######## design 1 ########
design_1/metal_stack.png
(2 px per um)
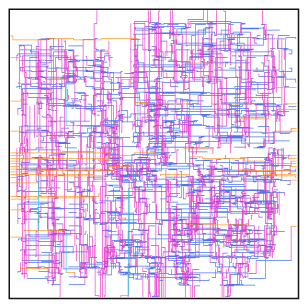

--- src/rtl/uart_io_bridge_if.sv ---
// uart_io_bridge_if: CPU data-memory port plus UART byte handshakes for uart_io_bridge.
// The slave modport is the bridge side. The master modport is the CPU/UART side.
interface uart_io_bridge_if;
    logic        stall;
    logic [31:0] addr;
    logic [31:0] wdata;
    logic [3:0]  we;
    logic        re;
    logic        io_sel;
    logic [31:0] rdata;
    logic [7:0]  uart_din;
    logic        uart_din_valid;
    logic        uart_din_ready;
    logic [7:0]  uart_dout;
    logic        uart_dout_valid;
    logic        uart_dout_ready;

    modport slave (
        input  stall, addr, wdata, we, re, uart_din_ready, uart_dout, uart_dout_valid,
        output io_sel, rdata, uart_din, uart_din_valid, uart_dout_ready
    );

    modport master (
        output stall, addr, wdata, we, re, uart_din_ready, uart_dout, uart_dout_valid,
        input  io_sel, rdata, uart_din, uart_din_valid, uart_dout_ready
    );
endinterface

--- src/rtl/uart_io_bridge.sv ---
// uart_io_bridge: memory-mapped bridge from the CPU data port (0x8xxx_xxxx) to the UART.
// It has RX/TX byte FIFOs, a status register, and a free-running cycle counter.
// Optional feature macro UART_IO_OVERFLOW_CNT_EN adds a saturating RX-drop counter at index 4.
module uart_io_bridge #(
    parameter int unsigned RX_DEPTH = 8,
    parameter int unsigned TX_DEPTH = 8
) (
    input  logic             clk,
    input  logic             rst,
    uart_io_bridge_if.slave  bus
);
    localparam int unsigned RX_AW = $clog2(RX_DEPTH);
    localparam int unsigned TX_AW = $clog2(TX_DEPTH);

    logic [RX_AW:0] rx_wr_q, rx_wr_d, rx_rd_q, rx_rd_d;
    logic [TX_AW:0] tx_wr_q, tx_wr_d, tx_rd_q, tx_rd_d;
    logic [7:0]     rx_mem_q [RX_DEPTH];
    logic [7:0]     tx_mem_q [TX_DEPTH];
    logic [31:0]    cyc_q, cyc_d;
    logic [31:0]    rdata_q, rdata_d;
    logic [31:0]    rd_mux;

    logic       take, rd, wr;
    logic [2:0] idx;
    logic       rx_empty, rx_full, tx_empty, tx_full;
    logic       rx_push, rx_pop, tx_push, tx_pop;
    logic       tx_valid;
    logic       ovf_nz;
    logic       unused_bits;

    assign unused_bits = ^{bus.addr[27:5], bus.addr[1:0], bus.wdata[31:8]};

    // Address decode and access qualification.
    assign bus.io_sel = (bus.addr[31:28] == 4'h8);
    assign take       = bus.io_sel && !bus.stall && (bus.re || (bus.we != 4'b0000));
    assign rd         = take && bus.re;
    assign wr         = take && (bus.we != 4'b0000);
    assign idx        = bus.addr[4:2];

    // Extra wrap bit distinguishes full from empty when the index bits match.
    assign rx_empty = (rx_wr_q == rx_rd_q);
    assign rx_full  = (rx_wr_q[RX_AW] != rx_rd_q[RX_AW]) &&
                      (rx_wr_q[RX_AW-1:0] == rx_rd_q[RX_AW-1:0]);
    assign tx_empty = (tx_wr_q == tx_rd_q);
    assign tx_full  = (tx_wr_q[TX_AW] != tx_rd_q[TX_AW]) &&
                      (tx_wr_q[TX_AW-1:0] == tx_rd_q[TX_AW-1:0]);

    assign rx_pop  = rd && (idx == 3'd1) && !rx_empty;
    assign rx_push = bus.uart_dout_valid && (!rx_full || rx_pop);
    // The TX push checks the full flag from the start of the cycle, so a same-cycle pop does not make room.
    assign tx_push = wr && (idx == 3'd2) && !tx_full;
    // Gating with rst drops valid in the reset cycle itself.
    assign tx_valid = !tx_empty && rst;
    assign tx_pop   = tx_valid && bus.uart_din_ready;

    assign bus.uart_din_valid  = tx_valid;
    assign bus.uart_din        = tx_valid ? tx_mem_q[tx_rd_q[TX_AW-1:0]] : 8'h00;
    assign bus.uart_dout_ready = rst;
    assign bus.rdata           = rdata_q;

`ifdef UART_IO_OVERFLOW_CNT_EN
    logic [31:0] ovf_q, ovf_d;
    logic        rx_drop;

    assign rx_drop = bus.uart_dout_valid && rx_full && !rx_pop;
    assign ovf_nz  = (ovf_q != '0);

    // Next value of the overflow counter: a write clears it; otherwise it saturates on each dropped byte.
    always_comb begin
        ovf_d = ovf_q;
        if (wr && (idx == 3'd4))
            ovf_d = '0;
        else if (rx_drop && (ovf_q != '1))
            ovf_d = ovf_q + 32'd1;
    end

    // Overflow counter register.
    always_ff @(posedge clk) begin
        if (!rst) ovf_q <= '0;
        else      ovf_q <= ovf_d;
    end
`else
    assign ovf_nz = 1'b0;
`endif

    // Load-data mux. Status reflects state before this cycle's push/pop.
    always_comb begin
        rd_mux = '0;
        case (idx)
            3'd0: rd_mux = {29'b0, ovf_nz, !tx_full, !rx_empty};
            3'd1: rd_mux = rx_empty ? 32'h0 : {24'b0, rx_mem_q[rx_rd_q[RX_AW-1:0]]};
            3'd3: rd_mux = cyc_q;
`ifdef UART_IO_OVERFLOW_CNT_EN
            3'd4: rd_mux = ovf_q;
`endif
            default: rd_mux = '0;
        endcase
    end

    // Next-state for the pointers, the cycle counter and the load data.
    always_comb begin
        rx_wr_d = rx_wr_q;
        rx_rd_d = rx_rd_q;
        tx_wr_d = tx_wr_q;
        tx_rd_d = tx_rd_q;
        rdata_d = rdata_q;
        cyc_d   = cyc_q + 32'd1;
        if (rx_push) rx_wr_d = rx_wr_q + 1'b1;
        if (rx_pop)  rx_rd_d = rx_rd_q + 1'b1;
        if (tx_push) tx_wr_d = tx_wr_q + 1'b1;
        if (tx_pop)  tx_rd_d = tx_rd_q + 1'b1;
        if (wr && (idx == 3'd3)) cyc_d = '0;
        if (rd) rdata_d = rd_mux;
    end

    // State registers with synchronous active-low reset.
    always_ff @(posedge clk) begin
        if (!rst) begin
            rx_wr_q <= '0;
            rx_rd_q <= '0;
            tx_wr_q <= '0;
            tx_rd_q <= '0;
            cyc_q   <= '0;
            rdata_q <= '0;
        end else begin
            rx_wr_q <= rx_wr_d;
            rx_rd_q <= rx_rd_d;
            tx_wr_q <= tx_wr_d;
            tx_rd_q <= tx_rd_d;
            cyc_q   <= cyc_d;
            rdata_q <= rdata_d;
        end
    end

    // FIFO storage writes. Contents need no reset because the pointers define validity.
    always_ff @(posedge clk) begin
        if (rst && rx_push) rx_mem_q[rx_wr_q[RX_AW-1:0]] <= bus.uart_dout;
        if (rst && tx_push) tx_mem_q[tx_wr_q[TX_AW-1:0]] <= bus.wdata[7:0];
    end
endmodule
--- src/flat_wrapper.sv ---
// flat-port wrapper written by rule: the top's interface ports become plain ports
module uart_io_bridge_flat 
#(
    parameter int unsigned RX_DEPTH = 8,
    parameter int unsigned TX_DEPTH = 8
)
  (clk, rst, bus_stall, bus_addr, bus_wdata, bus_we, bus_re, bus_uart_din_ready, bus_uart_dout, bus_uart_dout_valid, bus_io_sel, bus_rdata, bus_uart_din, bus_uart_din_valid, bus_uart_dout_ready);
  uart_io_bridge_if bus_i ();
  input  logic clk;
  input  logic rst;
  input wire logic [$bits(bus_i.stall)-1:0] bus_stall;
  input wire logic [$bits(bus_i.addr)-1:0] bus_addr;
  input wire logic [$bits(bus_i.wdata)-1:0] bus_wdata;
  input wire logic [$bits(bus_i.we)-1:0] bus_we;
  input wire logic [$bits(bus_i.re)-1:0] bus_re;
  input wire logic [$bits(bus_i.uart_din_ready)-1:0] bus_uart_din_ready;
  input wire logic [$bits(bus_i.uart_dout)-1:0] bus_uart_dout;
  input wire logic [$bits(bus_i.uart_dout_valid)-1:0] bus_uart_dout_valid;
  output wire logic [$bits(bus_i.io_sel)-1:0] bus_io_sel;
  output wire logic [$bits(bus_i.rdata)-1:0] bus_rdata;
  output wire logic [$bits(bus_i.uart_din)-1:0] bus_uart_din;
  output wire logic [$bits(bus_i.uart_din_valid)-1:0] bus_uart_din_valid;
  output wire logic [$bits(bus_i.uart_dout_ready)-1:0] bus_uart_dout_ready;
  assign bus_i.stall = bus_stall;
  assign bus_i.addr = bus_addr;
  assign bus_i.wdata = bus_wdata;
  assign bus_i.we = bus_we;
  assign bus_i.re = bus_re;
  assign bus_i.uart_din_ready = bus_uart_din_ready;
  assign bus_i.uart_dout = bus_uart_dout;
  assign bus_i.uart_dout_valid = bus_uart_dout_valid;
  assign bus_io_sel = bus_i.io_sel;
  assign bus_rdata = bus_i.rdata;
  assign bus_uart_din = bus_i.uart_din;
  assign bus_uart_din_valid = bus_i.uart_din_valid;
  assign bus_uart_dout_ready = bus_i.uart_dout_ready;
  uart_io_bridge #(.RX_DEPTH(RX_DEPTH), .TX_DEPTH(TX_DEPTH)) u_core (.clk(clk), .rst(rst), .bus(bus_i));
endmodule
--- config.mk ---
export PLATFORM = sky130hd
export DESIGN_NAME = uart_io_bridge_flat
export DESIGN_NICKNAME = d
export VERILOG_FILES = /design/src/rtl/uart_io_bridge_if.sv /design/src/rtl/uart_io_bridge.sv /design/src/flat_wrapper.sv
export SDC_FILE = /design/constraint.sdc
export NUM_CORES = 1
export LEC_CHECK = 0
export ABC_CLOCK_PERIOD_IN_PS = 3270
export CAP_MARGIN = 25
export CELL_PAD_IN_SITES_DETAIL_PLACEMENT = 1
export CELL_PAD_IN_SITES_GLOBAL_PLACEMENT = 1
export CORE_MARGIN = 3
export CORE_UTILIZATION = 46
export DETAILED_ROUTE_END_ITERATION = 10
export DONT_BUFFER_PORTS = 1
export GPL_TIMING_DRIVEN = 0
export PLACE_DENSITY_LB_ADDON = 0.12
export RECOVER_POWER = 25
export SYNTH_ARGS = -nofsm -noshare
export SYNTH_HDL_FRONTEND = slang
export SYNTH_SLANG_ARGS = --single-unit
--- constraint.sdc ---
create_clock -name clk -period 3.27 [get_ports clk]
set_input_delay 0.654 -clock clk [delete_from_list [all_inputs] [get_ports clk]]
set_output_delay 0.654 -clock clk [all_outputs]
set_load 0.02 [all_outputs]
######## design 2 ########
`src/rtl/pc_redirect_ctrl.sv`:
```
// rtl/pc_redirect_ctrl.sv - PC redirect control: resolves EX redirects, holds them until the PC accepts, issues flushes (optional REDIRECT_STATS_EN)
module pc_redirect_ctrl #(
    parameter int WORD_W = 32,
    parameter int ADDR_W = 26
) (
    input  logic              CLK,
    input  logic              RST,
    input  logic              ihit,
    input  logic              stall,
    input  logic [WORD_W-1:0] pcaddr,
    input  logic              ex_valid,
    input  logic              ex_branch,
    input  logic              ex_bne,
    input  logic              ex_zero,
    input  logic              ex_jump,
    input  logic              ex_jr,
    input  logic              ex_halt,
    input  logic [WORD_W-1:0] ex_bimm,
    input  logic [ADDR_W-1:0] ex_jimm,
    input  logic [WORD_W-1:0] ex_rsdata,
    input  logic [WORD_W-1:0] ex_pc4,
    output logic              PCSrc,
    output logic              Jump,
    output logic              JR,
    output logic              PC_EN,
    output logic [WORD_W-1:0] bimm,
    output logic [ADDR_W-1:0] jimm,
    output logic [WORD_W-1:0] jraddr,
    output logic [WORD_W-1:0] branch_pc,
    output logic              iREN,
    output logic [WORD_W-1:0] iaddr,
    output logic              flush,
`ifdef REDIRECT_STATS_EN
    output logic [31:0]       redirect_cnt,
    output logic [31:0]       pend_cycles,
`endif
    output logic              halted
);

    typedef enum logic [1:0] {RUN, PEND, HALT} state_t;

    state_t              state;
    logic                p_pcsrc;
    logic                p_jump;
    logic                p_jr;
    logic [WORD_W-1:0]   p_bimm;
    logic [ADDR_W-1:0]   p_jimm;
    logic [WORD_W-1:0]   p_jraddr;
    logic [WORD_W-1:0]   p_branch_pc;

    logic                accept;
    logic                halt_req;
    logic                taken;
    logic                d_pcsrc;
    logic                d_jump;
    logic                d_jr;

    // Handshake and EX redirect decode; halt suppresses any redirect in the same cycle
    always_comb begin
        accept   = ihit & ~stall & (state != HALT);
        halt_req = ex_valid & ex_halt & (state != HALT);
        d_jr     = ex_jr;
        d_jump   = ~ex_jr & ex_jump;
        d_pcsrc  = ~ex_jr & ~ex_jump & ex_branch & (ex_bne ^ ex_zero);
        taken    = (state == RUN) & ex_valid & ~ex_halt & (d_jr | d_jump | d_pcsrc);
    end

    // PC control outputs: live EX redirect in RUN, replayed pending redirect in PEND
    always_comb begin
        PCSrc     = 1'b0;
        Jump      = 1'b0;
        JR        = 1'b0;
        PC_EN     = 1'b0;
        bimm      = '0;
        jimm      = '0;
        jraddr    = '0;
        branch_pc = '0;
        flush     = 1'b0;
        iaddr     = pcaddr;
        iREN      = RST | (state != HALT);
        halted    = ~RST & (state == HALT);
        if (!RST) begin
            PC_EN = accept;
            if (taken) begin
                PCSrc     = d_pcsrc;
                Jump      = d_jump;
                JR        = d_jr;
                bimm      = ex_bimm;
                jimm      = ex_jimm;
                jraddr    = ex_rsdata;
                branch_pc = ex_pc4;
                flush     = accept;
            end else if (state == PEND && !halt_req) begin
                PCSrc     = p_pcsrc;
                Jump      = p_jump;
                JR        = p_jr;
                bimm      = p_bimm;
                jimm      = p_jimm;
                jraddr    = p_jraddr;
                branch_pc = p_branch_pc;
                flush     = accept;
            end
        end
    end

    // State machine and pending-redirect holding registers
    always_ff @(posedge CLK) begin
        if (RST) begin
            state       <= RUN;
            p_pcsrc     <= 1'b0;
            p_jump      <= 1'b0;
            p_jr        <= 1'b0;
            p_bimm      <= '0;
            p_jimm      <= '0;
            p_jraddr    <= '0;
            p_branch_pc <= '0;
        end else begin
            case (state)
                RUN: begin
                    if (halt_req) begin
                        state <= HALT;
                    end else if (taken && !accept) begin
                        state       <= PEND;
                        p_pcsrc     <= d_pcsrc;
                        p_jump      <= d_jump;
                        p_jr        <= d_jr;
                        p_bimm      <= ex_bimm;
                        p_jimm      <= ex_jimm;
                        p_jraddr    <= ex_rsdata;
                        p_branch_pc <= ex_pc4;
                    end
                end
                PEND: begin
                    if (halt_req || accept) begin
                        state       <= halt_req ? HALT : RUN;
                        p_pcsrc     <= 1'b0;
                        p_jump      <= 1'b0;
                        p_jr        <= 1'b0;
                        p_bimm      <= '0;
                        p_jimm      <= '0;
                        p_jraddr    <= '0;
                        p_branch_pc <= '0;
                    end
                end
                default: state <= HALT;
            endcase
        end
    end

`ifdef REDIRECT_STATS_EN
    // Redirect and pending-cycle counters; both idle in HALT since neither event occurs there
    always_ff @(posedge CLK) begin
        if (RST) begin
            redirect_cnt <= '0;
            pend_cycles  <= '0;
        end else begin
            if (flush)
                redirect_cnt <= redirect_cnt + 32'd1;
            if (state == PEND)
                pend_cycles <= pend_cycles + 32'd1;
        end
    end
`endif

endmodule

```
`config.mk`:
```
export PLATFORM = sky130hd
export DESIGN_NAME = pc_redirect_ctrl
export DESIGN_NICKNAME = d
export VERILOG_FILES = /design/src/rtl/pc_redirect_ctrl.sv
export SDC_FILE = /design/constraint.sdc
export NUM_CORES = 1
export LEC_CHECK = 0
export ABC_AREA = 1
export CAP_MARGIN = 20
export CORE_MARGIN = 1.5
export CORE_UTILIZATION = 47
export CTS_CLUSTER_SIZE = 24
export DETAILED_ROUTE_END_ITERATION = 7
export GPL_TIMING_DRIVEN = 0
export PLACE_DENSITY = 0.95
export SETUP_SLACK_MARGIN = 0.4
export SLEW_MARGIN = 40
export SYNTH_ARGS = -nofsm -noshare
export SYNTH_HDL_FRONTEND = slang
export SYNTH_SLANG_ARGS = --single-unit
export TNS_END_PERCENT = 20
```
`constraint.sdc`:
```
create_clock -name CLK -period 4.7 [get_ports CLK]
set_clock_uncertainty 0.15 [all_clocks]
set_input_delay 0.705 -clock CLK [delete_from_list [all_inputs] [get_ports CLK]]
set_output_delay 0.705 -clock CLK [all_outputs]
set_load 0.02 [all_outputs]
```

==> screenshots <==
Port wiring.
(a)
(3 px per um)
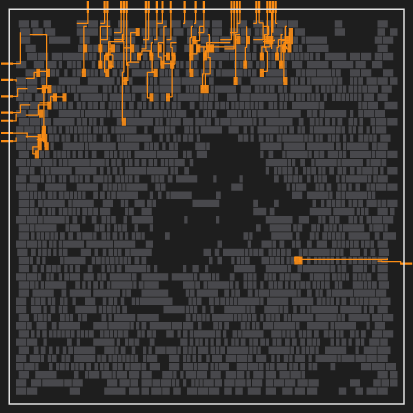
(b)
(2 px per um)
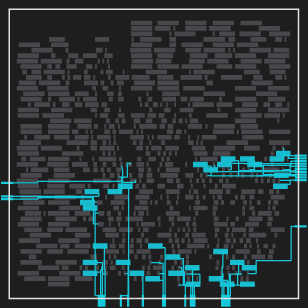
- most cells: (a)
- largest die: (b)
(b) is design 1.
(a) is design 2.

Key to (b):
- bus_rdata: cyan (bits 32; direction output; end cells 32; buffers 0; wire 961 um)

design_1/registers.png
(2 px per um)
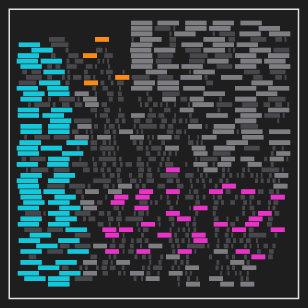
- u_core.rx_mem_q: cyan (sequential cells 64; where a column on the left)
- u_core.cyc_q: magenta (sequential cells 32)
- u_core.rx_wr_q: orange (sequential cells 4)
- not coloured: 114
sequential power: 2.88 mW
Finished Core Util: 53.6%

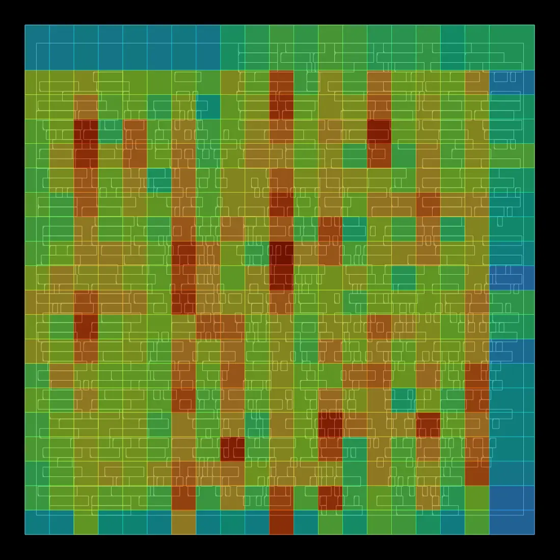
design_1/final_congestion.png
Top Usage Layer GRT: met2
GRT Total Usage: 19.7%

About design_1/metal_stack.png:
- met3: orange (wire length 1,140 um)
- met1: blue (wire length 8,310 um)
- met2: magenta (wire length 10,100 um)
- met4: cyan (wire length 361 um)
Post-Route WL: 20,000 um
Via Count: 5,543
wire per inst: 21.3 um

==> GITHUB_STEP_SUMMARY, design 1 <==
## PnR job results

| Metric | Value |
|---|---|
| Syn nets | 742 |
| Skew final | approximately 0.015 ns |
| Routability Congestion | approximately 0.8 |
| Biggest area cells | edfxtp_1 44%, dfxtp_1 20%, mux4_2 8.2% |
| Synth unique cells | 53 |
| Slew margin rel. | 29.2% |
| Post-layout minimum cycle time | 2.96 ns |
| Late-Pin Clk Latency | slightly above 0.5 ns |
| Met3 Resource Use GR | 5.26% |
| Layout cells sized above 1 | 14.6% |
| Status | complete, no violations |
| Antenna-violating nets left | 0 |
| Critical-path cell list | clkbuf_1, clkbuf_2, mux4_2, mux2i_1, nor2_1 |
| Drt first-iter violations | 224 |
| Final hold vios | 0 |
[design 1: worst max-delay path, delay by kind of cell (launching register included)]
kind | cells | cell delay (ns)
mux | 2 | 0.55
buf+inv | 2 | 0.80
simple gates | 1 | 0.15
flops | 1 | 0.31
[design 1: logic make-up after synthesis]
kind of cell               count (synthesis)  synth area share (%)
xor gates and xnor gates                  19                  1.90
and+or+nand+nor                          214                  13.4
buffers and inverters                     49                  2.32
adders and majority gates                  5                 0.716
AOI/OAI and AO/OA                         92                  6.34
muxes                                     62                  11.7
DFF                                      214                  63.7
[design 1: placed cells by master (no fill, tap or decap), types with 5 or more instances in the layout]
cell         n
a21oi_1     49
a32oi_1      6
buf_2       11
buf_4        6
clkbuf_1    35
clkbuf_16   23
dfxtp_1     85
edfxtp_1   128
ha_1         5
inv_1        7
mux2i_1     28
mux4_2      32
nand2_1     59
nand2b_1    13
nand3_1     39
nand4_1     13
nor2_1      27
nor3_1       6
o21ai_0     15
o31ai_1     12
or3_1        7
or4_1       13
xnor2_1     11
xor2_1       8
[design 1: repair_timing]
item / 4_1_cts / 5_1_grt
gates resized: 1 / 2
setup endpoints to repair: 8 / 8
pin swaps: 0 / 0
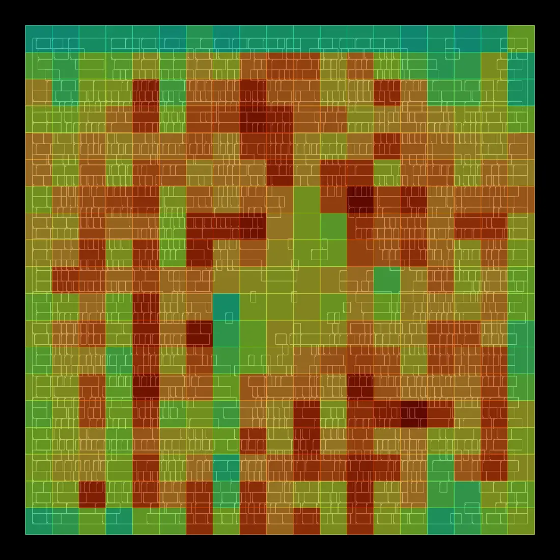
design_2/final_congestion.png
M2 GR Usage: 56.4%
GRT Total Usage: 32.0%

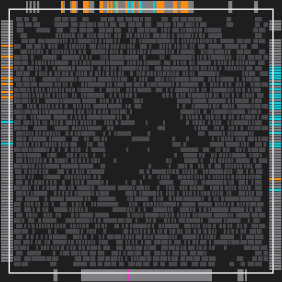
design_2/pins.png
(2 px per um) Pins as bars across the die edge, other pins in grey.
- ex_pc4: orange (pins 32; direction input; edge 24 north, 7 west, 1 east)
- ex_jump: magenta (pins 1; direction input; edge south)
- jimm: cyan (pins 26; direction output; edge 19 east, 5 north, 2 west)
- all pins by edge: 89 west, 89 east, 77 south, 71 north
Die X: 131 um
die height: 131 um
number of port buffers: 293

==> GITHUB_STEP_SUMMARY, design 2 <==
## PnR job results

| Metric | Value |
|---|---|
| Post-synth EDFFs | 0 |
| Finished Core Util | 72.3% |
| Tightest Hold Check Type | reg2reg |
| Top-area cell share | approximately 33% |
| Diodes inserted | 0 |
| Sequential power share | 35.9% |
| Sw frac | 29.9% |
| Top cells by count, synth | 513 x nand2_1, 253 x a21oi_1, 132 x nor2_1, 127 x dfxtp_1, 127 x nand3_1 |
| Logic area | 4360 um2 |
| Yosys top cell by instances | nand2_1 |
| Status | complete, no violations |
| Lkg Pwr | 4.79 nW |
| Layout cells sized above 1 | 7.24% |
| Post_cts resized | 1 |
| Post-Place Cells | 1,830 |
| Top sig layer | met4 |
| Antenna-violating nets left | 0 |
| Wire per inst | 15.3 um |
| Worst hold slack | 0.328 ns |
| ClkCell Share | 5.04% |
| Root Driver | clkbuf_16 |
| Worst slew pin tran | between 0.7 and 0.8 ns |
| Core Density at Floorplan | 48.4% |
| Synth Instances | 1,321 |
| Max-slew violation count | 0 |
| H-tree levels | 4 |
| CP Launch Point | ex_jr |
| Clock buffer cells | 23 |
| Final Setup Violations | 0 |
| TritonCTS clock tree | built |
==> design 2: cells in the final DEF, fill, tap and decap left out <==
master / n
dlymetal6s2s_1: 8
clkinvlp_4: 1
inv_1: 9
nand2_1: 513
nor2_1: 132
dfxtp_1: 127
nand2_2: 1
clkbuf_4: 1
buf_1: 11
clkinv_2: 4
a21oi_1: 253
bufinv_16: 2
nand3_1: 127
clkdlybuf4s50_1: 285
clkbuf_8: 5
clkbuf_16: 17
buf_4: 33
o21a_1: 1
buf_6: 1
nor2_4: 2
clkbuf_2: 2
clkbuf_1: 58
buf_2: 47
inv_2: 3
==> design 2: cells by family (layout without fill, tap and decap cells) <==
logic type | after synthesis | count (layout) | synth area share (%)
and+or+nand+nor | 775 | 775 | 40.0
AOI/OAI and AO/OA | 254 | 254 | 16.5
buffers and inverters | 165 | 487 | 10.5
DFF | 127 | 127 | 33.0
==> design 2: critical path, stage by stage <==
cell and delay (ns):
clkdlybuf4s50_1 0.46, inv_1 0.08, nand2_1 0.06, nor2_1 0.12, nand2_1 0.09, nand2_1 0.09
nand2_1 0.08, clkinv_2 0.21, clkbuf_4 0.29, buf_2 0.25, nand2_1 0.09, a21oi_1 0.18
clkdlybuf4s50_1 0.67

######## design 3 ########
### src/rtl/fsm_out_packer_pkg.sv
// Shared defaults, length-width helper and FIFO entry layout for the FSM output packer.
package fsm_pack_pkg;

    localparam int unsigned DEF_WIDTH = 8;
    localparam int unsigned DEF_DEPTH = 4;

    function automatic int unsigned len_w(input int unsigned width);
        return int'($clog2(width)) + 1;
    endfunction

    typedef struct packed {
        logic [len_w(DEF_WIDTH)-1:0] len;
        logic [DEF_WIDTH-1:0]        data;
    } fifo_entry_t;

endpackage

### src/rtl/fsm_out_packer_if.sv
// Packed-word valid/ready stream from the packer to the readback logic.
interface fsm_out_packer_if #(
    parameter int unsigned WIDTH = fsm_pack_pkg::DEF_WIDTH
);
    import fsm_pack_pkg::*;

    localparam int unsigned LW = len_w(WIDTH);

    logic             word_valid;
    logic             word_ready;
    logic [WIDTH-1:0] word_data;
    logic [LW-1:0]    word_len;

    modport master (output word_valid, output word_data, output word_len, input  word_ready);
    modport slave  (input  word_valid, input  word_data, input  word_len, output word_ready);

endinterface

### src/rtl/fsm_out_packer_fifo.sv
// DEPTH-entry register FIFO; head is read combinationally, pointers carry one extra wrap bit.
module fsm_out_fifo #(
    parameter type         entry_t = fsm_pack_pkg::fifo_entry_t,
    parameter int unsigned DEPTH   = fsm_pack_pkg::DEF_DEPTH
) (
    input  logic                   clk,
    input  logic                   reset,
    input  logic                   push,
    input  entry_t                 push_data,
    input  logic                   pop,
    output entry_t                 head,
    output logic                   empty,
    output logic                   full,
    output logic [$clog2(DEPTH):0] level
);
    localparam int unsigned AW = $clog2(DEPTH);

    entry_t      mem [DEPTH];
    logic [AW:0] wr_ptr;
    logic [AW:0] rd_ptr;
    logic        do_push;
    logic        do_pop;

    assign level   = wr_ptr - rd_ptr;
    assign empty   = (wr_ptr == rd_ptr);
    assign full    = (level == (AW+1)'(DEPTH));
    assign do_pop  = pop && !empty;
    // A pop on the same edge frees the slot a full-FIFO push needs.
    assign do_push = push && (!full || do_pop);
    assign head    = empty ? '0 : mem[rd_ptr[AW-1:0]];

    always_ff @(posedge clk or negedge reset) begin
        if (!reset) begin
            wr_ptr <= '0;
            rd_ptr <= '0;
        end else begin
            if (do_push) wr_ptr <= wr_ptr + 1'b1;
            if (do_pop)  rd_ptr <= rd_ptr + 1'b1;
        end
    end

    always_ff @(posedge clk) begin
        if (do_push) mem[wr_ptr[AW-1:0]] <= push_data;
    end

endmodule

### src/rtl/fsm_out_packer.sv
// Packs the FSM serial output LSB-first into words, with flush, buffering and sticky overflow.
module fsm_out_packer #(
    parameter int unsigned WIDTH = fsm_pack_pkg::DEF_WIDTH,
    parameter int unsigned DEPTH = fsm_pack_pkg::DEF_DEPTH
) (
    input  logic                   clk,
    input  logic                   reset,
    input  logic                   bit_en,
    input  logic                   bit_in,
    input  logic                   flush,
    input  logic                   clr_ovf,
    fsm_out_packer_if.master       word_if,
    output logic [$clog2(DEPTH):0] level,
    output logic                   overflow
);
    import fsm_pack_pkg::*;

    localparam int unsigned LW = len_w(WIDTH);

    typedef struct packed {
        logic [LW-1:0]    len;
        logic [WIDTH-1:0] data;
    } entry_t;

    logic [WIDTH-1:0] shift_q, shift_n;
    logic [LW-1:0]    cnt_q, cnt_n;
    logic             push;
    entry_t           push_entry;
    entry_t           head;
    logic             empty;
    logic             full;
    logic             pop;
    logic             drop;

    // The incoming bit is appended before deciding on a push, so a flush
    // on the same edge includes it and a word completed by it is not re-flushed.
    always_comb begin
        shift_n    = shift_q;
        cnt_n      = cnt_q;
        push       = 1'b0;
        push_entry = '0;
        if (bit_en) begin
            shift_n = shift_q | (WIDTH'(bit_in) << cnt_q);
            cnt_n   = cnt_q + 1'b1;
        end
        if ((cnt_n == LW'(WIDTH)) || (flush && (cnt_n != '0))) begin
            push            = 1'b1;
            push_entry.len  = cnt_n;
            push_entry.data = shift_n;
            shift_n         = '0;
            cnt_n           = '0;
        end
    end

    always_ff @(posedge clk or negedge reset) begin
        if (!reset) begin
            shift_q <= '0;
            cnt_q   <= '0;
        end else begin
            shift_q <= shift_n;
            cnt_q   <= cnt_n;
        end
    end

    assign pop  = word_if.word_ready && !empty;
    assign drop = push && full && !pop;

    always_ff @(posedge clk or negedge reset) begin
        if (!reset)       overflow <= 1'b0;
        else if (drop)    overflow <= 1'b1;
        else if (clr_ovf) overflow <= 1'b0;
    end

    fsm_out_fifo #(
        .entry_t (entry_t),
        .DEPTH   (DEPTH)
    ) u_fifo (
        .clk       (clk),
        .reset     (reset),
        .push      (push),
        .push_data (push_entry),
        .pop       (pop),
        .head      (head),
        .empty     (empty),
        .full      (full),
        .level     (level)
    );

    assign word_if.word_valid = !empty;
    assign word_if.word_data  = head.data;
    assign word_if.word_len   = head.len;

endmodule

### src/flat_wrapper.sv
// flat-port wrapper written by rule: the top's interface ports become plain ports
module fsm_out_packer_flat import fsm_pack_pkg::*;
#(
    parameter int unsigned WIDTH = fsm_pack_pkg::DEF_WIDTH,
    parameter int unsigned DEPTH = fsm_pack_pkg::DEF_DEPTH
)
  (clk, reset, bit_en, bit_in, flush, clr_ovf, level, overflow, word_if_word_valid, word_if_word_data, word_if_word_len, word_if_word_ready);
  fsm_out_packer_if #(.WIDTH(WIDTH)) word_if_i ();
  input  logic clk;
  input  logic reset;
  input  logic bit_en;
  input  logic bit_in;
  input  logic flush;
  input  logic clr_ovf;
  output logic [$clog2(DEPTH):0] level;
  output logic overflow;
  output wire logic [$bits(word_if_i.word_valid)-1:0] word_if_word_valid;
  output wire logic [$bits(word_if_i.word_data)-1:0] word_if_word_data;
  output wire logic [$bits(word_if_i.word_len)-1:0] word_if_word_len;
  input wire logic [$bits(word_if_i.word_ready)-1:0] word_if_word_ready;
  assign word_if_word_valid = word_if_i.word_valid;
  assign word_if_word_data = word_if_i.word_data;
  assign word_if_word_len = word_if_i.word_len;
  assign word_if_i.word_ready = word_if_word_ready;
  fsm_out_packer #(.WIDTH(WIDTH), .DEPTH(DEPTH)) u_core (.clk(clk), .reset(reset), .bit_en(bit_en), .bit_in(bit_in), .flush(flush), .clr_ovf(clr_ovf), .word_if(word_if_i), .level(level), .overflow(overflow));
endmodule
### config.mk
export PLATFORM = sky130hd
export DESIGN_NAME = fsm_out_packer_flat
export DESIGN_NICKNAME = d
export VERILOG_FILES = /design/src/rtl/fsm_out_packer_pkg.sv /design/src/rtl/fsm_out_packer_if.sv /design/src/rtl/fsm_out_packer_fifo.sv /design/src/rtl/fsm_out_packer.sv /design/src/flat_wrapper.sv
export SDC_FILE = /design/constraint.sdc
export NUM_CORES = 1
export LEC_CHECK = 0
export ABC_AREA = 1
export CORE_MARGIN = 3
export CORE_UTILIZATION = 57
export DETAILED_ROUTE_END_ITERATION = 8
export PLACE_DENSITY_LB_ADDON = 0.12
export SLEW_MARGIN = 10
export SYNTH_ARGS = -nofsm -noshare
export SYNTH_HDL_FRONTEND = slang
export SYNTH_SLANG_ARGS = --single-unit
### constraint.sdc
create_clock -name clk -period 3.66 [get_ports clk]
set_clock_uncertainty 0.05 [all_clocks]
set_input_delay 0.732 -clock clk [delete_from_list [all_inputs] [get_ports clk]]
set_output_delay 0.732 -clock clk [all_outputs]
set_load 0.005 [all_outputs]
######## design 4 ########
[config.mk]
export PLATFORM = sky130hd
export DESIGN_NAME = fhe_controller
export DESIGN_NICKNAME = d
export VERILOG_FILES = /design/src/rtl/fhe_controller.sv
export SDC_FILE = /design/constraint.sdc
export NUM_CORES = 1
export LEC_CHECK = 0
export ABC_AREA = 1
export CORE_MARGIN = 4
export CORE_UTILIZATION = 28
export DETAILED_ROUTE_END_ITERATION = 16
export GPL_ROUTABILITY_DRIVEN = 0
export PLACE_DENSITY = 0.51
export SYNTH_ARGS = -nofsm -noshare
export SYNTH_HDL_FRONTEND = slang
export SYNTH_SLANG_ARGS = --single-unit
[constraint.sdc]
create_clock -name clk -period 7.5 [get_ports clk]
set_input_delay 2.25 -clock clk [delete_from_list [all_inputs] [get_ports clk]]
set_output_delay 2.25 -clock clk [all_outputs]
set_load 0.005 [all_outputs]
[src/rtl/fhe_controller.sv]
// fhe_controller
//
// Sequencing controller for the encrypted-arithmetic datapath. It accepts one
// descriptor, which is an opcode plus three base addresses. It then walks every
// row of an LWE ciphertext: rows 0..DIMENSION-1 are the a[i] elements and row
// DIMENSION is the b term. For each row it presents operand and result
// addresses to the compute unit and scratch memory.
//
// Ports
//   clk            : rising-edge clock
//   rst_n          : asynchronous reset, ACTIVE HIGH despite the name
//   opcode         : operation to latch (0 ENC, 1 DEC, 2 ADD, 3 MUL)
//   config_en      : load descriptor (only honoured in IDLE)
//   op1_base_addr  : operand-1 base address
//   op2_base_addr  : operand-2 base address
//   out_base_addr  : result base address
//   opcode_out     : latched opcode, held until the next accepted descriptor
//   op1_addr       : operand-1 base + row (wraps modulo 2^ADDR_WIDTH)
//   op2_addr       : operand-2 base + row
//   out_addr       : result base + row
//   op_select      : 0 = a-vector path, 1 = b-term path (row == DIMENSION)
//   en             : datapath enable for the current row
//   done           : one-cycle completion pulse
//   row            : current row index
//
// All outputs come straight from flops. The addresses are precomputed one
// cycle ahead, so they never glitch relative to clk.

module fhe_controller #(
  parameter int PLAINTEXT_MODULUS  = 64,
  parameter int PLAINTEXT_WIDTH    = 6,
  parameter int CIPHERTEXT_MODULUS = 1024,
  parameter int CIPHERTEXT_WIDTH   = 21,
  parameter int DIMENSION          = 3,
  parameter int DIM_WIDTH          = 2,
  parameter int BIG_N              = 30,
  parameter int PARALLEL           = 1,
  parameter int ADDR_WIDTH         = 10
) (
  input  logic                  clk,
  input  logic                  rst_n,
  input  logic [1:0]            opcode,
  input  logic                  config_en,
  input  logic [ADDR_WIDTH-1:0] op1_base_addr,
  input  logic [ADDR_WIDTH-1:0] op2_base_addr,
  input  logic [ADDR_WIDTH-1:0] out_base_addr,
  output logic [1:0]            opcode_out,
  output logic [ADDR_WIDTH-1:0] op1_addr,
  output logic [ADDR_WIDTH-1:0] op2_addr,
  output logic [ADDR_WIDTH-1:0] out_addr,
  output logic                  op_select,
  output logic                  en,
  output logic                  done,
  output logic [DIM_WIDTH:0]    row
);

  // Only one row per beat is implemented. row must be able to hold DIMENSION.
  // The system constants must be sane, even though they do not affect
  // sequencing.
  localparam bit CFG_OK = (PARALLEL == 1) && (DIMENSION >= 1) &&
                          ((DIMENSION - 1) < (2 ** DIM_WIDTH)) &&
                          (PLAINTEXT_MODULUS > 0) && (PLAINTEXT_WIDTH > 0) &&
                          (CIPHERTEXT_MODULUS > 0) && (CIPHERTEXT_WIDTH > 0) &&
                          (BIG_N > 0) && (ADDR_WIDTH > 0);

  if (!CFG_OK) begin : g_cfg_check
    $error("fhe_controller: unsupported parameter set");
  end

  localparam logic [DIM_WIDTH:0] LAST_ROW = (DIM_WIDTH + 1)'(DIMENSION);

  typedef enum logic [1:0] {
    ST_IDLE = 2'd0,
    ST_RUN  = 2'd1,
    ST_DONE = 2'd2
  } state_t;

  state_t                state_q;
  logic [DIM_WIDTH:0]    row_q;
  logic [DIM_WIDTH:0]    row_d;
  logic [ADDR_WIDTH-1:0] row_ext_d;
  logic [1:0]            opcode_q;
  logic [ADDR_WIDTH-1:0] op1_base_q;
  logic [ADDR_WIDTH-1:0] op2_base_q;
  logic [ADDR_WIDTH-1:0] out_base_q;
  logic [ADDR_WIDTH-1:0] op1_addr_q;
  logic [ADDR_WIDTH-1:0] op2_addr_q;
  logic [ADDR_WIDTH-1:0] out_addr_q;
  logic                  op_select_q;
  logic                  en_q;
  logic                  done_q;

  // Compute the next row index and zero-extend or truncate it to the address
  // width, ready for base + row.
  always_comb begin
    row_d     = row_q + {{DIM_WIDTH{1'b0}}, 1'b1};
    row_ext_d = ADDR_WIDTH'(row_d);
  end

  // Controller FSM. Outputs are registered, and each address is set up one
  // cycle ahead, for the row the FSM is about to present.
  always_ff @(posedge clk or posedge rst_n) begin
    if (rst_n) begin
      state_q     <= ST_IDLE;
      row_q       <= '0;
      opcode_q    <= 2'd0;
      op1_base_q  <= '0;
      op2_base_q  <= '0;
      out_base_q  <= '0;
      op1_addr_q  <= '0;
      op2_addr_q  <= '0;
      out_addr_q  <= '0;
      op_select_q <= 1'b0;
      en_q        <= 1'b0;
      done_q      <= 1'b0;
    end else begin
      case (state_q)
        ST_IDLE: begin
          done_q      <= 1'b0;
          row_q       <= '0;
          op_select_q <= 1'b0;
          if (config_en) begin
            // Row 0 is presented on the cycle right after the descriptor is
            // accepted, so the addresses are the raw input bases.
            state_q    <= ST_RUN;
            opcode_q   <= opcode;
            op1_base_q <= op1_base_addr;
            op2_base_q <= op2_base_addr;
            out_base_q <= out_base_addr;
            op1_addr_q <= op1_base_addr;
            op2_addr_q <= op2_base_addr;
            out_addr_q <= out_base_addr;
            en_q       <= 1'b1;
          end else begin
            state_q    <= ST_IDLE;
            op1_addr_q <= op1_base_q;
            op2_addr_q <= op2_base_q;
            out_addr_q <= out_base_q;
            en_q       <= 1'b0;
          end
        end

        ST_RUN: begin
          if (row_q != LAST_ROW) begin
            state_q     <= ST_RUN;
            row_q       <= row_d;
            op1_addr_q  <= op1_base_q + row_ext_d;
            op2_addr_q  <= op2_base_q + row_ext_d;
            out_addr_q  <= out_base_q + row_ext_d;
            op_select_q <= (row_d == LAST_ROW);
            en_q        <= 1'b1;
            done_q      <= 1'b0;
          end else begin
            state_q     <= ST_DONE;
            row_q       <= '0;
            op1_addr_q  <= op1_base_q;
            op2_addr_q  <= op2_base_q;
            out_addr_q  <= out_base_q;
            op_select_q <= 1'b0;
            en_q        <= 1'b0;
            done_q      <= 1'b1;
          end
        end

        ST_DONE: begin
          // config_en is deliberately not sampled here. A new descriptor is
          // taken only from the first IDLE cycle.
          state_q     <= ST_IDLE;
          row_q       <= '0;
          op1_addr_q  <= op1_base_q;
          op2_addr_q  <= op2_base_q;
          out_addr_q  <= out_base_q;
          op_select_q <= 1'b0;
          en_q        <= 1'b0;
          done_q      <= 1'b0;
        end

        default: begin
          state_q     <= ST_IDLE;
          row_q       <= '0;
          op1_addr_q  <= op1_base_q;
          op2_addr_q  <= op2_base_q;
          out_addr_q  <= out_base_q;
          op_select_q <= 1'b0;
          en_q        <= 1'b0;
          done_q      <= 1'b0;
        end
      endcase
    end
  end

  assign opcode_out = opcode_q;
  assign op1_addr   = op1_addr_q;
  assign op2_addr   = op2_addr_q;
  assign out_addr   = out_addr_q;
  assign op_select  = op_select_q;
  assign en         = en_q;
  assign done       = done_q;
  assign row        = row_q;

endmodule

design_4/final_congestion.png
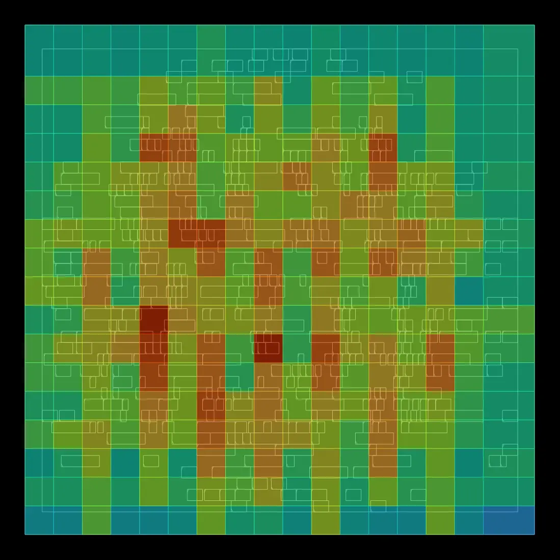
Finished Core Util: 37.8%
met3 Resource Use GR: 4.47%
GRT Total Usage: 14.8%
wire per inst: 15.0 um
grt met1 use: 19.1%

==> GITHUB_STEP_SUMMARY, design 4 <==
## PnR job results

| Metric | Value |
|---|---|
| Setup TNS | 0 ns |
| Pwr Total | 2.15 mW |
| Area Growth Syn to Fin | 31.1% |
| Seq share, synth | 46.9% |
| Crit Path Max Fanout | 4 |
| H-tree levels | 3 |
| Met1 wire length | roughly 4700 um |
| Hold path cells | 1 |
| Core area | between 10,000 and 15,000 um2 |
| Critical path's slowest cell | clkdlybuf4s50_1 |
| Root Driver | clkbuf_16 |
| Die height | approximately 120 um |
| Total gr overflow | 0 |
| Late-Pin Clk Latency | 0.34 ns |
| Synthesized registers | 69 |
| AO/OA Area Share | 17.9% |
| Status | complete, no violations |
| Ys cells | between 400 and 500 |
| Reg2reg path depth | 5 |
| Die X | between 100 and 150 um |
## design 4: area by class of cell
class / count / area (um2) / share of cell area (%)
clock inverter: 1 / 5.00 / 0.104
tap: 172 / 215 / 4.46
timing repair buffer: 75 / 743 / 15.4
sequential: 69 / 1730 / 35.8
multi-input combinational: 297 / 1630 / 33.8
clock buffer: 14 / 274 / 5.67
inverter: 61 / 231 / 4.79
## design 4: worst max path at each step
stage               startpoint  cells after the start          end  slack (ns)
floorplan                rst_n                      1         done        3.51
global placement     config_en                      6  op1_addr[1]        3.73
detailed placement   config_en                      6  op1_addr[1]        3.66
CTS                     row[0]                      1       row[0]        3.99
global route         config_en                      6  op1_addr[3]        3.84
finish                  row[0]                      1       row[0]        4.01
## design 4: kinds of logic after synthesis
kind of cell,Yosys count
AOI/OAI and AO/OA,119
xor gates and xnor gates,3
and+or+nand+nor,157
muxes,2
buffers and inverters,78
DFF,69
adders and majority gates,16
## design 4: worst register-to-register path: cells and delay by family (launching register included)
kind,cells,cell delay [ns]
multiplexers,1,0.35
buffers and inverters,2,0.67
AND/OR/NAND/NOR,2,0.61
flip-flops,1,0.93
## design 4: power by group
part           internal [mW]  switching [mW]
registers              0.561           0.127
logic                  0.465           0.594
clock network          0.249           0.154
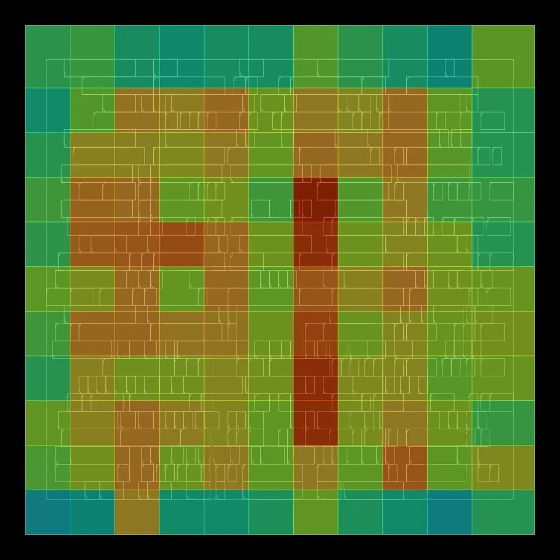
design_3/final_congestion.png
grt met1 use: 30.0%
Finished Core Util: 71.9%

==> GITHUB_STEP_SUMMARY, design 3 <==
## PnR job results

| Metric | Value |
|---|---|
| Clock transition at path regs | 0.07 ns |
| Setup TNS | 0 ns |
| Area Growth Syn to Fin | 17.4% |
| Fill count | 367 |
| Clock power frac | approximately 19% |
| Most frequent cells in the layout | 68 x nor2_1, 48 x edfxtp_1, 26 x nand2_1 |
| Status | complete, no violations |
| AO/OA Area Share | between 7 and 8% |
| GRT Total Usage | between 20% and 30% |
| Hold path cells | 2 |
| Met1 wire length | 2700 um |
| Comb_multi_in | 186 |
| HPWL after DPL | 3940 um |
| Final hold vios | 0 |
| Final period utilization | 90.9% |
| Non-filler instance count after layout | 392 |
| Crit Path Max Fanout | 25 |
| Lkg Pwr | 1.44 nW |
| Power in the clock group | 639 uW |
| Cell Area, Placed | 3320 um2 |
| Root Driver | clkbuf_8 |
| Hold Crit Endpoint | u_core.shift_q[4] |
| Main logic family | simple AND/OR/NAND/NOR gates |
| Logic area | roughly 940 um2 |
| Tightest Hold Check Type | reg2reg |
| First-pass GRT wire length | 9800 um |
| Sequential power share | between 30% and 40% |
| Layout cells sized above 1 | about an eighth |
| Inverters | 26 |
| Register-to-register setup slack | ~1.2 ns |
| Top power group | combinational logic |
| Post-route DRC | 0 |
| Routability Congestion | 0.810 |
| Initial antenna violation count | 0 |
| Non-clk bufs | 30 |
| Pre-CTS WS | about 0.66 ns |
| H-tree levels | 3 |
| Crit path launch type | register |
design 3: sequential cells by signal (all words and copies together), names as in the netlist:
| signal | flops |
|---|---|
| u_core.u_fifo.mem | 48 |
| u_core.u_fifo.wr_ptr | 3 |
| u_core.overflow | 1 |
| u_core.cnt_q | 4 |
| u_core.shift_q | 8 |
| u_core.u_fifo.rd_ptr | 3 |
design 3: critical path, cell delays in order, from the launching register on:
cell and delay (ns):
dfrtp_1 0.55, buf_4 0.27, inv_1 0.48, o21ai_0 0.20, a21oi_1 0.20, clkdlybuf4s50_1 0.52
design 3: Yosys cell counts, types with 5 or more instances:
cell type / number / share of area, %
nand2_1: 26 / 3.2
ha_1: 8 / 3.3
a21oi_1: 21 / 3.5
inv_1: 23 / 2.9
nor2_1: 68 / 8.5
nor3_1: 6 / 1.0
dfrtp_1: 19 / 16
o21ai_0: 24 / 4.0
nand3_1: 5 / 0.83
nand2_2: 5 / 1.0
nor2_2: 11 / 2.3
edfxtp_1: 48 / 48
clkbuf_1: 5 / 0.62

## Gallery

I/O pins on the die edge.
image #1
(4 px per um) Pins as bars across the die edge, other pins in grey.
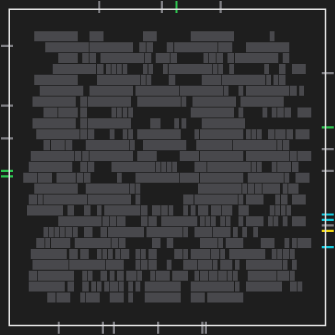
image #2
(2 px per um) Pins as bars across the die edge, other pins in grey.
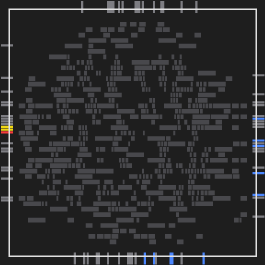
design 3: image #1
design 4: image #2

Key to image #2:
- op1_addr: blue (pins 10; direction output; edge 5 south, 5 east)
- opcode_out: yellow (pins 2; direction output; edge west)
- en: red (pins 1; direction output; edge west)
- all pins by edge: 20 west, 19 east, 18 south, 16 north


######## design 5 ########
design_5/metal_stack.png
(1.5 px per um)
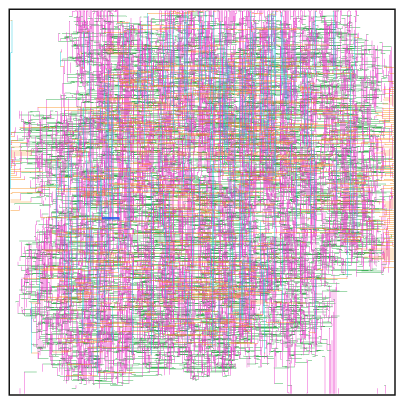

--- src/rtl/mp3_pkg.sv ---
// mp3 shared types: opcodes, FSM states, word/line types.
// Also the condition-code helper used by the core.
package mp3_types;

  typedef logic [15:0]  lc3_word;
  typedef logic [127:0] mem_line;

  typedef enum logic [3:0] {
    OP_BR   = 4'b0000,
    OP_ADD  = 4'b0001,
    OP_LD   = 4'b0010,
    OP_ST   = 4'b0011,
    OP_JSR  = 4'b0100,
    OP_AND  = 4'b0101,
    OP_LDR  = 4'b0110,
    OP_STR  = 4'b0111,
    OP_RTI  = 4'b1000,
    OP_NOT  = 4'b1001,
    OP_LDI  = 4'b1010,
    OP_STI  = 4'b1011,
    OP_JMP  = 4'b1100,
    OP_RES  = 4'b1101,
    OP_LEA  = 4'b1110,
    OP_TRAP = 4'b1111
  } opcode_t;

  typedef enum logic [3:0] {
    S_FETCH,
    S_DECODE,
    S_EXEC,
    S_ADDR,
    S_LD,
    S_LDI_PTR,
    S_ST,
    S_BR_JMP,
    S_MISS,
    S_WB_MEM
  } state_t;

  typedef enum logic [1:0] {
    B_IDLE,
    B_READ,
    B_WRITE
  } buf_state_t;

  localparam logic [2:0] RESET_NZP = 3'b010;

  function automatic logic [2:0] gen_cc(input lc3_word v);
    if (v[15])
      return 3'b100;
    if (v == 16'h0000)
      return 3'b010;
    return 3'b001;
  endfunction

endpackage

--- src/rtl/mp3_line_buffer.sv ---
// mp3 one-line buffer: hit logic, fill, word merge and
// write-through handshake towards the 128-bit line memory.
import mp3_types::*;

module mp3_line_buffer (
  input  logic    clk,
  input  logic    rst_n,
  input  lc3_word addr_i,
  input  lc3_word wdata_i,
  input  logic    read_i,
  input  logic    write_i,
  output lc3_word rdata_o,
  output logic    hit_o,
  output logic    resp_o,
  input  logic    pmem_resp_i,
  input  mem_line pmem_rdata_i,
  output logic    pmem_read_o,
  output logic    pmem_write_o,
  output lc3_word pmem_address_o,
  output mem_line pmem_wdata_o
);

  buf_state_t  st_q, st_d;
  logic        valid_q, valid_d;
  logic [11:0] tag_q, tag_d;
  mem_line     data_q, data_d;
  logic        rd_q, rd_d;
  logic        wr_q, wr_d;
  lc3_word     paddr_q, paddr_d;
  mem_line     pwdata_q, pwdata_d;
  mem_line     merged;
  logic [6:0]  base;
  logic        unused_bit0;

  assign unused_bit0 = addr_i[0];
  assign base = {addr_i[3:1], 4'b0000};

  assign hit_o   = valid_q && (tag_q == addr_i[15:4]);
  assign rdata_o = data_q[base +: 16];
  assign resp_o  = pmem_resp_i && (st_q != B_IDLE);

  assign pmem_read_o    = rd_q;
  assign pmem_write_o   = wr_q;
  assign pmem_address_o = paddr_q;
  assign pmem_wdata_o   = pwdata_q;

  // Store word spliced into the buffered line
  always_comb begin
    merged = data_q;
    merged[base +: 16] = wdata_i;
  end

  // Fill on any miss, merge+write-through on a store hit
  always_comb begin
    st_d     = st_q;
    valid_d  = valid_q;
    tag_d    = tag_q;
    data_d   = data_q;
    rd_d     = rd_q;
    wr_d     = wr_q;
    paddr_d  = paddr_q;
    pwdata_d = pwdata_q;
    unique case (st_q)
      B_IDLE: begin
        if (write_i && hit_o) begin
          data_d   = merged;
          pwdata_d = merged;
          paddr_d  = {addr_i[15:4], 4'b0000};
          wr_d     = 1'b1;
          st_d     = B_WRITE;
        end else if ((read_i || write_i) && !hit_o) begin
          paddr_d = {addr_i[15:4], 4'b0000};
          rd_d    = 1'b1;
          st_d    = B_READ;
        end
      end
      B_READ: begin
        if (pmem_resp_i) begin
          data_d  = pmem_rdata_i;
          tag_d   = paddr_q[15:4];
          valid_d = 1'b1;
          rd_d    = 1'b0;
          st_d    = B_IDLE;
        end
      end
      B_WRITE: begin
        if (pmem_resp_i) begin
          wr_d = 1'b0;
          st_d = B_IDLE;
        end
      end
      default: st_d = B_IDLE;
    endcase
  end

  // Buffer entry and request registers
  always_ff @(posedge clk or negedge rst_n) begin
    if (!rst_n) begin
      st_q     <= B_IDLE;
      valid_q  <= 1'b0;
      tag_q    <= '0;
      data_q   <= '0;
      rd_q     <= 1'b0;
      wr_q     <= 1'b0;
      paddr_q  <= '0;
      pwdata_q <= '0;
    end else begin
      st_q     <= st_d;
      valid_q  <= valid_d;
      tag_q    <= tag_d;
      data_q   <= data_d;
      rd_q     <= rd_d;
      wr_q     <= wr_d;
      paddr_q  <= paddr_d;
      pwdata_q <= pwdata_d;
    end
  end

endmodule

--- src/rtl/mp3.sv ---
// mp3 multicycle LC-3 core: datapath and control FSM.
// All memory traffic goes through mp3_line_buffer.
import mp3_types::*;

module mp3 #(
  parameter lc3_word RESET_PC = 16'h0000
) (
  input  logic    clk,
  input  logic    rst_n,
  input  logic    pmem_resp,
  input  mem_line pmem_rdata,
  output logic    pmem_read,
  output logic    pmem_write,
  output lc3_word pmem_address,
  output mem_line pmem_wdata
);

  state_t     state_q, state_d;
  state_t     ret_q, ret_d;
  lc3_word    pc_q, pc_d;
  lc3_word    ir_q, ir_d;
  lc3_word    mar_q, mar_d;
  logic [2:0] nzp_q, nzp_d;
  lc3_word    rf_q [8];

  logic       rf_we, cc_we;
  logic [2:0] rf_wa;
  lc3_word    rf_wd;

  opcode_t    op;
  lc3_word    off9, off11, off6, imm5;
  lc3_word    sr1_v, opb, src_v;
  lc3_word    m_addr, m_rdata;
  logic       m_read, m_write, m_hit, m_resp;
  logic       use_pc;

  assign op    = opcode_t'(ir_q[15:12]);
  assign off9  = {{6{ir_q[8]}}, ir_q[8:0], 1'b0};
  assign off11 = {{4{ir_q[10]}}, ir_q[10:0], 1'b0};
  assign off6  = {{9{ir_q[5]}}, ir_q[5:0], 1'b0};
  assign imm5  = {{11{ir_q[4]}}, ir_q[4:0]};
  assign sr1_v = rf_q[ir_q[8:6]];
  assign opb   = ir_q[5] ? imm5 : rf_q[ir_q[2:0]];
  assign src_v = rf_q[ir_q[11:9]];

  assign use_pc = (state_q == S_FETCH) ||
                  (state_q == S_MISS && ret_q == S_FETCH);
  assign m_addr  = use_pc ? pc_q : mar_q;
  assign m_read  = (state_q == S_FETCH) || (state_q == S_LD) ||
                   (state_q == S_LDI_PTR) || (state_q == S_MISS);
  assign m_write = (state_q == S_ST);

  mp3_line_buffer u_buf (
    .clk            (clk),
    .rst_n          (rst_n),
    .addr_i         (m_addr),
    .wdata_i        (src_v),
    .read_i         (m_read),
    .write_i        (m_write),
    .rdata_o        (m_rdata),
    .hit_o          (m_hit),
    .resp_o         (m_resp),
    .pmem_resp_i    (pmem_resp),
    .pmem_rdata_i   (pmem_rdata),
    .pmem_read_o    (pmem_read),
    .pmem_write_o   (pmem_write),
    .pmem_address_o (pmem_address),
    .pmem_wdata_o   (pmem_wdata)
  );

  // Control FSM: next state plus datapath updates
  always_comb begin
    state_d = state_q;
    ret_d   = ret_q;
    pc_d    = pc_q;
    ir_d    = ir_q;
    mar_d   = mar_q;
    nzp_d   = nzp_q;
    rf_we   = 1'b0;
    cc_we   = 1'b0;
    rf_wa   = ir_q[11:9];
    rf_wd   = m_rdata;
    unique case (state_q)
      S_FETCH: begin
        if (m_hit) begin
          ir_d    = m_rdata;
          pc_d    = pc_q + 16'd2;
          state_d = S_DECODE;
        end else begin
          ret_d   = S_FETCH;
          state_d = S_MISS;
        end
      end
      S_DECODE: begin
        case (op)
          OP_ADD, OP_AND, OP_NOT, OP_LEA:
            state_d = S_EXEC;
          OP_BR, OP_JMP, OP_JSR:
            state_d = S_BR_JMP;
          OP_LD, OP_LDR, OP_LDI, OP_ST,
          OP_STR, OP_STI, OP_TRAP:
            state_d = S_ADDR;
          default:
            state_d = S_FETCH;
        endcase
      end
      S_EXEC: begin
        rf_we = 1'b1;
        cc_we = 1'b1;
        case (op)
          OP_ADD:  rf_wd = sr1_v + opb;
          OP_AND:  rf_wd = sr1_v & opb;
          OP_NOT:  rf_wd = ~sr1_v;
          default: rf_wd = pc_q + off9;
        endcase
        state_d = S_FETCH;
      end
      S_BR_JMP: begin
        case (op)
          OP_BR: begin
            if (|(ir_q[11:9] & nzp_q))
              pc_d = pc_q + off9;
          end
          OP_JMP: pc_d = sr1_v;
          OP_JSR: begin
            rf_we = 1'b1;
            rf_wa = 3'd7;
            rf_wd = pc_q;
            pc_d  = ir_q[11] ? pc_q + off11 : sr1_v;
          end
          default: ;
        endcase
        state_d = S_FETCH;
      end
      S_ADDR: begin
        case (op)
          OP_LDR, OP_STR: mar_d = sr1_v + off6;
          OP_TRAP:        mar_d = {7'b0, ir_q[7:0], 1'b0};
          default:        mar_d = pc_q + off9;
        endcase
        case (op)
          OP_LDI, OP_STI: state_d = S_LDI_PTR;
          OP_ST, OP_STR:  state_d = S_ST;
          default:        state_d = S_LD;
        endcase
      end
      S_LDI_PTR: begin
        if (m_hit) begin
          mar_d   = m_rdata;
          state_d = (op == OP_STI) ? S_ST : S_LD;
        end else begin
          ret_d   = S_LDI_PTR;
          state_d = S_MISS;
        end
      end
      S_LD: begin
        if (m_hit) begin
          rf_we = 1'b1;
          if (op == OP_TRAP) begin
            rf_wa = 3'd7;
            rf_wd = pc_q;
            pc_d  = m_rdata;
          end else begin
            cc_we = 1'b1;
          end
          state_d = S_FETCH;
        end else begin
          ret_d   = S_LD;
          state_d = S_MISS;
        end
      end
      S_ST: begin
        if (m_hit) begin
          state_d = S_WB_MEM;
        end else begin
          ret_d   = S_ST;
          state_d = S_MISS;
        end
      end
      S_WB_MEM: begin
        if (m_resp)
          state_d = S_FETCH;
      end
      S_MISS: begin
        if (m_resp)
          state_d = ret_q;
      end
      default: state_d = S_FETCH;
    endcase
    if (cc_we)
      nzp_d = gen_cc(rf_wd);
  end

  // Architectural and control state registers
  always_ff @(posedge clk or negedge rst_n) begin
    if (!rst_n) begin
      state_q <= S_FETCH;
      ret_q   <= S_FETCH;
      pc_q    <= RESET_PC;
      ir_q    <= '0;
      mar_q   <= '0;
      nzp_q   <= RESET_NZP;
      for (int i = 0; i < 8; i++)
        rf_q[i] <= '0;
    end else begin
      state_q <= state_d;
      ret_q   <= ret_d;
      pc_q    <= pc_d;
      ir_q    <= ir_d;
      mar_q   <= mar_d;
      nzp_q   <= nzp_d;
      if (rf_we)
        rf_q[rf_wa] <= rf_wd;
    end
  end

endmodule

--- config.mk ---
export PLATFORM = sky130hd
export DESIGN_NAME = mp3
export DESIGN_NICKNAME = d
export VERILOG_FILES = /design/src/rtl/mp3_pkg.sv /design/src/rtl/mp3_line_buffer.sv /design/src/rtl/mp3.sv
export SDC_FILE = /design/constraint.sdc
export NUM_CORES = 1
export LEC_CHECK = 0
export CAP_MARGIN = 20
export CELL_PAD_IN_SITES_DETAIL_PLACEMENT = 1
export CELL_PAD_IN_SITES_GLOBAL_PLACEMENT = 1
export CORE_MARGIN = 2
export CORE_UTILIZATION = 45
export CTS_CLUSTER_DIAMETER = 200
export DETAILED_ROUTE_END_ITERATION = 8
export PLACE_DENSITY = 0.91
export SLEW_MARGIN = 10
export SYNTH_ARGS = -nofsm -noshare
export SYNTH_HDL_FRONTEND = slang
export SYNTH_SLANG_ARGS = --single-unit
--- constraint.sdc ---
create_clock -name clk -period 5.6 [get_ports clk]
set_input_delay 1.12 -clock clk [delete_from_list [all_inputs] [get_ports clk]]
set_output_delay 1.12 -clock clk [all_outputs]
set_load 0.01 [all_outputs]
######## design 6 ########
File: config.mk
export PLATFORM = sky130hd
export DESIGN_NAME = reset_sequencer
export DESIGN_NICKNAME = d
export VERILOG_FILES = /design/src/rtl/reset_sequencer.sv
export SDC_FILE = /design/constraint.sdc
export NUM_CORES = 1
export LEC_CHECK = 0
export CORE_UTILIZATION = 30
export CTS_BUF_LIST = sky130_fd_sc_hd__clkbuf_4 sky130_fd_sc_hd__clkbuf_8
export CTS_CLUSTER_SIZE = 40
export DETAILED_ROUTE_END_ITERATION = 8
export SYNTH_ARGS = -nofsm -noshare
export SYNTH_HDL_FRONTEND = slang
export SYNTH_SLANG_ARGS = --single-unit
File: constraint.sdc
create_clock -name clk -period 4.7 [get_ports clk]
set_input_delay 0.94 -clock clk [delete_from_list [all_inputs] [get_ports clk]]
set_output_delay 0.94 -clock clk [all_outputs]
set_load 0.005 [all_outputs]
File: src/rtl/reset_sequencer.sv
`default_nettype none
// +--------------------------------------------------------------------------+
// | reset_sequencer: staged reset release gated by a filtered, synced lock.  |
// | Revision: 1.0                                                            |
// +--------------------------------------------------------------------------+
module reset_sequencer #(
  parameter int STAGES      = 3,
  parameter int GAP         = 3,
  parameter int LOCK_FILTER = 4
) (
  input  logic              clk,
  input  logic              reset_in,
  input  logic              lock_in,
  input  logic              soft_reset_in,
  output logic [STAGES-1:0] reset_out,
  output logic              done,
  output logic [7:0]        loss_count
);

  localparam int FW = $clog2(LOCK_FILTER + 1);
  localparam int GW = (GAP > 0) ? $clog2(GAP + 1) : 1;

  typedef enum logic [1:0] {
    WAIT_LOCK = 2'd0,
    RELEASE   = 2'd1,
    RUN       = 2'd2
  } state_t;

  state_t            state;
  logic              sync_meta;
  logic              lock_s;
  logic [FW-1:0]     filter_cnt;
  logic [GW-1:0]     gap_cnt;
  logic [STAGES-1:0] next_out;

  // Shifting in a zero from the bottom releases the lowest still-held stage.
  assign next_out = reset_out << 1;

  always_ff @(posedge clk or posedge reset_in) begin
    if (reset_in) begin
      sync_meta  <= 1'b0;
      lock_s     <= 1'b0;
      filter_cnt <= '0;
      gap_cnt    <= '0;
      state      <= WAIT_LOCK;
      reset_out  <= '1;
      done       <= 1'b0;
      loss_count <= 8'd0;
    end else begin
      sync_meta <= lock_in;
      lock_s    <= sync_meta;
      case (state)
        WAIT_LOCK: begin
          if (soft_reset_in || !lock_s) begin
            filter_cnt <= '0;
          end else if (filter_cnt == FW'(LOCK_FILTER - 1)) begin
            filter_cnt   <= '0;
            reset_out[0] <= 1'b0;
            gap_cnt      <= GW'(GAP);
            if (STAGES == 1) begin
              done  <= 1'b1;
              state <= RUN;
            end else begin
              state <= RELEASE;
            end
          end else begin
            filter_cnt <= filter_cnt + 1'b1;
          end
        end
        RELEASE, RUN: begin
          if (!lock_s || soft_reset_in) begin
            reset_out  <= '1;
            done       <= 1'b0;
            filter_cnt <= '0;
            state      <= WAIT_LOCK;
            if (!lock_s && loss_count != 8'hFF)
              loss_count <= loss_count + 1'b1;
          end else if (state == RELEASE) begin
            if (gap_cnt == '0) begin
              reset_out <= next_out;
              gap_cnt   <= GW'(GAP);
              if (next_out == '0) begin
                done  <= 1'b1;
                state <= RUN;
              end
            end else begin
              gap_cnt <= gap_cnt - 1'b1;
            end
          end
        end
        default: state <= WAIT_LOCK;
      endcase
    end
  end

endmodule
`default_nettype wire

==> screenshots <==
Port wiring.
picture 1
(1.5 px per um)
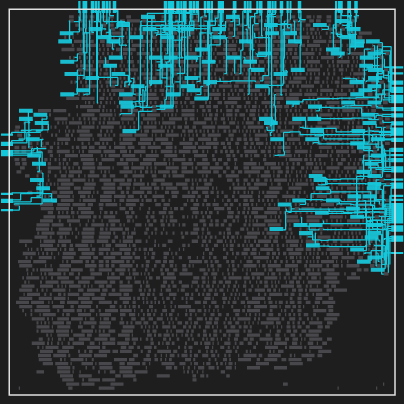
picture 2
(6 px per um)
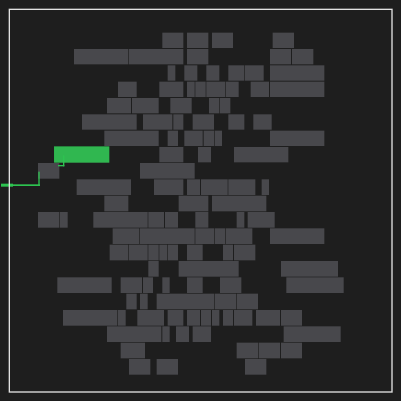
Picture 2 is design 6.
Picture 1 is design 5.

Key to picture 2:
- lock_in: green (bits 1; direction input; end cells 1; buffers 1; wire 9.20 um)

design_6/pins.png
(4 px per um) Pins as bars across the die edge, other pins in grey.
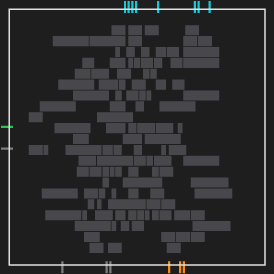
- lock_in: green (pins 1; direction input; edge west)
- loss_count: cyan (pins 8; direction output; edge north)
- reset_out: orange (pins 3; direction output; edge south)
- all pins by edge: 8 north, 6 south, 2 west
Die X: 63.5 um
die height: 63.5 um
number of port buffers: 15

==> GITHUB_STEP_SUMMARY, design 6 <==
## PnR job results

| Metric | Value |
|---|---|
| Synth Instances | approximately 98 |
| Final Setup Violations | 0 |
| Post-route DRC | 0 |
| TritonCTS clock tree | built |
| Top-area cell share | between 30% and 40% |
| Late-Pin Clk Latency | approximately 0.25 ns |
| Log Warnings | 29 |
| Most frequent logic cell in the layout | dfrtp_1 |
| Top cells by count, synth | 18 x dfrtp_1, 8 x a21oi_1, 7 x ha_1, 6 x inv_1 |
| Status | complete, no violations |
| Post_cts resized | 0 |
| Non-filler instance count after layout | 161 |
| Multiplexer share | under 10% |
| Synthesized area per cell | 11.6 um2 |
| CTS Buffer Depth | 2 |
| WL met2 | 1060 um |
| Pre-CTS WS | 2.16 ns |
| Unrepaired setup endpoints after global routing | no |
| Router iterations before antenna repair | 4 |
| Core Density at Floorplan | 32.8% |
| H-tree levels | 1 |
| Clock power frac | 23.8% |
| Critical Path AT | approximately 2.4 ns |
| CTS Hold Bufs | 0 |
| Final hold vios | 0 |
| Final period utilization | 48.3% |
| Register-to-register setup slack | between 2 and 3 ns |
| Post-Synth Simple-Gate Area | 17.8% |
| Yosys top cell by instances | dfrtp_1 |
| Most frequent cells in the layout | 18 x dfrtp_1, 15 x clkdlybuf4s50_1, 8 x a21oi_1 |
| HPWL after DPL | 1660 um |
| Synthesized registers | 21 |
| Main logic family | simple AND/OR/NAND/NOR gates |
| Sw frac | 29.8% |
| Synth Flop Type | dfrtp_1 |
| CTS buffer count | 3 |
| Post-Place Cells | 157 |
[design 6: how the worst min path moves through the flow]
stage,startpoint,end,slack (ns),cells after the start
finish,sync_meta,lock_s,0.35,0
global route,sync_meta,lock_s,0.37,0
CTS,sync_meta,lock_s,0.35,0
detailed placement,sync_meta,lock_s,0.34,0
global placement,sync_meta,lock_s,0.33,0
floorplan,sync_meta,lock_s,0.33,0
[design 6: power groups by stage]
stage | sequential, mW | combinational [mW] | clock, mW
2_1_floorplan | 0.236 | 0.0948 | 0
3_3_place_gp | 0.240 | 0.148 | 0
3_5_place_dp | 0.241 | 0.151 | 0
4_1_cts | 0.237 | 0.151 | 0.126
5_1_grt | 0.241 | 0.166 | 0.133
6_report | 0.237 | 0.150 | 0.120
[design 6: state kept, by name, summed over array words and instances (netlist names)]
name,count
loss_count,8
filter_cnt,3
reset_out,3
gap_cnt,2
state,2
done,1
lock_s,1
sync_meta,1
[design 6: final cells by class]
type                            count  area (um2)
Clock buffer                        4        48.8
Timing Repair Buffer               15         150
Multi-Input combinational cell     69         577
Sequential cell                    21         529
Fill cell                         345        2080
Tap cell                           46        57.6
Inverter                            6        22.5
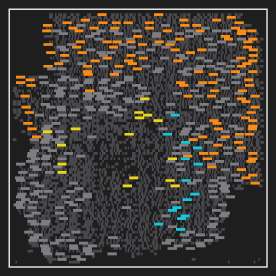
design_5/registers.png
(1 px per um)
- u_buf.pmem_wdata_o: orange (sequential cells 128)
- ir_q: yellow (sequential cells 16; where centre)
- mar_q: cyan (sequential cells 15)
- not coloured: 311
sequential power: 3.40 mW
register area: 11,800 um2
Finished Core Util: 54.3%
Seq/total area: 34.4%

## Picture notes: design_5/metal_stack.png
- met3: orange (wire length 11,000 um)
- met1: green (wire length 46.1 mm)
- met4: cyan (wire length 7,340 um)
- met5: blue (wire length 10.1 um)
- met2: magenta (wire length 55.6 mm)
Post-Route WL: 120,000 um
GRT Total Usage: 35.8%
Via Count: 28,319
wire per inst: 28.2 um

==> GITHUB_STEP_SUMMARY, design 5 <==
## PnR job results

| Metric | Value |
|---|---|
| Fin area | 34,200 um2 |
| Die area | 65,600 um2 |
| YS warnings | 0 |
| HPWL after DPL | around 85,000 um |
| Grt met1 use | a little under half |
| Status | complete, no violations |
| Yosys stat area | 28,600 um2 |
| Post-route DRC | 0 |
| CP Launch Point | ir_q[6] |
| Synth unique cells | 89 |
| Synthesized area per cell | 8.99 um2 |
| Max stage delay on crit path | 0.68 ns |
| Unrepaired setup endpoints after global routing | no |
| Drt first-iter violations | roughly 3,400 |
| Async S/R FF share, synth | 100% |
| IO Pins | around 280 |
| Diodes inserted | 7 |
| Yosys top cell by area | dfrtp_1 |
| Setup TNS | 0 ns |
| Peak supply drop | 0.260 mV |
| M2 GR Usage | 57.6% |
| Inverters | 42 |
| Crit. End Element | register |
| Top power group | clock |
| Reg2reg path depth | 17 |
| Critical Path AT | 5.74 ns |
| Reg-to-reg startpoint | ir_q[6] |
| Crit path launch type | register |
| Xor/xnor cell area share of the yosys netlist | 1.90% |
==> design 5: worst reg2reg max path: stages (launching register included) <==
cell	delay, ns
dfrtp_2	0.56
buf_4	0.34
mux4_2	0.55
mux2_2	0.33
ha_1	0.39
o21a_1	0.18
a2111oi_1	0.09
buf_4	0.16
o311ai_0	0.68
nor2_1	0.11
a311o_1	0.30
a21oi_1	0.17
nor2_1	0.08
a221o_1	0.26
nor4_1	0.44
buf_4	0.19
nand4_1	0.12
o21a_1	0.15
==> design 5: cells in the mapped netlist (6+ instances only) <==
library cell    n
dfrtp_1       469
nand2_1       429
o21ai_0       426
a21oi_1       374
nor2_1        299
clkbuf_1      171
nor3_1        120
mux4_2         96
mux2i_1        90
mux2_2         74
ha_1           63
a22oi_1        41
xnor2_1        39
inv_1          38
buf_2          36
nand3_1        36
o22ai_1        31
a221oi_1       30
buf_1          29
xor2_1         23
nand2b_1       15
a31oi_1        13
a21o_1         12
and3_1         12
buf_4          12
o211ai_1       12
nor2b_1        11
a221oi_2       10
nand4_1        10
a211oi_1        9
mux2_1          9
a211o_1         8
o221ai_1        8
o21a_1          7
o21ai_1         7
o31ai_1         7
o21bai_1        6
or3_1           6


==> notes/layouts.md <==
Pictures saved along the way, in no particular order.

Where the registers sit.
shot_01.png
(2 px per um)
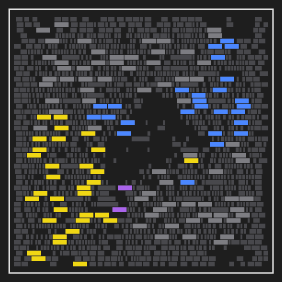
shot_02.png
(4 px per um)
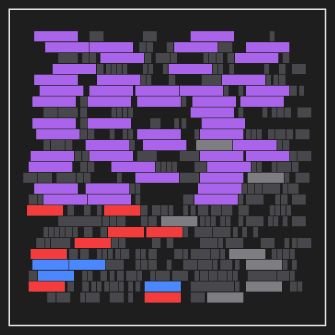
shot_03.png
(4 px per um)
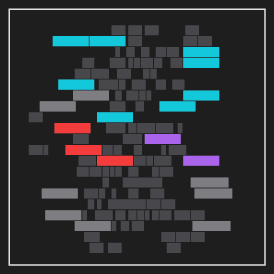
- shot_02.png = design 3
- shot_01.png = design 2
- shot_03.png = design 6
- largest die: shot_01.png

Key to shot_02.png:
- u_core.cnt_q: blue (sequential cells 4; where south-west)
- u_core.u_fifo.mem: purple (sequential cells 48)
- u_core.shift_q: red (sequential cells 8)
- not coloured: 7


## Gallery

Routed metal, one colour a layer.
panel A
(4 px per um)
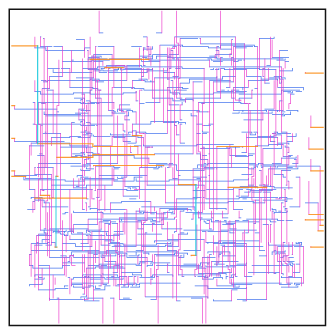
panel B
(6 px per um)
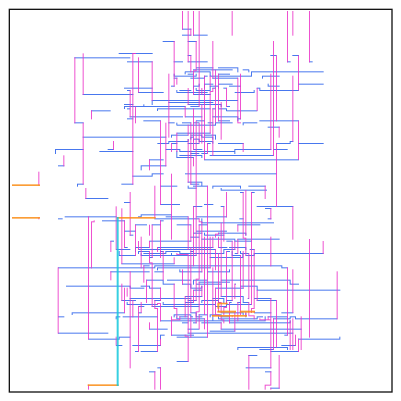
panel C
(3 px per um)
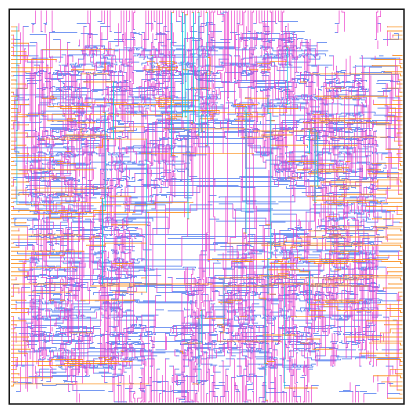
panel D
(3 px per um)
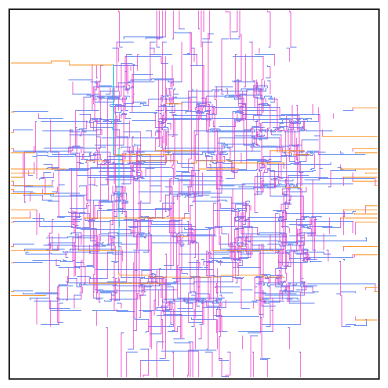
design 2 -> panel C
design 6 -> panel B
design 4 -> panel D
design 3 -> panel A
The one with the least wire is panel B.

Key to panel A:
- met2: magenta (wire length 2,780 um)
- met3: orange (wire length 170 um)
- met1: blue (wire length 2,700 um)
- met4: cyan (wire length 59.8 um)

Power figures rest on the tool's default switching activity, not on a simulated workload.
